# design 1

Fig. 1: design 1, metal layers overlaid
Scale bar: 20 um. Two of the layers only.
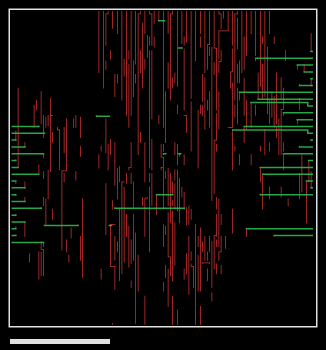

===== src/rtl/fifo_ctrl_pkg.sv =====
// Shared types and constants for the FIFO arbiter controller.
package fifo_ctrl_pkg;

  localparam int unsigned StateW      = 3;
  localparam int unsigned DefAeThr    = 1;
  // Default almost-full threshold is FIFO_DEPTH minus this margin.
  localparam int unsigned AfThrMargin = 2;

  typedef enum logic [StateW-1:0] {
    StReset  = 3'd0,
    StInit   = 3'd1,
    StIdle   = 3'd2,
    StActive = 3'd3,
    StError  = 3'd4
  } state_e;

  function automatic int unsigned idx_width(input int unsigned n);
    return (n > 1) ? $clog2(n) : 1;
  endfunction

endpackage


===== src/rtl/rr_grant_sel.sv =====
// Combinational winner select over a request vector.
// Round-robin from ptr_i+1 by default; ARB_STRICT_PRIO_EN selects lowest-index-wins.
module rr_grant_sel #(
  parameter int unsigned N    = 4,
  parameter int unsigned IdxW = 2
) (
  input  logic [N-1:0]    req_i,
  input  logic [IdxW-1:0] ptr_i,
  output logic [N-1:0]    gnt_o,
  output logic [IdxW-1:0] gnt_idx_o,
  output logic            gnt_valid_o
);

`ifdef ARB_STRICT_PRIO_EN
  logic unused_ptr;
  assign unused_ptr = ^ptr_i;
`endif

  always_comb begin : p_sel
    int unsigned j;
    j           = 0;
    gnt_valid_o = 1'b0;
    gnt_idx_o   = '0;
    // Scan farthest candidate first so the nearest requester overwrites it.
    for (int unsigned k = N; k >= 1; k--) begin
`ifdef ARB_STRICT_PRIO_EN
      j = k - 1;
`else
      j = (32'(ptr_i) + k) % N;
`endif
      if (req_i[j[IdxW-1:0]]) begin
        gnt_valid_o = 1'b1;
        gnt_idx_o   = j[IdxW-1:0];
      end
    end
    gnt_o = '0;
    if (gnt_valid_o) gnt_o[gnt_idx_o] = 1'b1;
  end

endmodule


===== src/rtl/fifo_arbiter_ctrl.sv =====
// Drains NUM_FIFOS input FIFOs into one output FIFO, one word per cycle, after threshold init.
// Define ARB_STRICT_PRIO_EN for fixed priority instead of round-robin arbitration.
module fifo_arbiter_ctrl
  import fifo_ctrl_pkg::*;
#(
  parameter int unsigned NUM_FIFOS      = 4,
  parameter int unsigned FIFO_DEPTH     = 8,
  parameter int unsigned FIFO_WORD_SIZE = 10,
  parameter int unsigned FIFO_PTR_SIZE  = $clog2(FIFO_DEPTH)
) (
  input  logic                          clk,
  input  logic                          reset,
  input  logic                          init,
  input  logic [FIFO_PTR_SIZE-1:0]      almost_empty_threshold_input,
  input  logic [FIFO_PTR_SIZE-1:0]      almost_full_threshold_input,
  input  logic [NUM_FIFOS-1:0]          in_empty,
  input  logic [NUM_FIFOS-1:0]          in_error,
  input  logic [NUM_FIFOS*FIFO_WORD_SIZE-1:0] in_data,
  input  logic                          out_almost_full,
  input  logic                          out_full,
  input  logic                          out_error,
  output logic [NUM_FIFOS-1:0]          in_rd_en,
  output logic                          out_wr_en,
  output logic [FIFO_WORD_SIZE-1:0]     out_data,
  output logic [FIFO_PTR_SIZE-1:0]      almost_empty_threshold,
  output logic [FIFO_PTR_SIZE-1:0]      almost_full_threshold,
  output logic [StateW-1:0]             state,
  output logic                          idle,
  output logic                          error_flag
);

  localparam int unsigned IdxW = idx_width(NUM_FIFOS);

  state_e                     state_q, state_d;
  logic [IdxW-1:0]            ptr_q, ptr_d;
  logic [IdxW-1:0]            widx_q, widx_d;
  logic                       out_wr_en_q, out_wr_en_d;
  logic                       idle_q, idle_d;
  logic                       error_flag_q, error_flag_d;
  logic [FIFO_PTR_SIZE-1:0]   ae_thr_q, ae_thr_d;
  logic [FIFO_PTR_SIZE-1:0]   af_thr_q, af_thr_d;

  logic [NUM_FIFOS-1:0]       gnt;
  logic [IdxW-1:0]            gnt_idx;
  logic                       gnt_valid;
  logic                       err_cond;
  logic                       pop;

  logic [FIFO_WORD_SIZE-1:0]  in_words [NUM_FIFOS];

  for (genvar gi = 0; gi < NUM_FIFOS; gi++) begin : g_words
    assign in_words[gi] = in_data[gi*FIFO_WORD_SIZE +: FIFO_WORD_SIZE];
  end

  rr_grant_sel #(
    .N    (NUM_FIFOS),
    .IdxW (IdxW)
  ) u_grant_sel (
    .req_i       (~in_empty),
    .ptr_i       (ptr_q),
    .gnt_o       (gnt),
    .gnt_idx_o   (gnt_idx),
    .gnt_valid_o (gnt_valid)
  );

  always_comb begin
    err_cond = (|in_error) | out_error | (out_wr_en_q & out_full);
    // Almost-full gating leaves room for the word already in flight.
    pop = !reset && gnt_valid && !out_almost_full && !out_full && !err_cond &&
          ((state_q == StIdle && !init) || state_q == StActive);
    in_rd_en = pop ? gnt : '0;

    state_d  = state_q;
    ae_thr_d = ae_thr_q;
    af_thr_d = af_thr_q;
    unique case (state_q)
      StReset:  state_d = StInit;
      StInit: begin
        if (init) begin
          ae_thr_d = almost_empty_threshold_input;
          af_thr_d = almost_full_threshold_input;
        end else begin
          state_d = StIdle;
        end
      end
      StIdle: begin
        if (init)           state_d = StInit;
        else if (gnt_valid) state_d = StActive;
      end
      // All empty implies no pop this cycle, so nothing remains in flight afterwards.
      StActive: if (!gnt_valid) state_d = StIdle;
      StError:  state_d = StError;
      default:  state_d = StError;
    endcase
    if (state_q != StReset && err_cond) state_d = StError;

    ptr_d        = pop ? gnt_idx : ptr_q;
    widx_d       = pop ? gnt_idx : widx_q;
    out_wr_en_d  = pop;
    idle_d       = (state_d == StIdle);
    error_flag_d = (state_d == StError);
  end

  always_ff @(posedge clk) begin
    if (reset) begin
      state_q      <= StReset;
      ptr_q        <= IdxW'(NUM_FIFOS - 1);
      widx_q       <= '0;
      out_wr_en_q  <= 1'b0;
      idle_q       <= 1'b0;
      error_flag_q <= 1'b0;
      ae_thr_q     <= FIFO_PTR_SIZE'(DefAeThr);
      af_thr_q     <= FIFO_PTR_SIZE'(FIFO_DEPTH - AfThrMargin);
    end else begin
      state_q      <= state_d;
      ptr_q        <= ptr_d;
      widx_q       <= widx_d;
      out_wr_en_q  <= out_wr_en_d;
      idle_q       <= idle_d;
      error_flag_q <= error_flag_d;
      ae_thr_q     <= ae_thr_d;
      af_thr_q     <= af_thr_d;
    end
  end

  assign out_wr_en              = out_wr_en_q;
  assign out_data               = out_wr_en_q ? in_words[widx_q] : '0;
  assign almost_empty_threshold = ae_thr_q;
  assign almost_full_threshold  = af_thr_q;
  assign state                  = state_q;
  assign idle                   = idle_q;
  assign error_flag             = error_flag_q;

endmodule

===== config.mk =====
export PLATFORM = sky130hd
export DESIGN_NAME = fifo_arbiter_ctrl
export DESIGN_NICKNAME = d
export VERILOG_FILES = /design/src/rtl/fifo_ctrl_pkg.sv /design/src/rtl/rr_grant_sel.sv /design/src/rtl/fifo_arbiter_ctrl.sv
export SDC_FILE = /design/constraint.sdc
export NUM_CORES = 1
export LEC_CHECK = 0
export CORE_AREA = 2 2 59 61
export DETAILED_ROUTE_END_ITERATION = 8
export DIE_AREA = 0 0 61 63
export MAX_ROUTING_LAYER = met4
export PLACE_DENSITY = 0.92
export SLEW_MARGIN = 30
export SYNTH_ARGS = -nofsm -noshare
export SYNTH_HDL_FRONTEND = slang
export SYNTH_SLANG_ARGS = --single-unit

===== constraint.sdc =====
create_clock -name clk -period 2.9 [get_ports clk]
set_input_delay 0.29 -clock clk [delete_from_list [all_inputs] [get_ports clk]]
set_output_delay 0.29 -clock clk [all_outputs]
set_load 0.02 [all_outputs]

# design 2

**src/rtl/gc_page_mover.sv**
```systemverilog
// gc_page_mover: copies every valid page of a GC victim block into the active write block,
// erases the victim and returns it to the clean fifo. Optional macro GC_MOVER_STATS_EN adds job statistics.
module gc_page_mover #(
    parameter int BLOCK_W = 10,
    parameter int PAGE_W  = 6
) (
    input  logic                       CLK,
    input  logic                       nRST,
    input  logic                       move_flag,
    input  logic [BLOCK_W-1:0]         erase_blk,
    input  logic [BLOCK_W-1:0]         active_blk,
    output logic                       active_request,
    output logic                       valid_rd_en,
    output logic [BLOCK_W+PAGE_W-1:0]  valid_addr,
    input  logic                       valid_bit,
    output logic                       nvm_req,
    output logic [1:0]                 nvm_op,
    output logic [BLOCK_W+PAGE_W-1:0]  nvm_addr,
    input  logic                       nvm_ack,
    output logic                       map_upd,
    output logic [BLOCK_W+PAGE_W-1:0]  map_old_addr,
    output logic [BLOCK_W+PAGE_W-1:0]  map_new_addr,
    output logic                       move_done_flag,
    output logic                       fifo_recover_en,
    output logic [BLOCK_W-1:0]         recover_blk,
`ifdef GC_MOVER_STATS_EN
    output logic                       busy,
    output logic [PAGE_W:0]            moved_pages,
    output logic [15:0]                erase_count
`else
    output logic                       busy
`endif
);

    localparam logic [PAGE_W-1:0] LAST_PAGE = '1;
    localparam logic [1:0] OP_READ  = 2'b00;
    localparam logic [1:0] OP_PROG  = 2'b01;
    localparam logic [1:0] OP_ERASE = 2'b10;

    typedef enum logic [3:0] {
        S_IDLE, S_CHECK, S_WAITV, S_READ, S_PROG, S_UPDATE, S_NEXT, S_ERASE, S_DONE
    } state_t;

    state_t              state_reg, state_next;
    logic [BLOCK_W-1:0]  victim_reg, victim_next;
    logic [PAGE_W-1:0]   src_page_reg, src_page_next;
    logic [PAGE_W-1:0]   wr_page_reg, wr_page_next;
    logic                first_check_reg, first_check_next;

    always_ff @(posedge CLK or negedge nRST) begin
        if (!nRST) begin
            state_reg       <= S_IDLE;
            victim_reg      <= '0;
            src_page_reg    <= '0;
            wr_page_reg     <= '0;
            first_check_reg <= 1'b0;
        end else begin
            state_reg       <= state_next;
            victim_reg      <= victim_next;
            src_page_reg    <= src_page_next;
            wr_page_reg     <= wr_page_next;
            first_check_reg <= first_check_next;
        end
    end

    always_comb begin
        state_next       = state_reg;
        victim_next      = victim_reg;
        src_page_next    = src_page_reg;
        wr_page_next     = wr_page_reg;
        first_check_next = first_check_reg;
        active_request   = 1'b0;
        valid_rd_en      = 1'b0;
        valid_addr       = '0;
        nvm_req          = 1'b0;
        nvm_op           = OP_READ;
        nvm_addr         = '0;
        map_upd          = 1'b0;
        map_old_addr     = '0;
        map_new_addr     = '0;
        move_done_flag   = 1'b0;
        fifo_recover_en  = 1'b0;
        recover_blk      = '0;

        unique case (state_reg)
            S_IDLE: begin
                if (move_flag) begin
                    victim_next      = erase_blk;
                    src_page_next    = '0;
                    first_check_next = 1'b1;
                    state_next       = S_CHECK;
                end
            end
            S_CHECK: begin
                valid_rd_en      = 1'b1;
                valid_addr       = {victim_reg, src_page_reg};
                first_check_next = 1'b0;
                // Never program into the block being erased: fetch a fresh one up front
                if (first_check_reg && (victim_reg == active_blk)) begin
                    active_request = 1'b1;
                    wr_page_next   = '0;
                end
                state_next = S_WAITV;
            end
            S_WAITV: begin
                state_next = valid_bit ? S_READ : S_NEXT;
            end
            S_READ: begin
                nvm_req  = 1'b1;
                nvm_op   = OP_READ;
                nvm_addr = {victim_reg, src_page_reg};
                if (nvm_ack)
                    state_next = S_PROG;
            end
            S_PROG: begin
                nvm_req  = 1'b1;
                nvm_op   = OP_PROG;
                nvm_addr = {active_blk, wr_page_reg};
                if (nvm_ack)
                    state_next = S_UPDATE;
            end
            S_UPDATE: begin
                map_upd      = 1'b1;
                map_old_addr = {victim_reg, src_page_reg};
                map_new_addr = {active_blk, wr_page_reg};
                if (wr_page_reg == LAST_PAGE) begin
                    wr_page_next   = '0;
                    active_request = 1'b1;
                end else begin
                    wr_page_next = wr_page_reg + 1'b1;
                end
                state_next = S_NEXT;
            end
            S_NEXT: begin
                if (src_page_reg == LAST_PAGE) begin
                    state_next = S_ERASE;
                end else begin
                    src_page_next = src_page_reg + 1'b1;
                    state_next    = S_CHECK;
                end
            end
            S_ERASE: begin
                nvm_req  = 1'b1;
                nvm_op   = OP_ERASE;
                nvm_addr = {victim_reg, {PAGE_W{1'b0}}};
                if (nvm_ack)
                    state_next = S_DONE;
            end
            S_DONE: begin
                move_done_flag  = 1'b1;
                fifo_recover_en = 1'b1;
                recover_blk     = victim_reg;
                state_next      = S_IDLE;
            end
            default: state_next = S_IDLE;
        endcase
    end

    assign busy = (state_reg != S_IDLE);

`ifdef GC_MOVER_STATS_EN
    logic [PAGE_W:0] moved_pages_reg;
    logic [15:0]     erase_count_reg;

    always_ff @(posedge CLK or negedge nRST) begin
        if (!nRST) begin
            moved_pages_reg <= '0;
            erase_count_reg <= '0;
        end else begin
            if (state_reg == S_IDLE && move_flag)
                moved_pages_reg <= '0;
            else if (state_reg == S_UPDATE)
                moved_pages_reg <= moved_pages_reg + {{PAGE_W{1'b0}}, 1'b1};
            if (state_reg == S_DONE && erase_count_reg != 16'hFFFF)
                erase_count_reg <= erase_count_reg + 16'd1;
        end
    end

    assign moved_pages = moved_pages_reg;
    assign erase_count = erase_count_reg;
`endif

endmodule

```
**config.mk**
```make
export PLATFORM = sky130hd
export DESIGN_NAME = gc_page_mover
export DESIGN_NICKNAME = d
export VERILOG_FILES = /design/src/rtl/gc_page_mover.sv
export SDC_FILE = /design/constraint.sdc
export NUM_CORES = 1
export LEC_CHECK = 0
export ABC_CLOCK_PERIOD_IN_PS = 4900
export CORE_ASPECT_RATIO = 0.8
export CORE_UTILIZATION = 30
export DETAILED_ROUTE_END_ITERATION = 7
export GPL_ROUTABILITY_DRIVEN = 0
export MAX_ROUTING_LAYER = met4
export PLACE_DENSITY = 0.64
export SLEW_MARGIN = 20
export SYNTH_ARGS = -nofsm -noshare
export SYNTH_HDL_FRONTEND = slang
export SYNTH_SLANG_ARGS = --single-unit
export TNS_END_PERCENT = 5
```
**constraint.sdc**
```tcl
create_clock -name CLK -period 4.9 [get_ports CLK]
set_input_delay 1.47 -clock CLK [delete_from_list [all_inputs] [get_ports CLK]]
set_output_delay 1.47 -clock CLK [all_outputs]
set_load 0.03 [all_outputs]
```
Fig. 2: design 1, register map, names as in the netlist
Scale bar: 20 um.
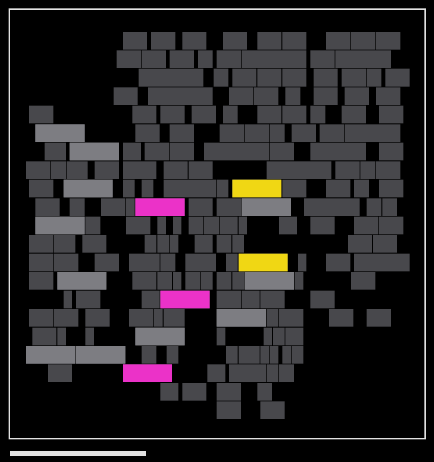
- yellow: `widx_q` (sequential cells 2)
- magenta: `state` (sequential cells 3)
- not coloured: 11

About Fig. 1:
- green: metal 3 (wire length 238 um)
- red: metal 2 (wire length 1630 um)

==> reports/results.ini, design 1 <==
[status]
status = complete, no violations

[sta]
setup_slack_ns = 0.2740

[clocking]
h-tree-depth = 1
cts_resized = 0

[yosys]
yosys_cells = 105
fp_nets = 165
netlist_area_mm2 = 0.001069

[global_route]
grt_pass1_wl_um = 5112
grt.total_usage_pct = 18.24
grt.met1_usage_pct = 21.27

[drt]
wl_met1_um = 1280
wl_met2_um = 1634

[worst_setup_path]
path_class = in2out
crit_path_top_delay_cell = clkdlybuf4s50_1

[layout]
clkbuf_count = 4
fill_cells = 281
signal_buffer_area_fraction_pct = 43.33

[pwr]
p_int_mw = 0.4463
power_density_mw_per_mm2 = 305.2

[floorplan]
dieArea_mm2 = 0.003843

[placement]
dpl.hpwl_um = 2710
dpl_cell_area_mm2 = 0.001962

==> design 1: state kept, by name, summed over array words and instances, names as in the netlist <==
signal and cells:
idle 1, almost_empty_threshold 3, state 3, ptr_q 2, widx_q 2, error_flag 1
out_wr_en 1, almost_full_threshold 3
==> design 1: final timing paths <==
check | startpoint | end | slack, ns
hold reg to reg | almost_full_threshold[0] | almost_full_threshold[0] | 0.51
hold / removal | almost_full_threshold[0] | almost_full_threshold[0] | 0.51
setup reg to reg | out_wr_en | state[0] | 1.51
setup / recovery | in_error[0] | in_rd_en[0] | 0.27
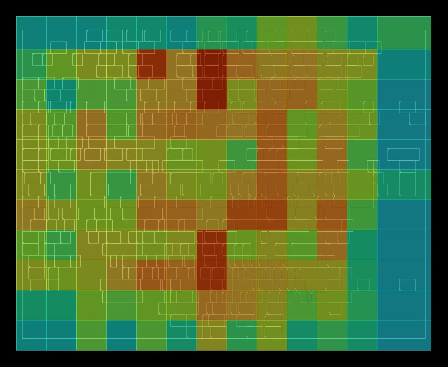
Fig. 3. Track usage over the die (design 2).
met1 usage: 27.51%
global routing's busiest layer: met2

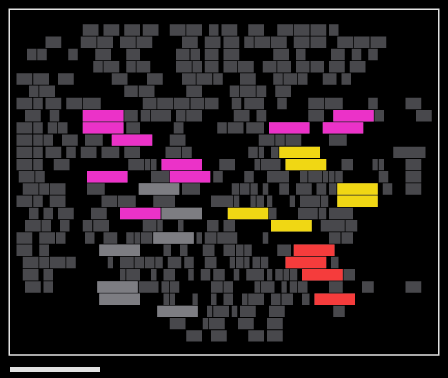
Fig. 4. Register map, names as in the netlist (design 2).
Scale bar: 20 um.
- magenta: `victim_reg` (sequential cells 10)
- red: `state_reg` (sequential cells 4; where bottom right)
- yellow: `wr_page_reg` (sequential cells 6)
- not coloured: 7

==> reports/results.ini, design 2 <==
[layout]
comb_cells = 190
largest_reg_flops = 10
final_cell_count_no_fill = 425

[worst_setup_path]
timing.rr.end = wr_page_reg[3]
path_cells = clkdlybuf4s50_1 > xor2_1 > nor4_1 > and3_1 > o21bai_1 > buf_12
path_buffers = 2
crit_family = simple AND/OR/NAND/NOR gates
crit_path_top_delay_cell = clkdlybuf4s50_1

[worst_hold_path]
hp-class = reg2reg

[yosys]
ys_seq_share_pct = 32.43
flop_cell = dfrtp_1
yosysTopAreaCellShare_pct = 32.43
synth_adder_area_share_pct = 1.201

[floorplan]
tapCellCount = 84
io-pin-count = 108
die_w_um = 95.17

[status]
status = complete, no violations

[placement]
placed_cells = 421
io_buffers = 107

[drt]
wl_met1_um = 3258
drtPass1Iterations = 4
final_antenna_net_count = 0

[sta]
fin_crit_sh_pct = 93.77
setup-tns-final_ns = 0

[clocking]
cts_buffers = 3
h-tree-depth = 1

[pwr]
combinationalPower_mw = 0.975

-- design 2: through the flow --
step | setup slack, ns | hold slack (ns) | total power [mW]
after floorplan | 0.9755 | 0.4718 | 1.098
after global placement | 0.3064 | 0.5157 | 1.471
after detailed placement | 0.3138 | 0.5317 | 1.476
after CTS | 0.3112 | 0.5496 | 1.604
after global routing | 0.1944 | 0.5897 | 1.709
final | 0.3052 | 0.5389 | 1.600
-- design 2: cells by family after synthesis --
group / count (synthesis)
DFF: 27
adders and majority gates: 2
AOI/OAI and AO/OA: 48
and+or+nand+nor: 116
buffers and inverters: 25
muxes: 10
xor gates and xnor gates: 14

# design 3

Fig. 5: design 3, register map, names as in the netlist
Scale bar: 20 um.
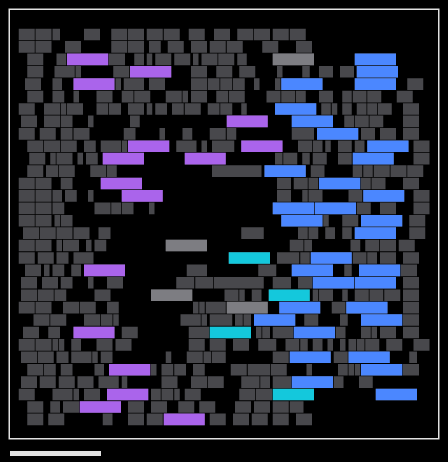

--- config.mk ---
export PLATFORM = sky130hd
export DESIGN_NAME = wb_commit_unit
export DESIGN_NICKNAME = d
export VERILOG_FILES = /design/src/rtl/wb_commit_unit.sv
export SDC_FILE = /design/constraint.sdc
export NUM_CORES = 1
export LEC_CHECK = 0
export CORE_MARGIN = 1.5
export CORE_UTILIZATION = 40
export CTS_CLUSTER_SIZE = 8
export DETAILED_ROUTE_END_ITERATION = 8
export GPL_TIMING_DRIVEN = 0
export HOLD_SLACK_MARGIN = 0.08
export PLACE_DENSITY = 0.81
export RECOVER_POWER = 100
export REMOVE_ABC_BUFFERS = 1
export SLEW_MARGIN = 20
export SYNTH_ARGS = -nofsm -noshare
export SYNTH_HDL_FRONTEND = slang
export SYNTH_SLANG_ARGS = --single-unit
--- constraint.sdc ---
create_clock -name clk -period 3.73 [get_ports clk]
set_input_delay 0.746 -clock clk [delete_from_list [all_inputs] [get_ports clk]]
set_output_delay 0.746 -clock clk [all_outputs]
set_load 0.05 [all_outputs]
--- src/rtl/wb_commit_unit.sv ---
// Write-back/commit stage: result select with LLB/LHB merge, registered register-file write,
// forwarding tap, retire counter and halt drain FSM. Optional macro WB_BYPASS_EN: same-cycle fwd_* bypass.
module wb_commit_unit #(
    parameter int DATA_W       = 16,
    parameter int CNT_W        = 32,
    parameter int DRAIN_CYCLES = 2
) (
    input  logic              clk,
    input  logic              rst_n,
    input  logic              wb_valid,
    input  logic              wb_RegWrite,
    input  logic              wb_MemtoReg,
    input  logic [3:0]        wb_Opcode,
    input  logic [3:0]        wb_RegRd,
    input  logic [DATA_W-1:0] wb_RegRsVal,
    input  logic [DATA_W-1:0] wb_alu_data,
    input  logic [DATA_W-1:0] wb_lw_data,
    input  logic [DATA_W-1:0] wb_pc_inc,
    input  logic [7:0]        wb_imm8,
    output logic              rf_we,
    output logic [3:0]        rf_waddr,
    output logic [DATA_W-1:0] rf_wdata,
    output logic              fwd_valid,
    output logic [3:0]        fwd_reg,
    output logic [DATA_W-1:0] fwd_data,
    output logic              halt,
    output logic [CNT_W-1:0]  retire_cnt
);

    localparam int DCNT_W = (DRAIN_CYCLES > 1) ? $clog2(DRAIN_CYCLES) : 1;

    localparam logic [1:0] RUN    = 2'd0;
    localparam logic [1:0] DRAIN  = 2'd1;
    localparam logic [1:0] HALTED = 2'd2;

    localparam logic [3:0] OP_LLB = 4'b1010;
    localparam logic [3:0] OP_LHB = 4'b1011;
    localparam logic [3:0] OP_PCS = 4'b1110;
    localparam logic [3:0] OP_HLT = 4'b1111;

    function automatic logic [DATA_W-1:0] selectResult(
        input logic              memtoReg,
        input logic [3:0]        opcode,
        input logic [DATA_W-1:0] rsVal,
        input logic [DATA_W-1:0] aluData,
        input logic [DATA_W-1:0] lwData,
        input logic [DATA_W-1:0] pcInc,
        input logic [7:0]        imm8
    );
        logic [DATA_W-1:0] res;
        if (memtoReg)
            res = lwData;
        else if (opcode == OP_PCS)
            res = pcInc;
        else if (opcode == OP_LLB)
            res = {rsVal[DATA_W-1:8], imm8};
        else if (opcode == OP_LHB)
            res = {imm8, rsVal[DATA_W-9:0]};
        else
            res = aluData;
        return res;
    endfunction

    logic [1:0]        state;
    logic [DCNT_W-1:0] drainCnt;
    logic              accept_p0;
    logic              isHlt_p0;
    logic              vld_p0;
    logic [DATA_W-1:0] result_p0;
    logic              vld_p1;
    logic [3:0]        waddr_p1;
    logic [DATA_W-1:0] wdata_p1;
    logic [CNT_W-1:0]  retire_p1;

    // p0: qualify the incoming MEM/WB slot and select its result
    assign accept_p0 = (state == RUN) && wb_valid;
    assign isHlt_p0  = (wb_Opcode == OP_HLT);
    assign vld_p0    = accept_p0 && wb_RegWrite && (wb_RegRd != 4'd0) && !isHlt_p0;
    assign result_p0 = selectResult(wb_MemtoReg, wb_Opcode, wb_RegRsVal,
                                    wb_alu_data, wb_lw_data, wb_pc_inc, wb_imm8);

    // p1: registered register-file write port and retire counter
    always_ff @(posedge clk or negedge rst_n) begin
        if (!rst_n) begin
            vld_p1    <= 1'b0;
            waddr_p1  <= '0;
            wdata_p1  <= '0;
            retire_p1 <= '0;
        end else begin
            vld_p1 <= vld_p0;
            if (vld_p0) begin
                waddr_p1 <= wb_RegRd;
                wdata_p1 <= result_p0;
            end
            if (accept_p0)
                retire_p1 <= retire_p1 + CNT_W'(1);
        end
    end

    // Halt FSM: the drain counter runs out before HALTED becomes sticky
    always_ff @(posedge clk or negedge rst_n) begin
        if (!rst_n) begin
            state    <= RUN;
            drainCnt <= '0;
        end else begin
            case (state)
                RUN: begin
                    if (accept_p0 && isHlt_p0) begin
                        state    <= DRAIN;
                        drainCnt <= DCNT_W'(DRAIN_CYCLES - 1);
                    end
                end
                DRAIN: begin
                    if (drainCnt == '0)
                        state <= HALTED;
                    else
                        drainCnt <= drainCnt - DCNT_W'(1);
                end
                HALTED: state <= HALTED;
                default: state <= RUN;
            endcase
        end
    end

    assign rf_we      = vld_p1;
    assign rf_waddr   = waddr_p1;
    assign rf_wdata   = wdata_p1;
    assign retire_cnt = retire_p1;
    assign halt       = (state == HALTED);

`ifdef WB_BYPASS_EN
    assign fwd_valid = vld_p0;
    assign fwd_reg   = wb_RegRd;
    assign fwd_data  = result_p0;
`else
    assign fwd_valid = vld_p1;
    assign fwd_reg   = waddr_p1;
    assign fwd_data  = wdata_p1;
`endif

endmodule
# design 4

## config.mk

```make
export PLATFORM = sky130hd
export DESIGN_NAME = gpio_mirror_ctrl_flat
export DESIGN_NICKNAME = d
export VERILOG_FILES = /design/src/rtl/gpio_mirror_ctrl_if.sv /design/src/rtl/gpio_mirror_ctrl.sv /design/src/flat_wrapper.sv
export SDC_FILE = /design/constraint.sdc
export NUM_CORES = 1
export LEC_CHECK = 0
export CORE_MARGIN = 2
export CORE_UTILIZATION = 37
export CTS_BUF_LIST = sky130_fd_sc_hd__clkbuf_8
export CTS_CLUSTER_SIZE = 10
export DETAILED_ROUTE_END_ITERATION = 8
export GPL_TIMING_DRIVEN = 0
export PLACE_DENSITY = 0.79
export SLEW_MARGIN = 10
export SYNTH_ARGS = -nofsm -noshare
export SYNTH_HDL_FRONTEND = slang
export SYNTH_SLANG_ARGS = --single-unit
export TNS_END_PERCENT = 1
```

## constraint.sdc

```tcl
create_clock -name s_axi_aclk -period 1.8 [get_ports s_axi_aclk]
set_clock_uncertainty 0.1 [all_clocks]
set_input_delay 0.45 -clock s_axi_aclk [delete_from_list [all_inputs] [get_ports s_axi_aclk]]
set_output_delay 0.45 -clock s_axi_aclk [all_outputs]
set_load 0.02 [all_outputs]
```

## src/rtl/gpio_mirror_ctrl_if.sv

```systemverilog
// ============================================================================
// Module      : gpio_mirror_ctrl_if
// Description : AXI4-Lite master-side bundle used by gpio_mirror_ctrl.
//               master modport faces the controller, slave modport faces the
//               GPIO register block (or its model).
// Revision    : 1.0 - initial release
// ============================================================================
`default_nettype none

interface gpio_mirror_ctrl_if;
  // Write address channel
  logic [31:0] m_axi_awaddr;
  logic        m_axi_awvalid;
  logic        m_axi_awready;
  // Write data channel
  logic [31:0] m_axi_wdata;
  logic [3:0]  m_axi_wstrb;
  logic        m_axi_wvalid;
  logic        m_axi_wready;
  // Write response channel
  logic [1:0]  m_axi_bresp;
  logic        m_axi_bvalid;
  logic        m_axi_bready;
  // Read address channel
  logic [31:0] m_axi_araddr;
  logic        m_axi_arvalid;
  logic        m_axi_arready;
  // Read data channel
  logic [31:0] m_axi_rdata;
  logic [1:0]  m_axi_rresp;
  logic        m_axi_rvalid;
  logic        m_axi_rready;

  modport master (
    output m_axi_awaddr, m_axi_awvalid, input m_axi_awready,
    output m_axi_wdata, m_axi_wstrb, m_axi_wvalid, input m_axi_wready,
    input  m_axi_bresp, m_axi_bvalid, output m_axi_bready,
    output m_axi_araddr, m_axi_arvalid, input m_axi_arready,
    input  m_axi_rdata, m_axi_rresp, m_axi_rvalid, output m_axi_rready
  );

  modport slave (
    input  m_axi_awaddr, m_axi_awvalid, output m_axi_awready,
    input  m_axi_wdata, m_axi_wstrb, m_axi_wvalid, output m_axi_wready,
    output m_axi_bresp, m_axi_bvalid, input m_axi_bready,
    input  m_axi_araddr, m_axi_arvalid, output m_axi_arready,
    output m_axi_rdata, m_axi_rresp, m_axi_rvalid, input m_axi_rready
  );
endinterface

`default_nettype wire

```

## src/rtl/gpio_mirror_ctrl.sv

```systemverilog
// ============================================================================
// Module      : gpio_mirror_ctrl
// Description : Periodically reads the GPIO input register (BASE_ADDR+0x00)
//               over AXI4-Lite and, whenever the low 16 bits change, writes
//               the new value XOR xor_mask to the output register
//               (BASE_ADDR+0x04).
//               Optional macro GPIO_MIRROR_IRQ_EN: when defined, change_irq
//               pulses one cycle per detected change; otherwise it is tied 0.
// Revision    : 1.0 - initial release
// ============================================================================
`default_nettype none

module gpio_mirror_ctrl #(
  parameter logic [31:0] BASE_ADDR = 32'h0,
  parameter int unsigned POLL_DIV  = 1000
) (
  input  wire logic          s_axi_aclk,
  input  wire logic          s_axi_aresetn,
  gpio_mirror_ctrl_if.master axi,
  input  wire logic          enable,
  input  wire logic [15:0]   xor_mask,
  output logic               busy,
  output logic               change_irq
);

  localparam int unsigned      CNT_W    = (POLL_DIV > 1) ? $clog2(POLL_DIV) : 1;
  localparam logic [CNT_W-1:0] CNT_MAX  = CNT_W'(POLL_DIV - 1);
  localparam logic [31:0]      IN_ADDR  = BASE_ADDR + 32'h0000_0000;
  localparam logic [31:0]      OUT_ADDR = BASE_ADDR + 32'h0000_0004;

  typedef enum logic [2:0] {
    IDLE     = 3'd0,
    RD_ADDR  = 3'd1,
    RD_DATA  = 3'd2,
    WR_REQ   = 3'd3,
    WR_RESP  = 3'd4
  } state_t;

  state_t           state_q, state_d;
  logic [CNT_W-1:0] cnt_q, cnt_d;
  logic [31:0]      araddr_q, araddr_d;
  logic             arvalid_q, arvalid_d;
  logic             rready_q, rready_d;
  logic [31:0]      awaddr_q, awaddr_d;
  logic             awvalid_q, awvalid_d;
  logic [31:0]      wdata_q, wdata_d;
  logic [3:0]       wstrb_q, wstrb_d;
  logic             wvalid_q, wvalid_d;
  logic             bready_q, bready_d;
  logic [15:0]      last_in_q, last_in_d;

  logic tick;
  logic change_det;
  logic aw_done;
  logic w_done;
  logic unused_bits;

  // Upper read-data bits and the write response code carry no meaning here.
  assign unused_bits = ^{axi.m_axi_rdata[31:16], axi.m_axi_bresp};

  assign tick = (cnt_q == CNT_MAX);

  // A good read whose low half differs from the last mirrored value.
  assign change_det = (state_q == RD_DATA) && axi.m_axi_rvalid &&
                      (axi.m_axi_rresp == 2'b00) &&
                      (axi.m_axi_rdata[15:0] != last_in_q);

  // A write channel is finished once its valid is low or is being accepted now.
  assign aw_done = !awvalid_q || axi.m_axi_awready;
  assign w_done  = !wvalid_q  || axi.m_axi_wready;

  // Free-running poll divider, wraps at POLL_DIV-1.
  always_comb begin
    cnt_d = (cnt_q == CNT_MAX) ? '0 : cnt_q + CNT_W'(1);
  end

  // Next-state and registered-output computation for the poll/mirror sequence.
  always_comb begin
    state_d   = state_q;
    araddr_d  = araddr_q;
    arvalid_d = arvalid_q;
    rready_d  = rready_q;
    awaddr_d  = awaddr_q;
    awvalid_d = awvalid_q;
    wdata_d   = wdata_q;
    wstrb_d   = wstrb_q;
    wvalid_d  = wvalid_q;
    bready_d  = bready_q;
    last_in_d = last_in_q;

    case (state_q)
      IDLE: begin
        // Ticks arriving while busy or disabled are simply lost.
        if (tick && enable) begin
          araddr_d  = IN_ADDR;
          arvalid_d = 1'b1;
          state_d   = RD_ADDR;
        end
      end
      RD_ADDR: begin
        if (axi.m_axi_arready) begin
          arvalid_d = 1'b0;
          rready_d  = 1'b1;
          state_d   = RD_DATA;
        end
      end
      RD_DATA: begin
        if (axi.m_axi_rvalid) begin
          rready_d = 1'b0;
          if (change_det) begin
            // Mask is captured here so later mask changes cannot disturb the write.
            last_in_d = axi.m_axi_rdata[15:0];
            awaddr_d  = OUT_ADDR;
            wdata_d   = {16'h0000, axi.m_axi_rdata[15:0] ^ xor_mask};
            wstrb_d   = 4'hF;
            awvalid_d = 1'b1;
            wvalid_d  = 1'b1;
            state_d   = WR_REQ;
          end else begin
            state_d   = IDLE;
          end
        end
      end
      WR_REQ: begin
        if (awvalid_q && axi.m_axi_awready) awvalid_d = 1'b0;
        if (wvalid_q && axi.m_axi_wready)   wvalid_d  = 1'b0;
        if (aw_done && w_done) begin
          bready_d = 1'b1;
          state_d  = WR_RESP;
        end
      end
      WR_RESP: begin
        if (axi.m_axi_bvalid) begin
          bready_d = 1'b0;
          state_d  = IDLE;
        end
      end
      default: begin
        arvalid_d = 1'b0;
        rready_d  = 1'b0;
        awvalid_d = 1'b0;
        wvalid_d  = 1'b0;
        bready_d  = 1'b0;
        state_d   = IDLE;
      end
    endcase
  end

  // State, counter and all bus-facing registers; reset drops every handshake at once.
  always_ff @(posedge s_axi_aclk or negedge s_axi_aresetn) begin
    if (!s_axi_aresetn) begin
      state_q   <= IDLE;
      cnt_q     <= '0;
      araddr_q  <= '0;
      arvalid_q <= 1'b0;
      rready_q  <= 1'b0;
      awaddr_q  <= '0;
      awvalid_q <= 1'b0;
      wdata_q   <= '0;
      wstrb_q   <= '0;
      wvalid_q  <= 1'b0;
      bready_q  <= 1'b0;
      last_in_q <= '0;
    end else begin
      state_q   <= state_d;
      cnt_q     <= cnt_d;
      araddr_q  <= araddr_d;
      arvalid_q <= arvalid_d;
      rready_q  <= rready_d;
      awaddr_q  <= awaddr_d;
      awvalid_q <= awvalid_d;
      wdata_q   <= wdata_d;
      wstrb_q   <= wstrb_d;
      wvalid_q  <= wvalid_d;
      bready_q  <= bready_d;
      last_in_q <= last_in_d;
    end
  end

`ifdef GPIO_MIRROR_IRQ_EN
  logic change_irq_q, change_irq_d;

  // Pulse request mirrors the change detection in the read-accept cycle.
  always_comb begin
    change_irq_d = change_det;
  end

  // Registered so the pulse lands one cycle after read data acceptance.
  always_ff @(posedge s_axi_aclk or negedge s_axi_aresetn) begin
    if (!s_axi_aresetn) change_irq_q <= 1'b0;
    else                change_irq_q <= change_irq_d;
  end

  assign change_irq = change_irq_q;
`else
  assign change_irq = 1'b0;
`endif

  assign busy              = (state_q != IDLE);
  assign axi.m_axi_araddr  = araddr_q;
  assign axi.m_axi_arvalid = arvalid_q;
  assign axi.m_axi_rready  = rready_q;
  assign axi.m_axi_awaddr  = awaddr_q;
  assign axi.m_axi_awvalid = awvalid_q;
  assign axi.m_axi_wdata   = wdata_q;
  assign axi.m_axi_wstrb   = wstrb_q;
  assign axi.m_axi_wvalid  = wvalid_q;
  assign axi.m_axi_bready  = bready_q;

endmodule

`default_nettype wire

```

## src/flat_wrapper.sv

```systemverilog
// flat-port wrapper written by rule: the top's interface ports become plain ports
module gpio_mirror_ctrl_flat 
#(
  parameter logic [31:0] BASE_ADDR = 32'h0,
  parameter int unsigned POLL_DIV  = 1000
)
  (s_axi_aclk, s_axi_aresetn, enable, xor_mask, busy, change_irq, axi_m_axi_awaddr, axi_m_axi_awvalid, axi_m_axi_awready, axi_m_axi_wdata, axi_m_axi_wstrb, axi_m_axi_wvalid, axi_m_axi_wready, axi_m_axi_bresp, axi_m_axi_bvalid, axi_m_axi_bready, axi_m_axi_araddr, axi_m_axi_arvalid, axi_m_axi_arready, axi_m_axi_rdata, axi_m_axi_rresp, axi_m_axi_rvalid, axi_m_axi_rready);
  gpio_mirror_ctrl_if axi_i ();
  input  wire logic s_axi_aclk;
  input  wire logic s_axi_aresetn;
  input  wire logic enable;
  input  wire logic [15:0] xor_mask;
  output logic busy;
  output logic change_irq;
  output wire logic [$bits(axi_i.m_axi_awaddr)-1:0] axi_m_axi_awaddr;
  output wire logic [$bits(axi_i.m_axi_awvalid)-1:0] axi_m_axi_awvalid;
  input wire logic [$bits(axi_i.m_axi_awready)-1:0] axi_m_axi_awready;
  output wire logic [$bits(axi_i.m_axi_wdata)-1:0] axi_m_axi_wdata;
  output wire logic [$bits(axi_i.m_axi_wstrb)-1:0] axi_m_axi_wstrb;
  output wire logic [$bits(axi_i.m_axi_wvalid)-1:0] axi_m_axi_wvalid;
  input wire logic [$bits(axi_i.m_axi_wready)-1:0] axi_m_axi_wready;
  input wire logic [$bits(axi_i.m_axi_bresp)-1:0] axi_m_axi_bresp;
  input wire logic [$bits(axi_i.m_axi_bvalid)-1:0] axi_m_axi_bvalid;
  output wire logic [$bits(axi_i.m_axi_bready)-1:0] axi_m_axi_bready;
  output wire logic [$bits(axi_i.m_axi_araddr)-1:0] axi_m_axi_araddr;
  output wire logic [$bits(axi_i.m_axi_arvalid)-1:0] axi_m_axi_arvalid;
  input wire logic [$bits(axi_i.m_axi_arready)-1:0] axi_m_axi_arready;
  input wire logic [$bits(axi_i.m_axi_rdata)-1:0] axi_m_axi_rdata;
  input wire logic [$bits(axi_i.m_axi_rresp)-1:0] axi_m_axi_rresp;
  input wire logic [$bits(axi_i.m_axi_rvalid)-1:0] axi_m_axi_rvalid;
  output wire logic [$bits(axi_i.m_axi_rready)-1:0] axi_m_axi_rready;
  assign axi_m_axi_awaddr = axi_i.m_axi_awaddr;
  assign axi_m_axi_awvalid = axi_i.m_axi_awvalid;
  assign axi_i.m_axi_awready = axi_m_axi_awready;
  assign axi_m_axi_wdata = axi_i.m_axi_wdata;
  assign axi_m_axi_wstrb = axi_i.m_axi_wstrb;
  assign axi_m_axi_wvalid = axi_i.m_axi_wvalid;
  assign axi_i.m_axi_wready = axi_m_axi_wready;
  assign axi_i.m_axi_bresp = axi_m_axi_bresp;
  assign axi_i.m_axi_bvalid = axi_m_axi_bvalid;
  assign axi_m_axi_bready = axi_i.m_axi_bready;
  assign axi_m_axi_araddr = axi_i.m_axi_araddr;
  assign axi_m_axi_arvalid = axi_i.m_axi_arvalid;
  assign axi_i.m_axi_arready = axi_m_axi_arready;
  assign axi_i.m_axi_rdata = axi_m_axi_rdata;
  assign axi_i.m_axi_rresp = axi_m_axi_rresp;
  assign axi_i.m_axi_rvalid = axi_m_axi_rvalid;
  assign axi_m_axi_rready = axi_i.m_axi_rready;
  gpio_mirror_ctrl #(.BASE_ADDR(BASE_ADDR), .POLL_DIV(POLL_DIV)) u_core (.s_axi_aclk(s_axi_aclk), .s_axi_aresetn(s_axi_aresetn), .axi(axi_i), .enable(enable), .xor_mask(xor_mask), .busy(busy), .change_irq(change_irq));
endmodule
```

# design 5

===== src/rtl/clock_mode_ctrl.sv =====
// Front-panel mode controller for the digital clock.
// Conditions the raw MODE/INC buttons (2-flop synchronizer + debounce),
// sequences RUN / SET_HR / SET_MIN, and issues one-cycle increment and
// clear commands to the time counters.
// Also drives the field blink, INC auto-repeat and the set-mode idle timeout.
// Every output comes straight from a flop.
module clock_mode_ctrl #(
  parameter int unsigned DEBOUNCE_CYCLES = 32'd1_000_000,
  parameter int unsigned REPEAT_DELAY    = 32'd25_000_000,
  parameter int unsigned REPEAT_PERIOD   = 32'd10_000_000,
  parameter int unsigned TIMEOUT_CYCLES  = 32'd500_000_000,
  parameter int unsigned BLINK_HALF      = 32'd12_500_000
) (
  input  logic       clk,
  input  logic       rst,
  input  logic       btn_mode,
  input  logic       btn_inc,
  output logic [1:0] state,
  output logic       hr_inc,
  output logic       min_inc,
  output logic       sec_clr,
  output logic       blink
);

  typedef enum logic [1:0] {
    ST_RUN     = 2'b00,
    ST_SET_HR  = 2'b01,
    ST_SET_MIN = 2'b10
  } state_e;

  // Button bit positions inside the conditioning vectors.
  localparam int IDX_MODE = 0;
  localparam int IDX_INC  = 1;

  // Counter widths: each counter can hold its terminal value without wrapping.
  localparam int unsigned REP_MAX = (REPEAT_DELAY > REPEAT_PERIOD) ? REPEAT_DELAY : REPEAT_PERIOD;
  localparam int DB_W = (DEBOUNCE_CYCLES > 32'd0) ? $clog2(DEBOUNCE_CYCLES + 32'd1) : 1;
  localparam int RP_W = (REP_MAX > 32'd0) ? $clog2(REP_MAX + 32'd1) : 1;
  localparam int TO_W = (TIMEOUT_CYCLES > 32'd1) ? $clog2(TIMEOUT_CYCLES) : 1;
  localparam int BL_W = (BLINK_HALF > 32'd1) ? $clog2(BLINK_HALF) : 1;

  localparam logic [DB_W-1:0] DB_TERM   = DB_W'(DEBOUNCE_CYCLES);
  localparam logic [DB_W-1:0] DB_ONE    = DB_W'(1'b1);
  localparam logic [RP_W-1:0] RP_DELAY  = RP_W'(REPEAT_DELAY);
  localparam logic [RP_W-1:0] RP_PERIOD = RP_W'(REPEAT_PERIOD);
  localparam logic [RP_W-1:0] RP_ONE    = RP_W'(1'b1);
  // Idle counter runs 0..TIMEOUT_CYCLES-1 while in a set mode, so the
  // set state lasts exactly TIMEOUT_CYCLES cycles when nothing happens.
  localparam logic [TO_W-1:0] TO_TERM   = TO_W'(TIMEOUT_CYCLES - 32'd1);
  localparam logic [TO_W-1:0] TO_ONE    = TO_W'(1'b1);
  localparam logic [BL_W-1:0] BL_TERM   = BL_W'(BLINK_HALF - 32'd1);
  localparam logic [BL_W-1:0] BL_ONE    = BL_W'(1'b1);

  // ---------------- input conditioning ----------------
  logic [1:0]            sync1_q, sync1_d;
  logic [1:0]            sync2_q, sync2_d;
  logic [1:0]            deb_q, deb_d;
  logic [1:0]            deb_prev_q, deb_prev_d;
  logic [1:0][DB_W-1:0]  dbcnt_q, dbcnt_d;

  logic mode_press_s;
  logic inc_press_s;

  // ---------------- control state ----------------
  logic [1:0]      state_q, state_d;
  logic            hr_inc_q, hr_inc_d;
  logic            min_inc_q, min_inc_d;
  logic            sec_clr_q, sec_clr_d;
  logic            blink_q, blink_d;
  logic [BL_W-1:0] blink_cnt_q, blink_cnt_d;
  logic [TO_W-1:0] idle_q, idle_d;
  logic            rep_act_q, rep_act_d;
  logic            rep_first_q, rep_first_d;
  logic [RP_W-1:0] rep_cnt_q, rep_cnt_d;

  logic            rep_fire_s;
  logic            inc_pulse_s;
  logic [RP_W-1:0] rep_lim_s;

  // Synchronize both buttons and debounce: count while the synchronized
  // level disagrees with the debounced level, adopt it at the terminal count.
  always_comb begin
    sync1_d    = {btn_inc, btn_mode};
    sync2_d    = sync1_q;
    deb_d      = deb_q;
    deb_prev_d = deb_q;
    dbcnt_d    = dbcnt_q;
    for (int b = 0; b < 2; b++) begin
      if (sync2_q[b] == deb_q[b]) begin
        dbcnt_d[b] = '0;
      end else if (dbcnt_q[b] == DB_TERM) begin
        dbcnt_d[b] = '0;
        deb_d[b]   = sync2_q[b];
      end else begin
        dbcnt_d[b] = dbcnt_q[b] + DB_ONE;
      end
    end
  end

  // Conditioning registers: synchronizer stages, debounced levels, counters.
  always_ff @(posedge clk) begin
    if (rst) begin
      sync1_q    <= 2'b00;
      sync2_q    <= 2'b00;
      deb_q      <= 2'b00;
      deb_prev_q <= 2'b00;
      dbcnt_q    <= '0;
    end else begin
      sync1_q    <= sync1_d;
      sync2_q    <= sync2_d;
      deb_q      <= deb_d;
      deb_prev_q <= deb_prev_d;
      dbcnt_q    <= dbcnt_d;
    end
  end

  // Press events are rising edges of the debounced levels; releases are ignored.
  always_comb begin
    mode_press_s = deb_q[IDX_MODE] & ~deb_prev_q[IDX_MODE];
    inc_press_s  = deb_q[IDX_INC]  & ~deb_prev_q[IDX_INC];
    rep_lim_s    = rep_first_q ? RP_PERIOD : RP_DELAY;
    rep_fire_s   = rep_act_q & deb_q[IDX_INC] & (rep_cnt_q == rep_lim_s);
  end

  // Mode FSM next state plus increment/clear pulses, auto-repeat, idle timeout and blink.
  always_comb begin
    state_d     = state_q;
    hr_inc_d    = 1'b0;
    min_inc_d   = 1'b0;
    sec_clr_d   = 1'b0;
    blink_d     = blink_q;
    blink_cnt_d = blink_cnt_q;
    idle_d      = idle_q;
    rep_act_d   = rep_act_q;
    rep_first_d = rep_first_q;
    rep_cnt_d   = rep_cnt_q;
    inc_pulse_s = 1'b0;

    case (state_q)
      ST_RUN: begin
        // INC is ignored here; all set-mode bookkeeping sits idle.
        blink_d     = 1'b0;
        blink_cnt_d = '0;
        idle_d      = '0;
        rep_act_d   = 1'b0;
        rep_first_d = 1'b0;
        rep_cnt_d   = '0;
        if (mode_press_s) begin
          state_d = ST_SET_HR;
          blink_d = 1'b1;
        end else begin
          state_d = ST_RUN;
        end
      end

      ST_SET_HR, ST_SET_MIN: begin
        if (mode_press_s) begin
          // MODE wins over a same-cycle INC press; a held INC must be
          // released and pressed again before it acts in the new mode.
          idle_d      = '0;
          blink_cnt_d = '0;
          rep_act_d   = 1'b0;
          rep_first_d = 1'b0;
          rep_cnt_d   = '0;
          if (state_q == ST_SET_HR) begin
            state_d = ST_SET_MIN;
            blink_d = 1'b1;
          end else begin
            state_d   = ST_RUN;
            blink_d   = 1'b0;
            sec_clr_d = 1'b1;
          end
        end else begin
          inc_pulse_s = inc_press_s | rep_fire_s;

          // Auto-repeat: first pulse REPEAT_DELAY after the press, then every REPEAT_PERIOD.
          if (inc_press_s) begin
            rep_act_d   = 1'b1;
            rep_first_d = 1'b0;
            rep_cnt_d   = RP_ONE;
          end else if (!rep_act_q || !deb_q[IDX_INC]) begin
            rep_act_d   = 1'b0;
            rep_first_d = 1'b0;
            rep_cnt_d   = '0;
          end else if (rep_fire_s) begin
            rep_first_d = 1'b1;
            rep_cnt_d   = RP_ONE;
          end else begin
            rep_cnt_d   = rep_cnt_q + RP_ONE;
          end

          // Blink half-period counter.
          if (blink_cnt_q == BL_TERM) begin
            blink_cnt_d = '0;
            blink_d     = ~blink_q;
          end else begin
            blink_cnt_d = blink_cnt_q + BL_ONE;
          end

          // Any increment reloads the idle counter; otherwise time out to RUN.
          if (inc_pulse_s) begin
            idle_d    = '0;
            hr_inc_d  = (state_q == ST_SET_HR);
            min_inc_d = (state_q == ST_SET_MIN);
          end else if (idle_q == TO_TERM) begin
            state_d     = ST_RUN;
            sec_clr_d   = 1'b1;
            blink_d     = 1'b0;
            blink_cnt_d = '0;
            idle_d      = '0;
            rep_act_d   = 1'b0;
            rep_first_d = 1'b0;
            rep_cnt_d   = '0;
          end else begin
            idle_d = idle_q + TO_ONE;
          end
        end
      end

      default: begin
        // Unused encoding: silently recover to RUN with no pulses.
        state_d     = ST_RUN;
        blink_d     = 1'b0;
        blink_cnt_d = '0;
        idle_d      = '0;
        rep_act_d   = 1'b0;
        rep_first_d = 1'b0;
        rep_cnt_d   = '0;
      end
    endcase
  end

  // Control registers; reset abandons any set mode without issuing a pulse.
  always_ff @(posedge clk) begin
    if (rst) begin
      state_q     <= ST_RUN;
      hr_inc_q    <= 1'b0;
      min_inc_q   <= 1'b0;
      sec_clr_q   <= 1'b0;
      blink_q     <= 1'b0;
      blink_cnt_q <= '0;
      idle_q      <= '0;
      rep_act_q   <= 1'b0;
      rep_first_q <= 1'b0;
      rep_cnt_q   <= '0;
    end else begin
      state_q     <= state_d;
      hr_inc_q    <= hr_inc_d;
      min_inc_q   <= min_inc_d;
      sec_clr_q   <= sec_clr_d;
      blink_q     <= blink_d;
      blink_cnt_q <= blink_cnt_d;
      idle_q      <= idle_d;
      rep_act_q   <= rep_act_d;
      rep_first_q <= rep_first_d;
      rep_cnt_q   <= rep_cnt_d;
    end
  end

  assign state   = state_q;
  assign hr_inc  = hr_inc_q;
  assign min_inc = min_inc_q;
  assign sec_clr = sec_clr_q;
  assign blink   = blink_q;

endmodule


===== config.mk =====
export PLATFORM = sky130hd
export DESIGN_NAME = clock_mode_ctrl
export DESIGN_NICKNAME = d
export VERILOG_FILES = /design/src/rtl/clock_mode_ctrl.sv
export SDC_FILE = /design/constraint.sdc
export NUM_CORES = 1
export LEC_CHECK = 0
export ABC_AREA = 1
export CAP_MARGIN = 20
export CELL_PAD_IN_SITES_DETAIL_PLACEMENT = 1
export CELL_PAD_IN_SITES_GLOBAL_PLACEMENT = 1
export CORE_MARGIN = 5
export CORE_UTILIZATION = 46
export CTS_CLUSTER_SIZE = 40
export DETAILED_ROUTE_END_ITERATION = 8
export GPL_TIMING_DRIVEN = 0
export PLACE_DENSITY_LB_ADDON = 0.1
export SETUP_SLACK_MARGIN = 0.4
export SYNTH_ARGS = -nofsm -noshare
export SYNTH_HDL_FRONTEND = slang
export SYNTH_SLANG_ARGS = --single-unit

===== constraint.sdc =====
create_clock -name clk -period 2.1 [get_ports clk]
set_clock_uncertainty 0.15 [all_clocks]
set_input_delay 0.63 -clock clk [delete_from_list [all_inputs] [get_ports clk]]
set_output_delay 0.63 -clock clk [all_outputs]
set_load 0.02 [all_outputs]

Fig. 6: design 4, placed cells, one colour a class
Scale bar: 20 um. Fill, decap, tap and diode cells in grey.
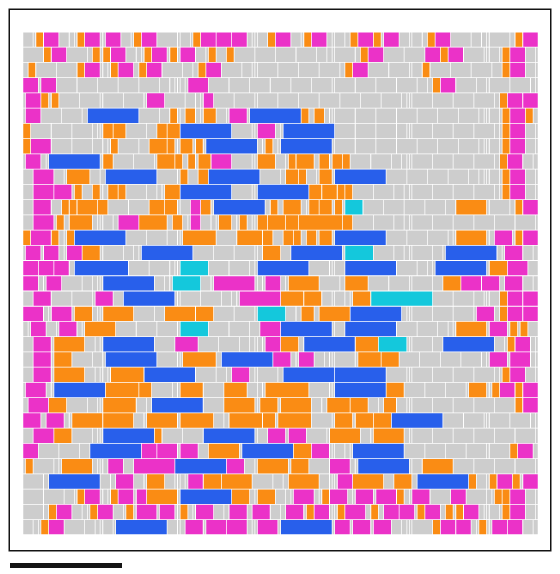
- blue: sequential cells (cells 51; share of their area 29%)
- orange: combinational and other logic (cells 223; share of their area 36%)
- magenta: remaining buffers and delay cells (cells 163; share of their area 31%)
- cyan: clock drivers and dummy loads (cells 8; share of their area 2.8%)

==> reports/results.ini, design 4 <==
[status]
status = finished with violations
violations = negative setup slack

[worst_hold_path]
min_path_cells = 1

[sta]
min_period_ns = 1.982
final-setup-viol-count = 37
setup_slack_ns = -0.1823

[layout]
comb_cells = 219
clkbuf_count = 6
signal_buffer_area_fraction_pct = 30.49

[job]
cap_violations = 0

[clocking]
cts_resized = 55
cts.sinks = 51

[floorplan]
rows = 33

[worst_setup_path]
critPathLaunch = u_core.last_in_q[5]
path_cells = xnor2_2 > nand4_1 > nor4_4 > nor3_4 > buf_12 > mux2_4

[yosys]
yosysWarnings = 0
synthCells = 284

## design 4: through the flow
stage	area, um2	std cells	setup TNS (ns)	power [mW]	util (%)
2_1_floorplan	3516	363	-0.6182	1.499	-
3_3_place_gp	4328	536	-98.67	1.638	52.41
3_5_place_dp	4343	537	-31.23	1.647	52.59
4_1_cts	4477	549	-7.112	2.499	54.21
5_1_grt	4486	550	-8.292	2.580	54.32
6_report	4486	550	-5.555	2.477	54.32
## design 4: power by group
part | internal (mW) | switching (mW)
Clock | 0.458 | 0.400
Combinational | 0.221 | 0.253
Sequential | 1.14 | 0.0000000000969
Total | 1.82 | 0.653
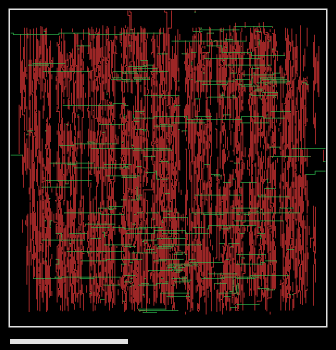
Fig. 7. Metal layers overlaid (design 5).
Scale bar: 50 um. Two of the layers only.
- green: metal 3 (wire length 1930 um)
- red: metal 2 (wire length 17900 um)

==> reports/results.ini, design 5 <==
[status]
status = finished with violations
violations = negative setup slack

[yosys]
yosys.area_share.simple_pct = 41.67
yosysTopAreaCellShare_pct = 38.01
yosys_cells = 1021
async_reset_ff_share_pct = 0
fp_nets = 1037
flop_cell = dfxtp_1
synth_cell_types = 43
yosysWarnings = 0
edf_count = 0
yosys-top-cells-count = nand2_1, nor2_1, dfxtp_1, inv_1, nand3_1
synth_flops = 134

[worst_setup_path]
path_depth = 9
critPathLaunchType = flop
rr_worst_depth = 9
crit_top_cell = nand2_1
cp_data_required_time_ns = 2.29

[clocking]
ctsHoldBuffers = 0
cts_setup_buffers = 56

[drt]
final_antenna_net_count = 0
wl_met2_um = 17920
drt-wirelength-per-cell_um = 26.03
top_layer = met4

[global_route]
grt_pass1_wl_um = 38920

[placement]
dp_slack_ns = 0.05486
dpl_cell_area_mm2 = 0.007480
placed_cells = 1217

[floorplan]
dieArea_mm2 = 0.01792

[sta]
final-setup-viol-count = 15
fin_crit_sh_pct = 111.1
setup_slack_ns = -0.2324
worst_slew_pin_slew_ns = 0.5896
min_period_ns = 2.332

[pwr]
max-vdd-ir-drop_uv = 619.8
power-top-group = the clock network

[layout]
final_cell_count_no_fill = 1352
layout-drive-gt1-share_pct = 40.50

design 5: registers in the layout, indices dropped and copies added, names as in the netlist, 2 cells and up:
register     count
dbcnt_q         40
idle_q          29
rep_cnt_q       25
blink_cnt_q     24
deb_prev_d       2
deb_prev_q       2
state            2
sync1_q          2
sync2_q          2
design 5: layout make-up:
type                    instances  area (um2)
well taps                     188       235.2
repair inverters                1       16.27
clock inverters                13       180.2
multi-input cells             736        4915
repair buffers                110        1049
flip-flops and latches        134        2789
fillers                      1763        4821
plain buffers                   9       133.9
clock buffers                  18       439.2
inverters                     142       565.5
diodes                          1       2.502
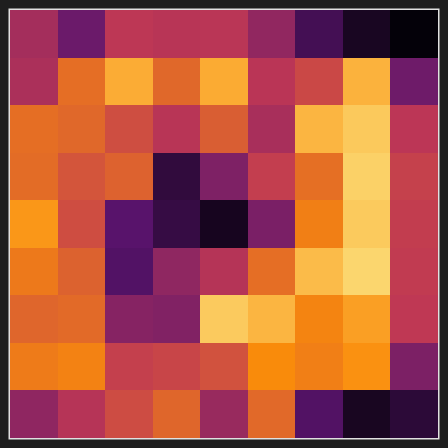
Fig. 8. Cell area per tile (design 3).
The die is cut into 9 by 9 equal tiles; black is low, pale yellow is high, 0 to 100% covered.
- mean over tiles: 54%
- fullest tile: 91%
- densest ninth of the die: right middle

Notes on Fig. 5 above:
- purple: `fwd_data` (sequential cells 16)
- blue: `retire_cnt` (sequential cells 32; where a vertical strip on the right)
- cyan: `fwd_reg` (sequential cells 4)

==> reports/results.ini, design 3 <==
[clocking]
h-tree-depth = 2
clk_pin_slew_ns = 0.10
cts.sinks = 56
root_buffer = clkbuf_8
cts_resized = 0

[worst_setup_path]
path_class = in2reg
path_cells = dlygate4sd3_1 > and4_1 > or4b_4 > mux2_2
crit_family = buffers and inverters
max_stage_delay_ns = 1.28

[sta]
slew_viol_final = 0
holdWs_ns = 0.4702
max_freq_mhz = 325.2

[layout]
fin_nets = 538
comb_cells = 220
largest_reg_flops = 32

[pwr]
clockPowerShare_pct = 14.7
power_switching_mw = 1.502
leakage_nw = 2.239
combinationalPowerShare_pct = 56.4
max-vdd-ir-drop_uv = 459.5

[yosys]
yosysChipArea_mm2 = 0.003296
flop_cell = dfrtp_1
area_leaders = dfrtp_1, xnor2_1, o31ai_2
netlist_area_mm2 = 0.003296

[placement]
placed_cells = 543

[global_route]
grt.total_usage_pct = 19.00
grt_pass1_wl_um = 13350
antenna_found_initial = 0

[status]
status = complete, no violations

[floorplan]
rows = 32

[drt]
drt-wirelength-per-cell_um = 14.94
drt_iter0_drc = 73
drt-vias-per-instance = 5.229

[design 3: cells by family after synthesis]
kind of cell | count (synthesis) | share of synthesized area [%]
mux | 23 | 7.251
fa+ha+maj | 5 | 1.898
compound gates | 51 | 13.52
buf+inv | 44 | 8.504
xor+xnor | 31 | 8.238
flops | 56 | 42.52
simple gates | 110 | 18.07
[design 3: worst register-to-register path, delay by kind of cell (launching register included)]
family,cells,cell delay [ns]
and+or+nand+nor,3,1.26
buffers and inverters,2,0.52
DFF,1,0.41
adders and majority gates,1,0.25
xor gates and xnor gates,1,0.16

==> layout pictures side by side <==
Track usage over the die.
picture 1
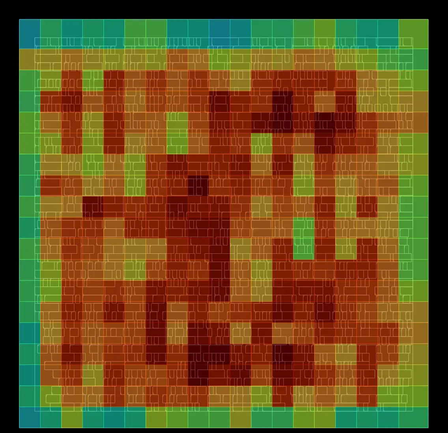
picture 2
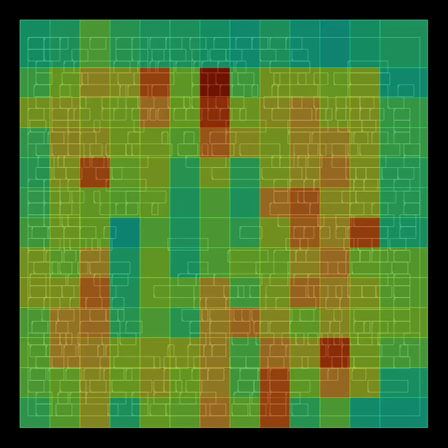
picture 3
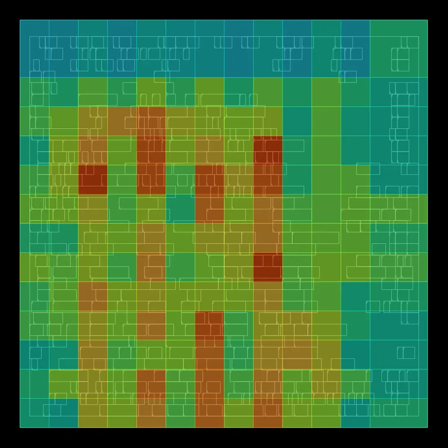
| picture | from |
|---|---|
| picture 1 | design 5 |
| picture 3 | design 4 |
| picture 2 | design 3 |
The one with the highest track usage is picture 1.
The one with the least wire per cell is picture 3.


# design 6

**src/rtl/temp_poll_ctrl.sv**
```systemverilog
// temp_poll_ctrl
//   Sequencer in front of an I2C byte master. It writes a two-byte config to
//   each of N_SENS temperature sensors once, then reads them round-robin with
//   POLL_CYC idle clocks between rounds. Each reading is turned into
//   sign + integer magnitude. Every wait for the master is bounded by TIMEOUT;
//   an expired wait flags the channel in err and moves on to the next one.
module temp_poll_ctrl #(
    parameter int         N_SENS    = 4,
    parameter logic [6:0] ADDR_BASE = 7'h48,
    parameter logic [7:0] CONF_PTR  = 8'h01,
    parameter logic [7:0] TEMP_PTR  = 8'h00,
    parameter logic [7:0] CONF_B1   = 8'h60,
    parameter logic [7:0] CONF_B2   = 8'hA0,
    parameter int         POLL_CYC  = 100000,
    parameter int         TIMEOUT   = 4096
) (
    input  logic                clk,
    input  logic                reset,
    input  logic                done,
    input  logic                ready,
    input  logic [7:0]          drd,
    output logic                go,
    output logic                rw,
    output logic [1:0]          n_byte,
    output logic [7:0]          r_pointer,
    output logic [6:0]          dev_add,
    output logic [7:0]          dwr,
    output logic [N_SENS-1:0]   temp_sign,
    output logic [9*N_SENS-1:0] temp_mag,
    output logic [N_SENS-1:0]   temp_valid,
    output logic [N_SENS-1:0]   err,
    output logic                upd,
    output logic [2:0]          upd_ch
);

    // Channel index width; kept exact so per-channel selects are never oversized.
    localparam int CHW = (N_SENS > 1) ? $clog2(N_SENS) : 1;
    localparam logic [CHW-1:0] LAST_CH = CHW'(N_SENS - 1);

    // One shared counter serves both the poll interval and the wait timeout.
    localparam int CNT_MAX = (POLL_CYC > TIMEOUT) ? POLL_CYC : TIMEOUT;
    localparam int CW      = $clog2(CNT_MAX + 1);
    localparam logic [CW-1:0] CNT_TOP   = CW'(CNT_MAX);
    localparam logic [CW-1:0] TMO_LAST  = CW'(TIMEOUT - 1);
    localparam logic [CW-1:0] POLL_LAST = CW'(POLL_CYC - 1);

    // EM bit of the config byte selects 13-bit (shift 3) or 12-bit (shift 4) data.
    localparam logic EM    = CONF_B2[4];
    localparam int   SHIFT = EM ? 3 : 4;

    typedef enum logic [3:0] {
        S_IDLE,
        S_CFG_GO,
        S_CFG_B1,
        S_CFG_B2,
        S_CFG_END,
        S_RD_GO,
        S_RD_B1,
        S_RD_B2,
        S_CONV,
        S_RD_END,
        S_NEXT,
        S_POLL
    } state_t;

    state_t              state_q, state_d;
    logic [CHW-1:0]      ch_q, ch_d;
    logic [N_SENS-1:0]   cfg_ok_q, cfg_ok_d;
    logic                started_q, started_d;
    logic [CW-1:0]       cnt_q, cnt_d;
    logic [15:0]         data_q, data_d;

    logic                rw_q, rw_d;
    logic [1:0]          n_byte_q, n_byte_d;
    logic [7:0]          r_pointer_q, r_pointer_d;
    logic [6:0]          dev_add_q, dev_add_d;
    logic [7:0]          dwr_q, dwr_d;
    logic [N_SENS-1:0]   temp_sign_q, temp_sign_d;
    logic [9*N_SENS-1:0] temp_mag_q, temp_mag_d;
    logic [N_SENS-1:0]   temp_valid_q, temp_valid_d;
    logic [N_SENS-1:0]   err_q, err_d;
    logic                upd_q, upd_d;
    logic [2:0]          upd_ch_q, upd_ch_d;

    logic [N_SENS-1:0]   ch_sel;
    logic                is_wait;
    logic                tmo_hit;
    logic signed [15:0]  raw;
    logic [15:0]         raw_abs;
    logic                conv_sign;
    logic [8:0]          conv_mag;

    // One-hot decode of the current channel for all per-channel updates.
    always_comb begin
        ch_sel = '0;
        for (int k = 0; k < N_SENS; k++) begin
            ch_sel[k] = (ch_q == CHW'(k));
        end
    end

    // Reading to sign + magnitude: arithmetic shift drops the unused low bits,
    // then |raw| >> 4 truncates the fraction toward zero.
    always_comb begin
        raw       = $signed(data_q) >>> SHIFT;
        raw_abs   = raw[15] ? -raw : raw;
        conv_sign = raw[15];
        conv_mag  = 9'(raw_abs >> 4);
    end

    // Wait states are timed; IDLE only after the first transaction was issued.
    always_comb begin
        case (state_q)
            S_IDLE:                       is_wait = started_q;
            S_CFG_B1, S_CFG_B2, S_CFG_END,
            S_RD_B1, S_RD_B2, S_RD_END:   is_wait = 1'b1;
            default:                      is_wait = 1'b0;
        endcase
        tmo_hit = is_wait && (cnt_q == TMO_LAST);
    end

    // Next-state, master fields, channel results and counter.
    always_comb begin
        // NOTE: every signal gets a default before the case so that no path
        // leaves it unassigned, which would otherwise infer a latch.
        state_d      = state_q;
        ch_d         = ch_q;
        cfg_ok_d     = cfg_ok_q;
        started_d    = started_q;
        data_d       = data_q;
        rw_d         = rw_q;
        n_byte_d     = n_byte_q;
        r_pointer_d  = r_pointer_q;
        dev_add_d    = dev_add_q;
        dwr_d        = dwr_q;
        temp_sign_d  = temp_sign_q;
        temp_mag_d   = temp_mag_q;
        temp_valid_d = temp_valid_q;
        err_d        = err_q;
        upd_d        = 1'b0;
        upd_ch_d     = upd_ch_q;
        cnt_d        = cnt_q;

        case (state_q)
            S_IDLE: begin
                if (done) begin
                    state_d = ((cfg_ok_q & ch_sel) != '0) ? S_RD_GO : S_CFG_GO;
                end
            end
            S_CFG_GO: begin
                started_d = 1'b1;
                state_d   = S_CFG_B1;
            end
            S_CFG_B1: begin
                if (ready) begin
                    dwr_d   = CONF_B1;
                    state_d = S_CFG_B2;
                end
            end
            S_CFG_B2: begin
                if (ready) begin
                    dwr_d   = CONF_B2;
                    state_d = S_CFG_END;
                end
            end
            S_CFG_END: begin
                if (done) begin
                    cfg_ok_d = cfg_ok_q | ch_sel;
                    err_d    = err_q & ~ch_sel;
                    state_d  = S_RD_GO;
                end
            end
            S_RD_GO: begin
                started_d = 1'b1;
                state_d   = S_RD_B1;
            end
            S_RD_B1: begin
                if (ready) begin
                    data_d[15:8] = drd;
                    state_d      = S_RD_B2;
                end
            end
            S_RD_B2: begin
                if (ready) begin
                    data_d[7:0] = drd;
                    state_d     = S_CONV;
                end
            end
            S_CONV: begin
                temp_sign_d  = (temp_sign_q & ~ch_sel) | (ch_sel & {N_SENS{conv_sign}});
                temp_valid_d = temp_valid_q | ch_sel;
                for (int k = 0; k < N_SENS; k++) begin
                    if (ch_sel[k]) begin
                        temp_mag_d[9*k +: 9] = conv_mag;
                    end
                end
                state_d = S_RD_END;
            end
            S_RD_END: begin
                if (done) begin
                    upd_d    = 1'b1;
                    upd_ch_d = 3'(ch_q);
                    err_d    = err_q & ~ch_sel;
                    state_d  = S_NEXT;
                end
            end
            S_NEXT: begin
                if (ch_q == LAST_CH) begin
                    ch_d    = '0;
                    state_d = S_POLL;
                end else begin
                    ch_d    = ch_q + CHW'(1);
                    state_d = S_IDLE;
                end
            end
            S_POLL: begin
                if (cnt_q == POLL_LAST) begin
                    state_d = S_IDLE;
                end
            end
            default: state_d = S_IDLE;
        endcase

        // A wait that saw no event in its last allowed clock gives up on the
        // channel; results stay as they were, cfg_ok is not touched.
        if (tmo_hit && (state_d == state_q)) begin
            err_d    = err_q | ch_sel;
            upd_d    = 1'b1;
            upd_ch_d = 3'(ch_q);
            state_d  = S_NEXT;
        end

        // Master fields are loaded on entry to a go state and then held.
        if (state_d == S_CFG_GO) begin
            rw_d        = 1'b0;
            n_byte_d    = 2'd2;
            r_pointer_d = CONF_PTR;
            dev_add_d   = ADDR_BASE + 7'(ch_d);
        end else if (state_d == S_RD_GO) begin
            rw_d        = 1'b1;
            n_byte_d    = 2'd2;
            r_pointer_d = TEMP_PTR;
            dev_add_d   = ADDR_BASE + 7'(ch_d);
        end

        if (state_d != state_q) begin
            cnt_d = '0;
        end else if (cnt_q != CNT_TOP) begin
            cnt_d = cnt_q + CW'(1);
        end
    end

    // State and output registers with asynchronous active-low reset.
    always_ff @(posedge clk or negedge reset) begin
        if (!reset) begin
            state_q      <= S_IDLE;
            ch_q         <= '0;
            cfg_ok_q     <= '0;
            started_q    <= 1'b0;
            cnt_q        <= '0;
            data_q       <= '0;
            rw_q         <= 1'b0;
            n_byte_q     <= '0;
            r_pointer_q  <= '0;
            dev_add_q    <= '0;
            dwr_q        <= '0;
            temp_sign_q  <= '0;
            temp_mag_q   <= '0;
            temp_valid_q <= '0;
            err_q        <= '0;
            upd_q        <= 1'b0;
            upd_ch_q     <= '0;
        end else begin
            // NOTE: non-blocking assignments so every flop samples the values
            // from before this edge, independent of statement order.
            state_q      <= state_d;
            ch_q         <= ch_d;
            cfg_ok_q     <= cfg_ok_d;
            started_q    <= started_d;
            cnt_q        <= cnt_d;
            data_q       <= data_d;
            rw_q         <= rw_d;
            n_byte_q     <= n_byte_d;
            r_pointer_q  <= r_pointer_d;
            dev_add_q    <= dev_add_d;
            dwr_q        <= dwr_d;
            temp_sign_q  <= temp_sign_d;
            temp_mag_q   <= temp_mag_d;
            temp_valid_q <= temp_valid_d;
            err_q        <= err_d;
            upd_q        <= upd_d;
            upd_ch_q     <= upd_ch_d;
        end
    end

    assign go         = (state_q == S_CFG_GO) || (state_q == S_RD_GO);
    assign rw         = rw_q;
    assign n_byte     = n_byte_q;
    assign r_pointer  = r_pointer_q;
    assign dev_add    = dev_add_q;
    assign dwr        = dwr_q;
    assign temp_sign  = temp_sign_q;
    assign temp_mag   = temp_mag_q;
    assign temp_valid = temp_valid_q;
    assign err        = err_q;
    assign upd        = upd_q;
    assign upd_ch     = upd_ch_q;

endmodule

```
**config.mk**
```make
export PLATFORM = sky130hd
export DESIGN_NAME = temp_poll_ctrl
export DESIGN_NICKNAME = d
export VERILOG_FILES = /design/src/rtl/temp_poll_ctrl.sv
export SDC_FILE = /design/constraint.sdc
export NUM_CORES = 1
export LEC_CHECK = 0
export ABC_AREA = 1
export CORE_MARGIN = 2
export CORE_UTILIZATION = 45
export CTS_BUF_LIST = sky130_fd_sc_hd__clkbuf_2
export DETAILED_ROUTE_END_ITERATION = 7
export DONT_BUFFER_PORTS = 1
export PLACE_DENSITY = 0.7
export SETUP_SLACK_MARGIN = 0.02
export SYNTH_ARGS = -nofsm -noshare
export SYNTH_HDL_FRONTEND = slang
export SYNTH_SLANG_ARGS = --single-unit
```
**constraint.sdc**
```tcl
create_clock -name clk -period 3.59 [get_ports clk]
set_clock_uncertainty 0.05 [all_clocks]
set_input_delay 0.8975 -clock clk [delete_from_list [all_inputs] [get_ports clk]]
set_output_delay 0.8975 -clock clk [all_outputs]
set_load 0.02 [all_outputs]
```
# design 7

### src/rtl/game_engine_fsm_if.sv
// ---------------------------------------------------------------------------
// game_engine_fsm_if
// Command/response bundle between the button/direction decoder (master) and
// the 2048 move engine (slave). The renderer taps grid/score/win/lose.
//   move_valid/move_dir/move_ready : one move per handshake
//   new_game, load_valid/load_grid : board commands, sampled while idle
//   grid, score, moved, done, win, lose : engine results
// ---------------------------------------------------------------------------
interface game_engine_fsm_if #(
  parameter int N  = 4,
  parameter int TW = 4
);
  logic              move_valid;
  logic [1:0]        move_dir;
  logic              move_ready;
  logic              new_game;
  logic              load_valid;
  logic [N*N*TW-1:0] load_grid;
  logic [N*N*TW-1:0] grid;
  logic [31:0]       score;
  logic              moved;
  logic              done;
  logic              win;
  logic              lose;

  modport master (
    output move_valid, move_dir, new_game, load_valid, load_grid,
    input  move_ready, grid, score, moved, done, win, lose
  );

  modport slave (
    input  move_valid, move_dir, new_game, load_valid, load_grid,
    output move_ready, grid, score, moved, done, win, lose
  );
endinterface

### src/rtl/game_engine_fsm.sv
// ---------------------------------------------------------------------------
// game_engine_fsm
// Multi-cycle 2048 engine for an N x N board of exponent-coded tiles
// (0 = blank, e = tile 2^e). A move slides/merges one line per cycle, then
// spawns one tile (1 or 2) in a random blank only if the board changed.
// Ports:
//   clk  : clock, all state on the rising edge
//   rst  : asynchronous, active-low reset
//   bus  : game_engine_fsm_if.slave (commands in, board/score/flags out);
//          tile (r,c) sits at grid[(r*N+c)*TW +: TW], row 0 top, col 0 left
// ---------------------------------------------------------------------------
module game_engine_fsm #(
  parameter int          N       = 4,
  parameter int          TW      = 4,
  parameter int          WIN_EXP = 11,
  parameter logic [15:0] SEED    = 16'hACE1
) (
  input logic              clk,
  input logic              rst,
  game_engine_fsm_if.slave bus
);

  localparam int              NN       = N * N;
  localparam int              LW       = (N > 1) ? $clog2(N) : 1;
  localparam int              CW       = $clog2(NN + 1);
  localparam logic [TW-1:0]   TILE_MAX = '1;
  localparam logic [33:0]     GAIN_CAP = 34'h1_0000_0000;
  localparam logic [15:0]     SEED_EFF = (SEED == 16'h0000) ? 16'hACE1 : SEED;

  typedef enum logic [2:0] {S_IDLE, S_SLIDE, S_COUNT, S_PLACE, S_CHECK} state_t;
  typedef enum logic [1:0] {DIR_RIGHT = 2'd0, DIR_LEFT = 2'd1,
                            DIR_UP    = 2'd2, DIR_DOWN = 2'd3} dir_t;

  // Registered state
  state_t        state_q, state_d;
  logic [15:0]   lfsr_q;
  logic [TW-1:0] board_q [NN];
  logic [31:0]   score_q;
  logic          moved_q, done_q, win_q, win_clr_q, lose_q;
  dir_t          dir_q;
  logic [LW-1:0] line_q;
  logic [CW-1:0] spawn_k_q;
  logic [TW-1:0] spawn_v_q;

  // Combinational helpers
  logic [15:0]   lfsr_next;
  logic          move_ready_c, cmd_new, cmd_load, cmd_move, last_line;
  logic [TW-1:0] line_in  [N];
  logic [TW-1:0] line_out [N];
  logic [TW-1:0] comp     [N+1];   // compacted line; extra slot is always blank
  int            comp_n, out_n;
  logic          skip;
  logic [33:0]   line_gain, score_sum;
  logic [31:0]   score_sat;
  logic          line_changed;
  logic [CW-1:0] blank_cnt, seen;
  logic [NN-1:0] place_sel;
  logic          has_pair, hit_win;
  int            p0, p1;

  // Position of the j-th tile of line i, j = 0 being the tile on the move edge.
  function automatic int tile_idx(dir_t d, int i, int j);
    case (d)
      DIR_LEFT:  return i * N + j;
      DIR_RIGHT: return i * N + (N - 1 - j);
      DIR_UP:    return j * N + i;
      default:   return (N - 1 - j) * N + i;
    endcase
  endfunction

  // Score contribution of a merge producing exponent e, capped at 2^32.
  function automatic logic [33:0] merge_term(logic [TW-1:0] e);
    if (int'(e) >= 32) return GAIN_CAP;
    return 34'd1 << e;
  endfunction

  // Galois LFSR, x^16 + x^14 + x^13 + x^11, shifting right.
  assign lfsr_next = {1'b0, lfsr_q[15:1]} ^ (lfsr_q[0] ? 16'hB400 : 16'h0000);

  assign last_line = (line_q == LW'(N - 1));

  // -------------------------------------------------------------------------
  // FSM: next state and command decode
  // -------------------------------------------------------------------------
  always_comb begin
    // NOTE: every output gets a default before the case so no path leaves a latch.
    state_d      = state_q;
    move_ready_c = 1'b0;
    cmd_new      = 1'b0;
    cmd_load     = 1'b0;
    cmd_move     = 1'b0;
    unique case (state_q)
      S_IDLE: begin
        move_ready_c = 1'b1;
        if (bus.new_game) begin
          cmd_new = 1'b1;
          state_d = S_CHECK;
        end else if (bus.load_valid) begin
          cmd_load = 1'b1;
          state_d  = S_CHECK;
        end else if (bus.move_valid) begin
          cmd_move = 1'b1;
          state_d  = S_SLIDE;
        end
      end
      S_SLIDE: if (last_line) state_d = (moved_q || line_changed) ? S_COUNT : S_CHECK;
      S_COUNT: state_d = (blank_cnt == '0) ? S_CHECK : S_PLACE;
      S_PLACE: state_d = S_CHECK;
      S_CHECK: state_d = S_IDLE;
      default: state_d = S_IDLE;
    endcase
  end

  always_ff @(posedge clk or negedge rst) begin
    if (!rst) state_q <= S_IDLE;
    else      state_q <= state_d;
  end

  // -------------------------------------------------------------------------
  // One-line slide/merge for the line selected by line_q
  // -------------------------------------------------------------------------
  always_comb begin
    // NOTE: blocking assignments here on purpose: comp/out_n/skip are scratch
    // values consumed later in the same evaluation.
    for (int j = 0; j < N; j++) line_in[j] = board_q[tile_idx(dir_q, int'(line_q), j)];
    for (int j = 0; j <= N; j++) comp[j] = '0;
    comp_n = 0;
    for (int j = 0; j < N; j++) begin
      if (line_in[j] != '0) begin
        comp[comp_n] = line_in[j];
        comp_n       = comp_n + 1;
      end
    end
    for (int j = 0; j < N; j++) line_out[j] = '0;
    line_gain = '0;
    out_n     = 0;
    skip      = 1'b0;
    for (int j = 0; j < N; j++) begin
      if (skip) begin
        skip = 1'b0;                       // partner already consumed by a merge
      end else if (comp[j] != '0) begin
        if (comp[j] == comp[j+1] && comp[j] != TILE_MAX) begin
          line_out[out_n] = comp[j] + TW'(1);
          line_gain       = line_gain + merge_term(comp[j] + TW'(1));
          if (line_gain > GAIN_CAP) line_gain = GAIN_CAP;
          skip = 1'b1;
        end else begin
          line_out[out_n] = comp[j];
        end
        out_n = out_n + 1;
      end
    end
    line_changed = 1'b0;
    for (int j = 0; j < N; j++) if (line_out[j] != line_in[j]) line_changed = 1'b1;
  end

  assign score_sum = {2'b00, score_q} + line_gain;
  assign score_sat = (score_sum[33:32] != 2'b00) ? 32'hFFFF_FFFF : score_sum[31:0];

  // -------------------------------------------------------------------------
  // Whole-board observations: blanks, spawn target, lose/win detection
  // -------------------------------------------------------------------------
  always_comb begin
    blank_cnt = '0;
    hit_win   = 1'b0;
    has_pair  = 1'b0;
    seen      = '0;
    place_sel = '0;
    for (int t = 0; t < NN; t++) begin
      if (board_q[t] == '0) begin
        if (seen == spawn_k_q) place_sel[t] = 1'b1;
        seen      = seen + CW'(1);
        blank_cnt = blank_cnt + CW'(1);
      end
      if (int'(board_q[t]) >= WIN_EXP) hit_win = 1'b1;
    end
    for (int r = 0; r < N; r++)
      for (int c = 0; c < N - 1; c++)
        if (board_q[r*N+c] == board_q[r*N+c+1]) has_pair = 1'b1;
    for (int r = 0; r < N - 1; r++)
      for (int c = 0; c < N; c++)
        if (board_q[r*N+c] == board_q[(r+1)*N+c]) has_pair = 1'b1;
  end

  // Starting tiles for a new game; a collision moves the second one along.
  always_comb begin
    p0 = int'(lfsr_q) % NN;
    p1 = int'(lfsr_q[15:8]) % NN;
    if (p1 == p0) p1 = (p0 + 1) % NN;
  end

  // -------------------------------------------------------------------------
  // Datapath registers
  // -------------------------------------------------------------------------
  always_ff @(posedge clk or negedge rst) begin
    if (!rst) begin
      // NOTE: the board is a register array, not a RAM, so it is reset in full;
      // grid must read 0 while rst is low and a reset drops any partial move.
      for (int t = 0; t < NN; t++) board_q[t] <= '0;
      lfsr_q    <= SEED_EFF;
      score_q   <= '0;
      moved_q   <= 1'b0;
      done_q    <= 1'b0;
      win_q     <= 1'b0;
      win_clr_q <= 1'b0;
      lose_q    <= 1'b0;
      dir_q     <= DIR_RIGHT;
      line_q    <= '0;
      spawn_k_q <= '0;
      spawn_v_q <= '0;
    end else begin
      lfsr_q <= lfsr_next;
      done_q <= 1'b0;
      unique case (state_q)
        S_IDLE: begin
          if (cmd_new) begin
            for (int t = 0; t < NN; t++) board_q[t] <= (t == p0 || t == p1) ? TW'(1) : '0;
            score_q   <= '0;
            win_clr_q <= 1'b1;
          end else if (cmd_load) begin
            for (int t = 0; t < NN; t++) board_q[t] <= bus.load_grid[t*TW +: TW];
            score_q   <= '0;
            win_clr_q <= 1'b1;
          end else if (cmd_move) begin
            dir_q   <= dir_t'(bus.move_dir);
            moved_q <= 1'b0;
            line_q  <= '0;
          end
        end
        S_SLIDE: begin
          for (int j = 0; j < N; j++) board_q[tile_idx(dir_q, int'(line_q), j)] <= line_out[j];
          score_q <= score_sat;
          moved_q <= moved_q | line_changed;
          line_q  <= line_q + LW'(1);
        end
        S_COUNT: begin
          if (blank_cnt != '0) begin
            spawn_k_q <= CW'(int'(lfsr_q) % int'(blank_cnt));
            spawn_v_q <= (lfsr_q[3:0] == 4'h0) ? TW'(2) : TW'(1);
          end
        end
        S_PLACE: begin
          for (int t = 0; t < NN; t++) if (place_sel[t]) board_q[t] <= spawn_v_q;
        end
        S_CHECK: begin
          // win is cleared by new_game/load here, so both flags move together.
          lose_q    <= (blank_cnt == '0) && !has_pair;
          win_q     <= (win_q && !win_clr_q) || hit_win;
          win_clr_q <= 1'b0;
          done_q    <= 1'b1;
        end
        default: ;
      endcase
    end
  end

  // -------------------------------------------------------------------------
  // Outputs
  // -------------------------------------------------------------------------
  for (genvar g = 0; g < NN; g++) begin : g_grid
    assign bus.grid[g*TW +: TW] = board_q[g];
  end

  assign bus.move_ready = move_ready_c;
  assign bus.score      = score_q;
  assign bus.moved      = moved_q;
  assign bus.done       = done_q;
  assign bus.win        = win_q;
  assign bus.lose       = lose_q;

endmodule

### src/flat_wrapper.sv
// flat-port wrapper written by rule: the top's interface ports become plain ports
module game_engine_fsm_flat 
#(
  parameter int          N       = 4,
  parameter int          TW      = 4,
  parameter int          WIN_EXP = 11,
  parameter logic [15:0] SEED    = 16'hACE1
)
  (clk, rst, bus_move_valid, bus_move_dir, bus_new_game, bus_load_valid, bus_load_grid, bus_move_ready, bus_grid, bus_score, bus_moved, bus_done, bus_win, bus_lose);
  game_engine_fsm_if #(.N(N), .TW(TW)) bus_i ();
  input logic clk;
  input logic rst;
  input wire logic [$bits(bus_i.move_valid)-1:0] bus_move_valid;
  input wire logic [$bits(bus_i.move_dir)-1:0] bus_move_dir;
  input wire logic [$bits(bus_i.new_game)-1:0] bus_new_game;
  input wire logic [$bits(bus_i.load_valid)-1:0] bus_load_valid;
  input wire logic [$bits(bus_i.load_grid)-1:0] bus_load_grid;
  output wire logic [$bits(bus_i.move_ready)-1:0] bus_move_ready;
  output wire logic [$bits(bus_i.grid)-1:0] bus_grid;
  output wire logic [$bits(bus_i.score)-1:0] bus_score;
  output wire logic [$bits(bus_i.moved)-1:0] bus_moved;
  output wire logic [$bits(bus_i.done)-1:0] bus_done;
  output wire logic [$bits(bus_i.win)-1:0] bus_win;
  output wire logic [$bits(bus_i.lose)-1:0] bus_lose;
  assign bus_i.move_valid = bus_move_valid;
  assign bus_i.move_dir = bus_move_dir;
  assign bus_i.new_game = bus_new_game;
  assign bus_i.load_valid = bus_load_valid;
  assign bus_i.load_grid = bus_load_grid;
  assign bus_move_ready = bus_i.move_ready;
  assign bus_grid = bus_i.grid;
  assign bus_score = bus_i.score;
  assign bus_moved = bus_i.moved;
  assign bus_done = bus_i.done;
  assign bus_win = bus_i.win;
  assign bus_lose = bus_i.lose;
  game_engine_fsm #(.N(N), .TW(TW), .WIN_EXP(WIN_EXP), .SEED(SEED)) u_core (.clk(clk), .rst(rst), .bus(bus_i));
endmodule
### config.mk
export PLATFORM = sky130hd
export DESIGN_NAME = game_engine_fsm_flat
export DESIGN_NICKNAME = d
export VERILOG_FILES = /design/src/rtl/game_engine_fsm_if.sv /design/src/rtl/game_engine_fsm.sv /design/src/flat_wrapper.sv
export SDC_FILE = /design/constraint.sdc
export NUM_CORES = 1
export LEC_CHECK = 0
export ABC_AREA = 1
export CELL_PAD_IN_SITES_DETAIL_PLACEMENT = 1
export CELL_PAD_IN_SITES_GLOBAL_PLACEMENT = 1
export CORE_ASPECT_RATIO = 0.6
export CORE_MARGIN = 2
export CORE_UTILIZATION = 30
export DETAILED_ROUTE_END_ITERATION = 6
export GPL_TIMING_DRIVEN = 1
export MAX_ROUTING_LAYER = met4
export PLACE_DENSITY_LB_ADDON = 0.25
export SKIP_CTS_REPAIR_TIMING = 1
export SLEW_MARGIN = 20
export SYNTH_ARGS = -nofsm -noshare
export SYNTH_HDL_FRONTEND = slang
export SYNTH_SLANG_ARGS = --single-unit
### constraint.sdc
create_clock -name clk -period 97.3 [get_ports clk]
set_clock_uncertainty 0.1 [all_clocks]
set_input_delay 14.595 -clock clk [delete_from_list [all_inputs] [get_ports clk]]
set_output_delay 14.595 -clock clk [all_outputs]
set_load 0.1 [all_outputs]
# design 8

==> src/rtl/apb_uart_requester.sv <==
// APB requester: takes one command at a time over valid/ready, runs a SETUP/ACCESS transfer
// against the UART's APB slave port, and reports data/status on a one-cycle response strobe.
module apb_uart_requester #(
    parameter int ADDR_W  = 8,
    parameter int DATA_W  = 8,
    parameter int TIMEOUT = 16,
    localparam int W      = $clog2(TIMEOUT + 1)
) (
    input  logic              PCLK,
    input  logic              PRESET,
    input  logic              cmd_valid,
    output logic              cmd_ready,
    input  logic              cmd_write,
    input  logic [ADDR_W-1:0] cmd_addr,
    input  logic [DATA_W-1:0] cmd_wdata,
    output logic              rsp_valid,
    output logic [DATA_W-1:0] rsp_rdata,
    output logic              rsp_err,
    output logic [W-1:0]      rsp_wait,
    output logic              PSEL,
    output logic              PENABLE,
    output logic              PWRITE,
    output logic [ADDR_W-1:0] PADDR,
    output logic [DATA_W-1:0] PWDATA,
    input  logic [DATA_W-1:0] PRDATA,
    input  logic              PREADY,
    output logic [1:0]        dbg_state
);

    typedef enum logic [1:0] {
        IDLE   = 2'd0,
        SETUP  = 2'd1,
        ACCESS = 2'd2
    } state_t;

    state_t            state_q, state_d;
    logic [W-1:0]      cnt_q, cnt_d;
    logic              psel_d, penable_d, pwrite_d;
    logic [ADDR_W-1:0] paddr_d;
    logic [DATA_W-1:0] pwdata_d;
    logic              rsp_valid_d, rsp_err_d;
    logic [DATA_W-1:0] rsp_rdata_d;
    logic [W-1:0]      rsp_wait_d;

    // Handshake: a command transfers on the edge where cmd_valid & cmd_ready; cmd_ready is
    // high only in IDLE outside reset, so nothing is held or queued while a transfer runs.
    assign cmd_ready = (state_q == IDLE) & ~PRESET;
    assign dbg_state = state_q;

    always_comb begin
        state_d     = state_q;
        cnt_d       = cnt_q;
        psel_d      = PSEL;
        penable_d   = PENABLE;
        pwrite_d    = PWRITE;
        paddr_d     = PADDR;
        pwdata_d    = PWDATA;
        rsp_valid_d = 1'b0;
        rsp_err_d   = rsp_err;
        rsp_rdata_d = rsp_rdata;
        rsp_wait_d  = rsp_wait;
        case (state_q)
            IDLE: begin
                if (cmd_valid && cmd_ready) begin
                    pwrite_d  = cmd_write;
                    paddr_d   = cmd_addr;
                    pwdata_d  = cmd_wdata;
                    psel_d    = 1'b1;
                    penable_d = 1'b0;
                    state_d   = SETUP;
                end
            end
            SETUP: begin
                penable_d = 1'b1;
                cnt_d     = '0;
                state_d   = ACCESS;
            end
            ACCESS: begin
                // PREADY wins over the timeout when both land on the same edge.
                if (PREADY) begin
                    psel_d      = 1'b0;
                    penable_d   = 1'b0;
                    rsp_valid_d = 1'b1;
                    rsp_err_d   = 1'b0;
                    rsp_wait_d  = cnt_q;
                    rsp_rdata_d = PWRITE ? '0 : PRDATA;
                    state_d     = IDLE;
                end else if (cnt_q == W'(TIMEOUT - 1)) begin
                    psel_d      = 1'b0;
                    penable_d   = 1'b0;
                    rsp_valid_d = 1'b1;
                    rsp_err_d   = 1'b1;
                    rsp_wait_d  = W'(TIMEOUT);
                    rsp_rdata_d = '0;
                    state_d     = IDLE;
                end else begin
                    cnt_d = cnt_q + W'(1);
                end
            end
            default: begin
                psel_d    = 1'b0;
                penable_d = 1'b0;
                state_d   = IDLE;
            end
        endcase
    end

    always_ff @(posedge PCLK) begin
        if (PRESET) begin
            state_q   <= IDLE;
            cnt_q     <= '0;
            PSEL      <= 1'b0;
            PENABLE   <= 1'b0;
            PWRITE    <= 1'b0;
            PADDR     <= '0;
            PWDATA    <= '0;
            rsp_valid <= 1'b0;
            rsp_err   <= 1'b0;
            rsp_rdata <= '0;
            rsp_wait  <= '0;
        end else begin
            state_q   <= state_d;
            cnt_q     <= cnt_d;
            PSEL      <= psel_d;
            PENABLE   <= penable_d;
            PWRITE    <= pwrite_d;
            PADDR     <= paddr_d;
            PWDATA    <= pwdata_d;
            rsp_valid <= rsp_valid_d;
            rsp_err   <= rsp_err_d;
            rsp_rdata <= rsp_rdata_d;
            rsp_wait  <= rsp_wait_d;
        end
    end

endmodule

==> config.mk <==
export PLATFORM = sky130hd
export DESIGN_NAME = apb_uart_requester
export DESIGN_NICKNAME = d
export VERILOG_FILES = /design/src/rtl/apb_uart_requester.sv
export SDC_FILE = /design/constraint.sdc
export NUM_CORES = 1
export LEC_CHECK = 0
export CAP_MARGIN = 20
export CORE_UTILIZATION = 60
export CTS_CLUSTER_DIAMETER = 200
export CTS_CLUSTER_SIZE = 25
export DETAILED_ROUTE_END_ITERATION = 8
export DONT_BUFFER_PORTS = 1
export PLACE_DENSITY = 0.76
export SLEW_MARGIN = 20
export SYNTH_ARGS = -nofsm -noshare
export SYNTH_HDL_FRONTEND = slang
export SYNTH_SLANG_ARGS = --single-unit
==> constraint.sdc <==
create_clock -name PCLK -period 5.34 [get_ports PCLK]
set_input_delay 0.534 -clock PCLK [delete_from_list [all_inputs] [get_ports PCLK]]
set_output_delay 0.534 -clock PCLK [all_outputs]
set_load 0.01 [all_outputs]
# design 9

--- src/rtl/regfile_wb_arbiter.sv ---
// rtl/regfile_wb_arbiter.sv - shares the register file write port between an ALU and a long-latency unit
// Tracks registers reserved for the long-latency port and reports read hazards to decode.
module regfile_wb_arbiter #(
    parameter int MAX_WAIT = 4,
    parameter bit ZERO_R0  = 1'b1
) (
    input  logic        clk,
    input  logic        reset,
    input  logic        a_valid,
    output logic        a_ready,
    input  logic        a_fpoint,
    input  logic [4:0]  a_dst,
    input  logic [31:0] a_data,
    input  logic        b_valid,
    output logic        b_ready,
    input  logic        b_fpoint,
    input  logic [4:0]  b_dst,
    input  logic [31:0] b_data,
    input  logic        iss_valid,
    output logic        iss_ready,
    input  logic        iss_fpoint,
    input  logic [4:0]  iss_dst,
    input  logic        q_fpoint,
    input  logic [4:0]  q_rs,
    input  logic [4:0]  q_rt,
    output logic        hazard_a,
    output logic        hazard_b,
    output logic        rf_write,
    output logic        rf_regdst,
    output logic        rf_fpoint,
    output logic [4:0]  rf_rd,
    output logic [31:0] rf_busW
);

    localparam int AW = $clog2(MAX_WAIT + 1);
    localparam logic [AW-1:0] AGE_MAX = AW'(MAX_WAIT);

    logic [AW-1:0] age;
    logic [63:0]   pending;
    logic          rf_from_b;

    logic          b_wins;
    logic          grant;
    logic          win_fp;
    logic [4:0]    win_dst;
    logic [31:0]   win_data;
    logic          win_write;
    logic          iss_set;

    assign rf_regdst = 1'b1;

    always_comb begin
        b_wins    = b_valid && ((age == AGE_MAX) || !a_valid);
        a_ready   = a_valid && !b_wins;
        b_ready   = b_valid && b_wins;
        grant     = a_ready || b_ready;
        win_fp    = b_wins ? b_fpoint : a_fpoint;
        win_dst   = b_wins ? b_dst    : a_dst;
        win_data  = b_wins ? b_data   : a_data;
        // Integer r0 is hardwired: the handshake completes but nothing is written.
        win_write = grant && !(ZERO_R0 && !win_fp && (win_dst == 5'd0));
        // A pending bit stays set through its clearing cycle, which also rules out set/clear collisions.
        iss_ready = iss_valid && !pending[{iss_fpoint, iss_dst}];
        iss_set   = iss_ready && !(ZERO_R0 && !iss_fpoint && (iss_dst == 5'd0));
        hazard_a  = pending[{q_fpoint, q_rs}];
        hazard_b  = pending[{q_fpoint, q_rt}];
    end

    always_ff @(posedge clk or posedge reset) begin
        if (reset) begin
            age <= '0;
        end else if (b_valid && !b_ready) begin
            if (age != AGE_MAX) age <= age + 1'b1;
        end else begin
            age <= '0;
        end
    end

    always_ff @(posedge clk or posedge reset) begin
        if (reset) begin
            rf_write  <= 1'b0;
            rf_from_b <= 1'b0;
            rf_fpoint <= 1'b0;
            rf_rd     <= 5'd0;
            rf_busW   <= 32'd0;
        end else begin
            rf_write  <= win_write;
            rf_from_b <= b_ready;
            if (grant) begin
                rf_fpoint <= win_fp;
                rf_rd     <= win_dst;
                rf_busW   <= win_data;
            end
        end
    end

    // The reservation is released on the same edge the register file commits the B value.
    always_ff @(posedge clk or posedge reset) begin
        if (reset) begin
            pending <= '0;
        end else begin
            if (rf_write && rf_from_b) pending[{rf_fpoint, rf_rd}] <= 1'b0;
            if (iss_set) pending[{iss_fpoint, iss_dst}] <= 1'b1;
        end
    end

endmodule

--- config.mk ---
export PLATFORM = sky130hd
export DESIGN_NAME = regfile_wb_arbiter
export DESIGN_NICKNAME = d
export VERILOG_FILES = /design/src/rtl/regfile_wb_arbiter.sv
export SDC_FILE = /design/constraint.sdc
export NUM_CORES = 1
export LEC_CHECK = 0
export ABC_AREA = 0
export CAP_MARGIN = 20
export CORE_ASPECT_RATIO = 2
export CORE_MARGIN = 4
export CORE_UTILIZATION = 58
export CTS_BUF_LIST = sky130_fd_sc_hd__clkbuf_16
export DETAILED_ROUTE_END_ITERATION = 10
export DONT_BUFFER_PORTS = 1
export HOLD_SLACK_MARGIN = 0.03
export PLACE_DENSITY = 0.79
export SYNTH_ARGS = -nofsm -noshare
export SYNTH_HDL_FRONTEND = slang
export SYNTH_SLANG_ARGS = --single-unit
--- constraint.sdc ---
create_clock -name clk -period 3.5 [get_ports clk]
set_input_delay 0.525 -clock clk [delete_from_list [all_inputs] [get_ports clk]]
set_output_delay 0.525 -clock clk [all_outputs]
set_load 0.01 [all_outputs]
Fig. 9: design 7, track usage over the die
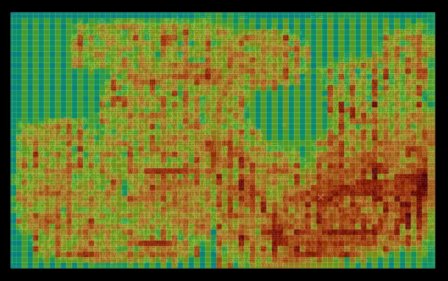
global routing's busiest layer: met1
met3 Track Usage GR: 5.119%
met1 usage: 40.84%
grt met2 use: 37.81%

==> reports/results.ini, design 7 <==
[status]
status = finished with violations
violations = design-rule violations

[yosys]
async_reset_ff_share_pct = 100.0
synth_cell_types = 97
synth_flops = 131

[global_route]
antenna_found_initial = 5
overflow = 0
grt_start_max_net_pins = 65
grt.total_usage_pct = 27.57

[layout]
lay_top_cells = nand2_1, inv_1, nor2_1, nand3_1, o21ai_0
lay_top_count = nand2_1
n_all_buffers = 254
fill_cells = 21291
synthToLayoutAreaGrowth_pct = 7.978
largest_reg_flops = 64
fin_nets = 8352
antenna_cells = 4

[placement]
dpl_cell_area_mm2 = 0.05248
finalWeightedCongestion = 1.024
placed_cells = 10149

[sta]
setup_slack_ns = 19.96
max_freq_mhz = 12.93

[drt]
final_antenna_net_count = 0
drt_iter0_drc = 5170
route.detailed.drc = 9

[worst_hold_path]
hp-start = u_core.lfsr_q[15]

[floorplan]
die_w_um = 526.7
fp_util_pct = 30.11

[worst_setup_path]
path_class = reg2reg
cp_max_fo = 31

[clocking]
cts_buffers = 17
worstSkewPairLatency_ns = 0.57
root_buffer = clkbuf_16

design 7: logic make-up after synthesis:
family	Yosys count	synth area share (%)
compound gates	1255	15.82
xor+xnor	365	6.517
fa+ha+maj	277	7.140
buf+inv	1454	13.90
flops	131	6.687
other cells	1	0.007627
simple gates	4452	49.93
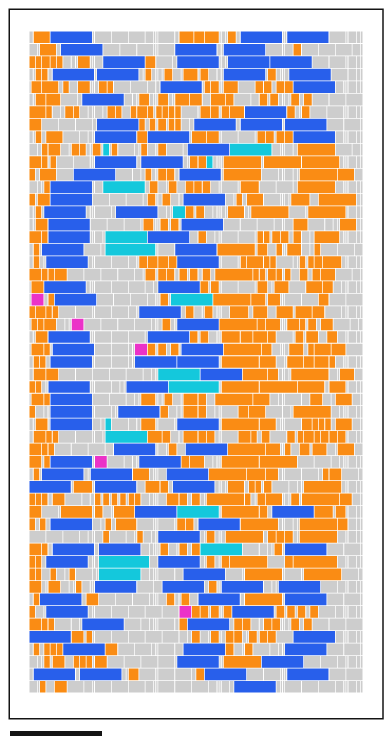
Fig. 10. Placed cells, one colour a class (design 9).
Scale bar: 20 um. Fill, decap, tap and diode cells in grey.
- cyan: clock drivers and dummy loads (cells 16; share of their area 5.2%)
- magenta: remaining buffers and delay cells (cells 5; share of their area 0.59%)
- orange: combinational and other logic (cells 450; share of their area 52%)
- blue: sequential cells (cells 107; share of their area 42%)

==> reports/results.ini, design 9 <==
[layout]
finish.instance_area_mm2 = 0.006539
lay_top_count = dfrtp_1
num-nonclk-inverters = 10
comb_cells = 440
fin_nets = 673

[placement]
dpl.hpwl_um = 13890
placed_cells = 699
dpl_cell_area_mm2 = 0.006205

[worst_setup_path]
cp_max_fo = 4
crit_path_end_kind = output port
path_cells = mux4_1 > mux2_2 > a21oi_1 > o311ai_1 > a221oi_1
path_class = reg2out
path_buffers = 0
reg2reg_slack_ns = 1.36
critPathLaunch = pending[43]
worstReg2RegStart = age[0]

[drt]
routed_wl_um = 18160
dr_total_vias = 5176
drt_iter0_drc = 626
drt-vias-per-instance = 7.239

[global_route]
grt_start_max_net_pins = 47
grt.total_usage_pct = 30.83
antenna_found_initial = 0
met2_usage_pct = 51.75

[sta]
setup-tns-final_ns = 0
setup_slack_ns = 0.7023
finalClockSkew_ns = 0.007576
min_period_ns = 2.798
relSlewSlack_pct = 28.35

[yosys]
yosys.area_share.simple_pct = 11.89
ys_sh_xor_pct = 0
synth_cell_types = 54
ys_seq_share_pct = 43.21
netlist_area_mm2 = 0.006196

[floorplan]
rows = 53
die_w_um = 81.09

[status]
status = complete, no violations

[clocking]
clk_pin_slew_ns = 0.07

## design 9: sequential cells by signal, summed over array words and instances, names as in the netlist
name and count:
age 3, rf_write 1, rf_rd 5, rf_busW 32, pending 64, rf_from_b 1
rf_fpoint 1
## design 9: how the worst max path moves through the flow
stage	endpoint	slack, ns	cells past startpoint
finish	iss_ready	0.70	5
detailed placement	iss_ready	0.87	5
global placement	iss_ready	0.88	5
floorplan	age[0]	0.16	1
global route	iss_ready	0.57	5
CTS	iss_ready	0.66	5
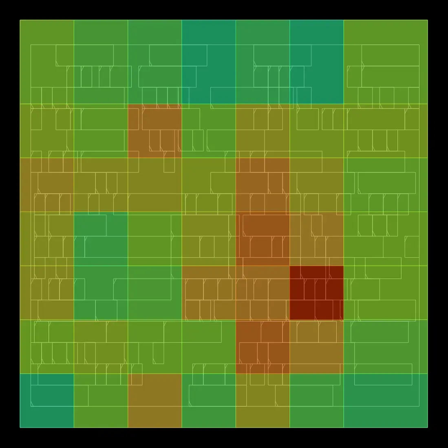
Fig. 11. Track usage over the die (design 8).
met1 usage: 25.64%
global routing's busiest layer: met2

==> reports/results.ini, design 8 <==
[placement]
placed_cells = 196

[layout]
fill_cells = 174
finish.instance_area_mm2 = 0.001573
mi_logic_area_um2 = 624.3
n_all_buffers = 0
signal_buffer_area_fraction_pct = 0
comb_cells = 124
final_cell_count_no_fill = 203

[yosys]
yosysWarnings = 0
yosysTopAreaCellShare_pct = 53.11
edf_count = 0
synthCells = 182
most_common_cell = nand2_1
avgSynthCellArea_um2 = 8.284
synth_flops = 40

[worst_setup_path]
reg2reg_slack_ns = 3.08
cp_data_required_time_ns = 5.63
path_cells = ha_1 > and3_1 > ha_1 > or4b_1 > or4_1 > o21ai_1
critPathLaunchType = flop
arrival_ns = 2.55
crit_family = simple AND/OR/NAND/NOR gates
endpoint = cnt_q[3]
timing.rr.end = cnt_q[3]
crit_top_cell = ha_1
rr_worst_depth = 6

[status]
status = complete, no violations

[clocking]
clk_pin_slew_ns = 0.11

[global_route]
grt_pass1_vias = 1037
antenna_found_initial = 0

[floorplan]
tapCellCount = 28
dieArea_mm2 = 0.002718
die_w_um = 52.13

[sta]
finalHoldViolations = 0
slew_viol_final = 0
relSlewSlack_pct = 50.51
fin_crit_sh_pct = 42.35

[worst_hold_path]
min_path_cells = 1
min_to = PWDATA[5]

[drt]
route.met3.wl_um = 269
drt-vias-per-instance = 5.773

[job]
tool_warnings = 26

[design 8: cells by family (layout without fill, tap and decap cells)]
kind of cell | count (synthesis) | after routing | synth area share (%)
DFF | 40 | 40 | 53.11
AOI/OAI and AO/OA | 52 | 52 | 18.17
buffers and inverters | 18 | 11 | 5.477
and+or+nand+nor | 70 | 70 | 21.58
adders and majority gates | 2 | 2 | 1.659
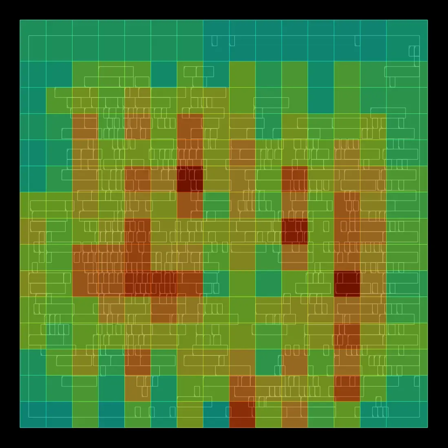
Fig. 12. Track usage over the die (design 6).
Layout Utilization: 48.08%
met1 usage: 23.18%
global routing's busiest layer: met2
grt met2 use: 31.15%

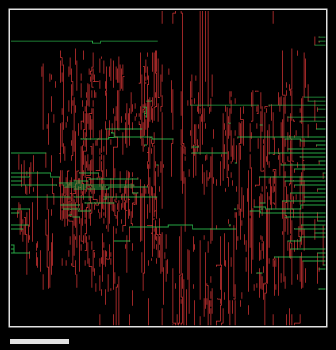
Fig. 13. Metal layers overlaid (design 6).
Scale bar: 20 um. Two of the layers only.
- green: metal 3 (wire length 860 um)
- red: metal 2 (wire length 4730 um)

==> reports/results.ini, design 6 <==
[global_route]
antenna_found_initial = 0
globalRouteMet3Util_pct = 5.811

[drt]
route.detailed.drc = 0
routed_wl_um = 10160
wl_met1_um = 4371
drtPass1Iterations = 4
wl_met2_um = 4726

[worst_setup_path]
timing.rr.end = cnt_q[2]
cp_data_required_time_ns = 2.64
worstReg2RegStart = cnt_q[1]
rr_worst_depth = 17
max_stage_delay_ns = 0.58
cp_max_fo = 9
path_cells = inv_2 > nand2_1 > nor2_1

[clocking]
cts_buffers = 9
clk_pin_slew_ns = 0.32

[layout]
lay_top_cells = nand2_1, dfrtp_1, inv_1, nor2_1, o21ai_0
antenna_cells = 0
fin_nets = 579
final_cell_count_no_fill = 702

[worst_hold_path]
hp-class = in2async

[sta]
holdWs_ns = 0.1239
min_period_ns = 2.743
fin_crit_sh_pct = 76.41

[floorplan]
dieHeight_um = 107.5
fp_util_pct = 46.46
die_w_um = 107.5
coreArea_mm2 = 0.01037
dieArea_mm2 = 0.01155

[placement]
finalWeightedCongestion = 0.8889

[status]
status = complete, no violations

[yosys]
synth_flops = 99
avgSynthCellArea_um2 = 8.604
yosys_cells = 560
yosys.area_share.simple_pct = 27.73
edf_count = 0
netlist_area_mm2 = 0.004818
yosys-top-cells-count = nand2_1, dfrtp_1, inv_1, nor2_1, o21ai_0

-- design 6: flip-flops by register name, indices dropped and copies added (netlist names), named ones only --
register    count
ch_q            2
dwr             3
data_q         12
temp_valid      4
state_q         4
rw              1
upd             1
cnt_q          17
r_pointer       1
upd_ch          2
dev_add         3
started_q       1
cfg_ok_q        4
temp_mag       36
-- design 6: final cells by class --
class                           instances  area [um2]
Multi-Input combinational cell        387        1956
Tap cell                              136       170.2
Fill cell                            1023        5384
Inverter                               62       235.2
Sequential cell                        99        2477
Timing Repair Buffer                    2       35.03
Clock buffer                            9       45.04
Clock inverter                          7       67.56

==> screenshots <==
Cell area per tile.
shot_01.png
The die is cut into 10 by 10 equal tiles; black is low, pale yellow is high, 0 to 100% covered.
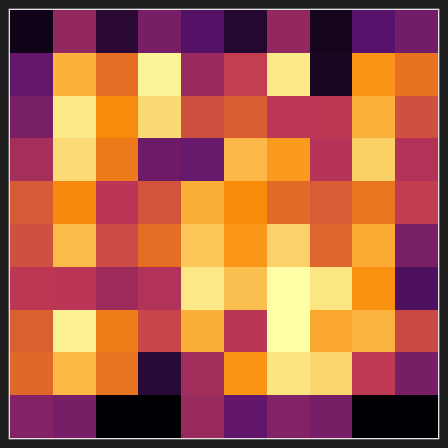
shot_02.png
The die is cut into 11 by 11 equal tiles; black is low, pale yellow is high, 0 to 100% covered.
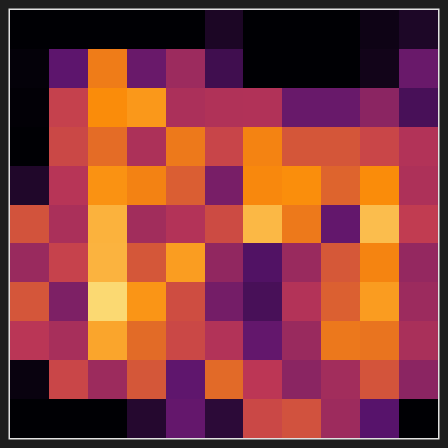
shot_03.png
The die is cut into 8 by 15 equal tiles; black is low, pale yellow is high, 0 to 100% covered.
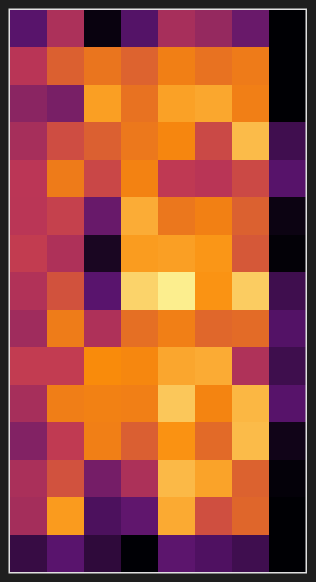
shot_04.png
The die is cut into 26 by 16 equal tiles; black is low, pale yellow is high, 0 to 100% covered.
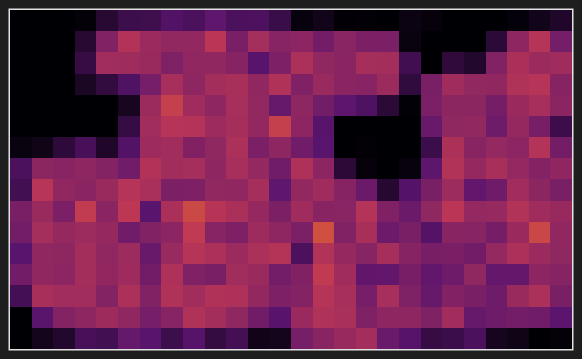
design 8 -> shot_01.png
design 9 -> shot_03.png
design 6 -> shot_02.png
design 7 -> shot_04.png
- lowest utilization: shot_04.png



==> gallery <==
Cell area per tile.
panel A
The die is cut into 10 by 10 equal tiles; black is low, pale yellow is high, 0 to 100% covered.
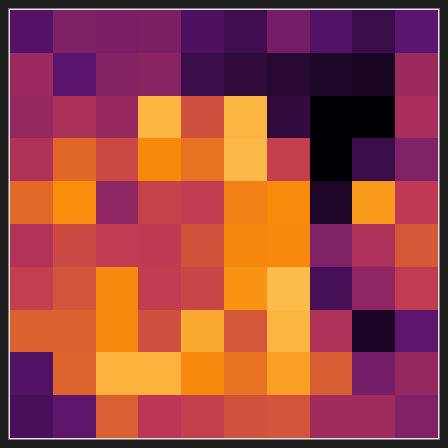
panel B
The die is cut into 6 by 6 equal tiles; black is low, pale yellow is high, 0 to 100% covered.
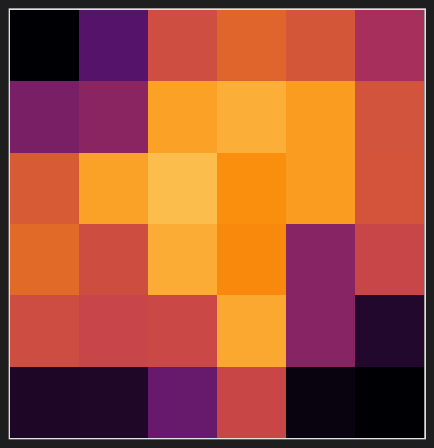
panel C
The die is cut into 10 by 8 equal tiles; black is low, pale yellow is high, 0 to 100% covered.
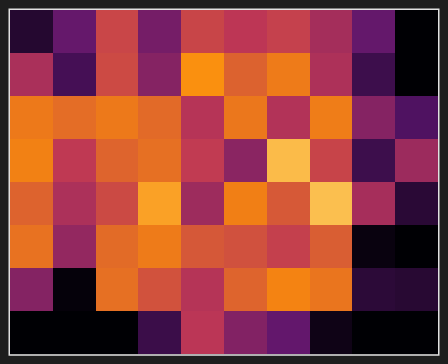
panel D
The die is cut into 13 by 13 equal tiles; black is low, pale yellow is high, 0 to 100% covered.
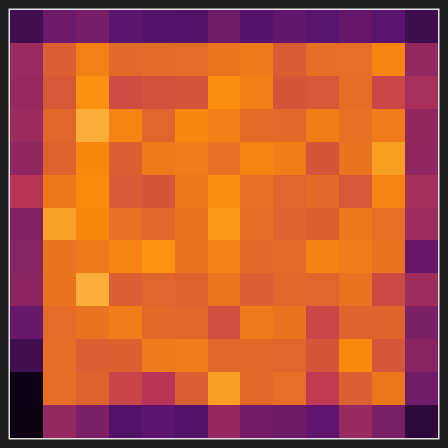
panel B -> design 1
panel A -> design 4
panel C -> design 2
panel D -> design 5


==> notes/layouts.md <==
Pictures saved along the way, in no particular order.

Placed cells, one colour a class.
image #1
Scale bar: 20 um. Fill, decap, tap and diode cells in grey.
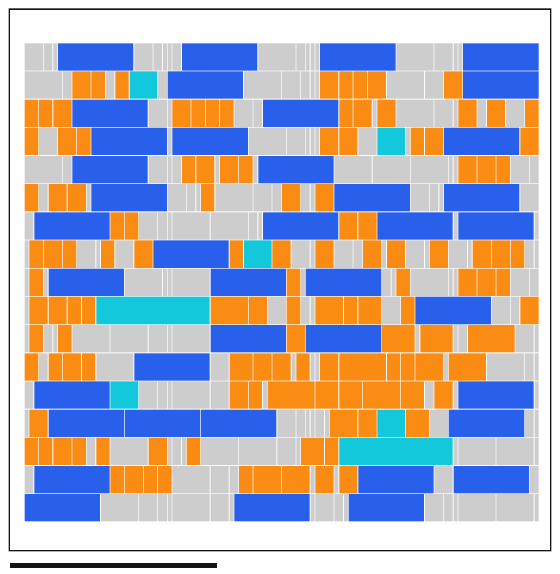
image #2
Scale bar: 50 um. Fill, decap, tap and diode cells in grey.
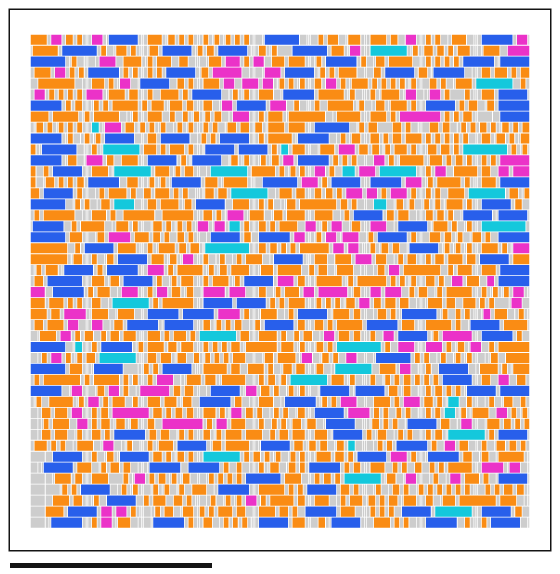
image #3
Scale bar: 20 um. Fill, decap, tap and diode cells in grey.
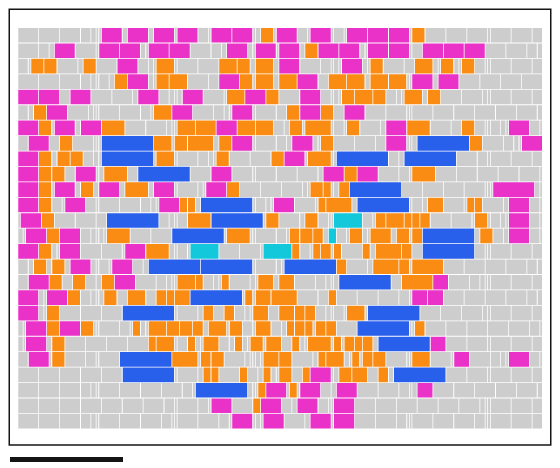
image #4
Scale bar: 200 um. Fill, decap, tap and diode cells in grey.
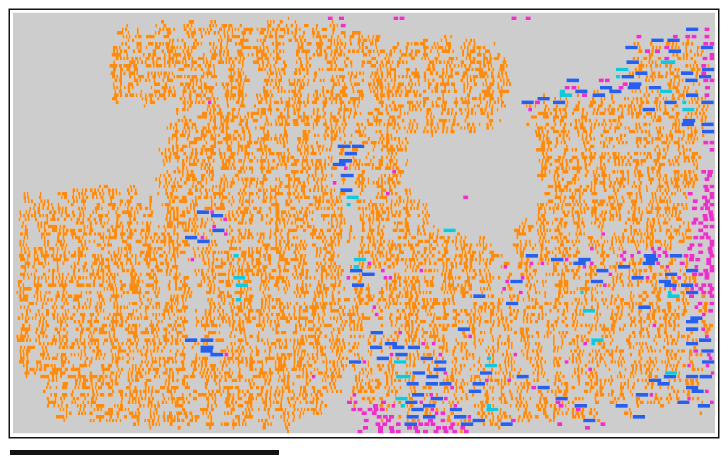
image #5
Scale bar: 20 um. Fill, decap, tap and diode cells in grey.
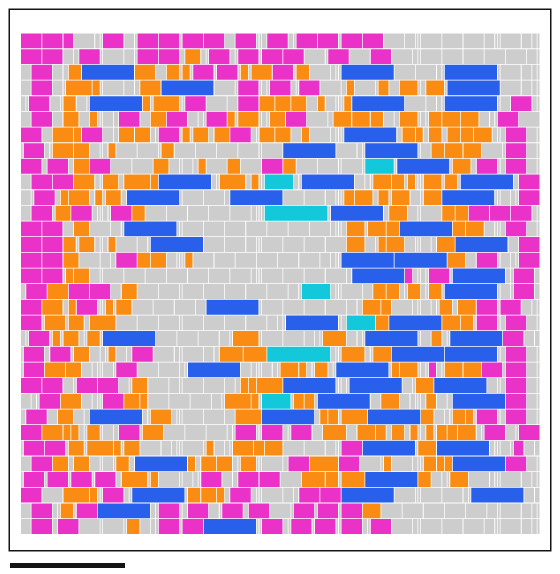
image #6
Scale bar: 20 um. Fill, decap, tap and diode cells in grey.
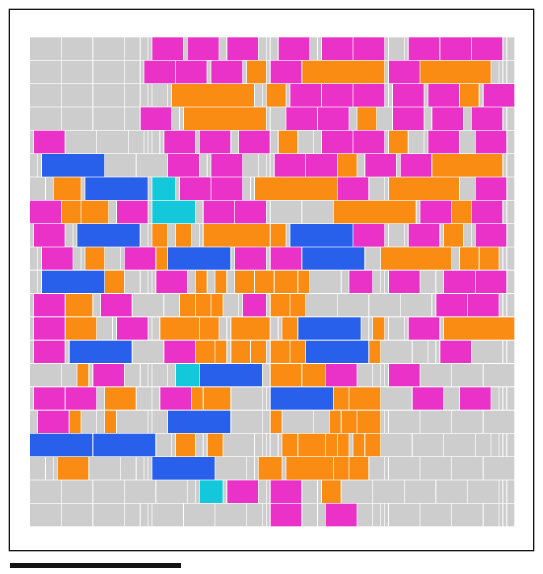
image #5 -> design 3
image #3 -> design 2
image #2 -> design 5
image #4 -> design 7
image #1 -> design 8
image #6 -> design 1

Key to image #5:
- blue: sequential cells (cells 56; share of their area 30%)
- cyan: clock drivers and dummy loads (cells 7; share of their area 2.7%)
- magenta: remaining buffers and delay cells (cells 161; share of their area 34%)
- orange: combinational and other logic (cells 224; share of their area 34%)

Power and IR drop assume default switching activity.
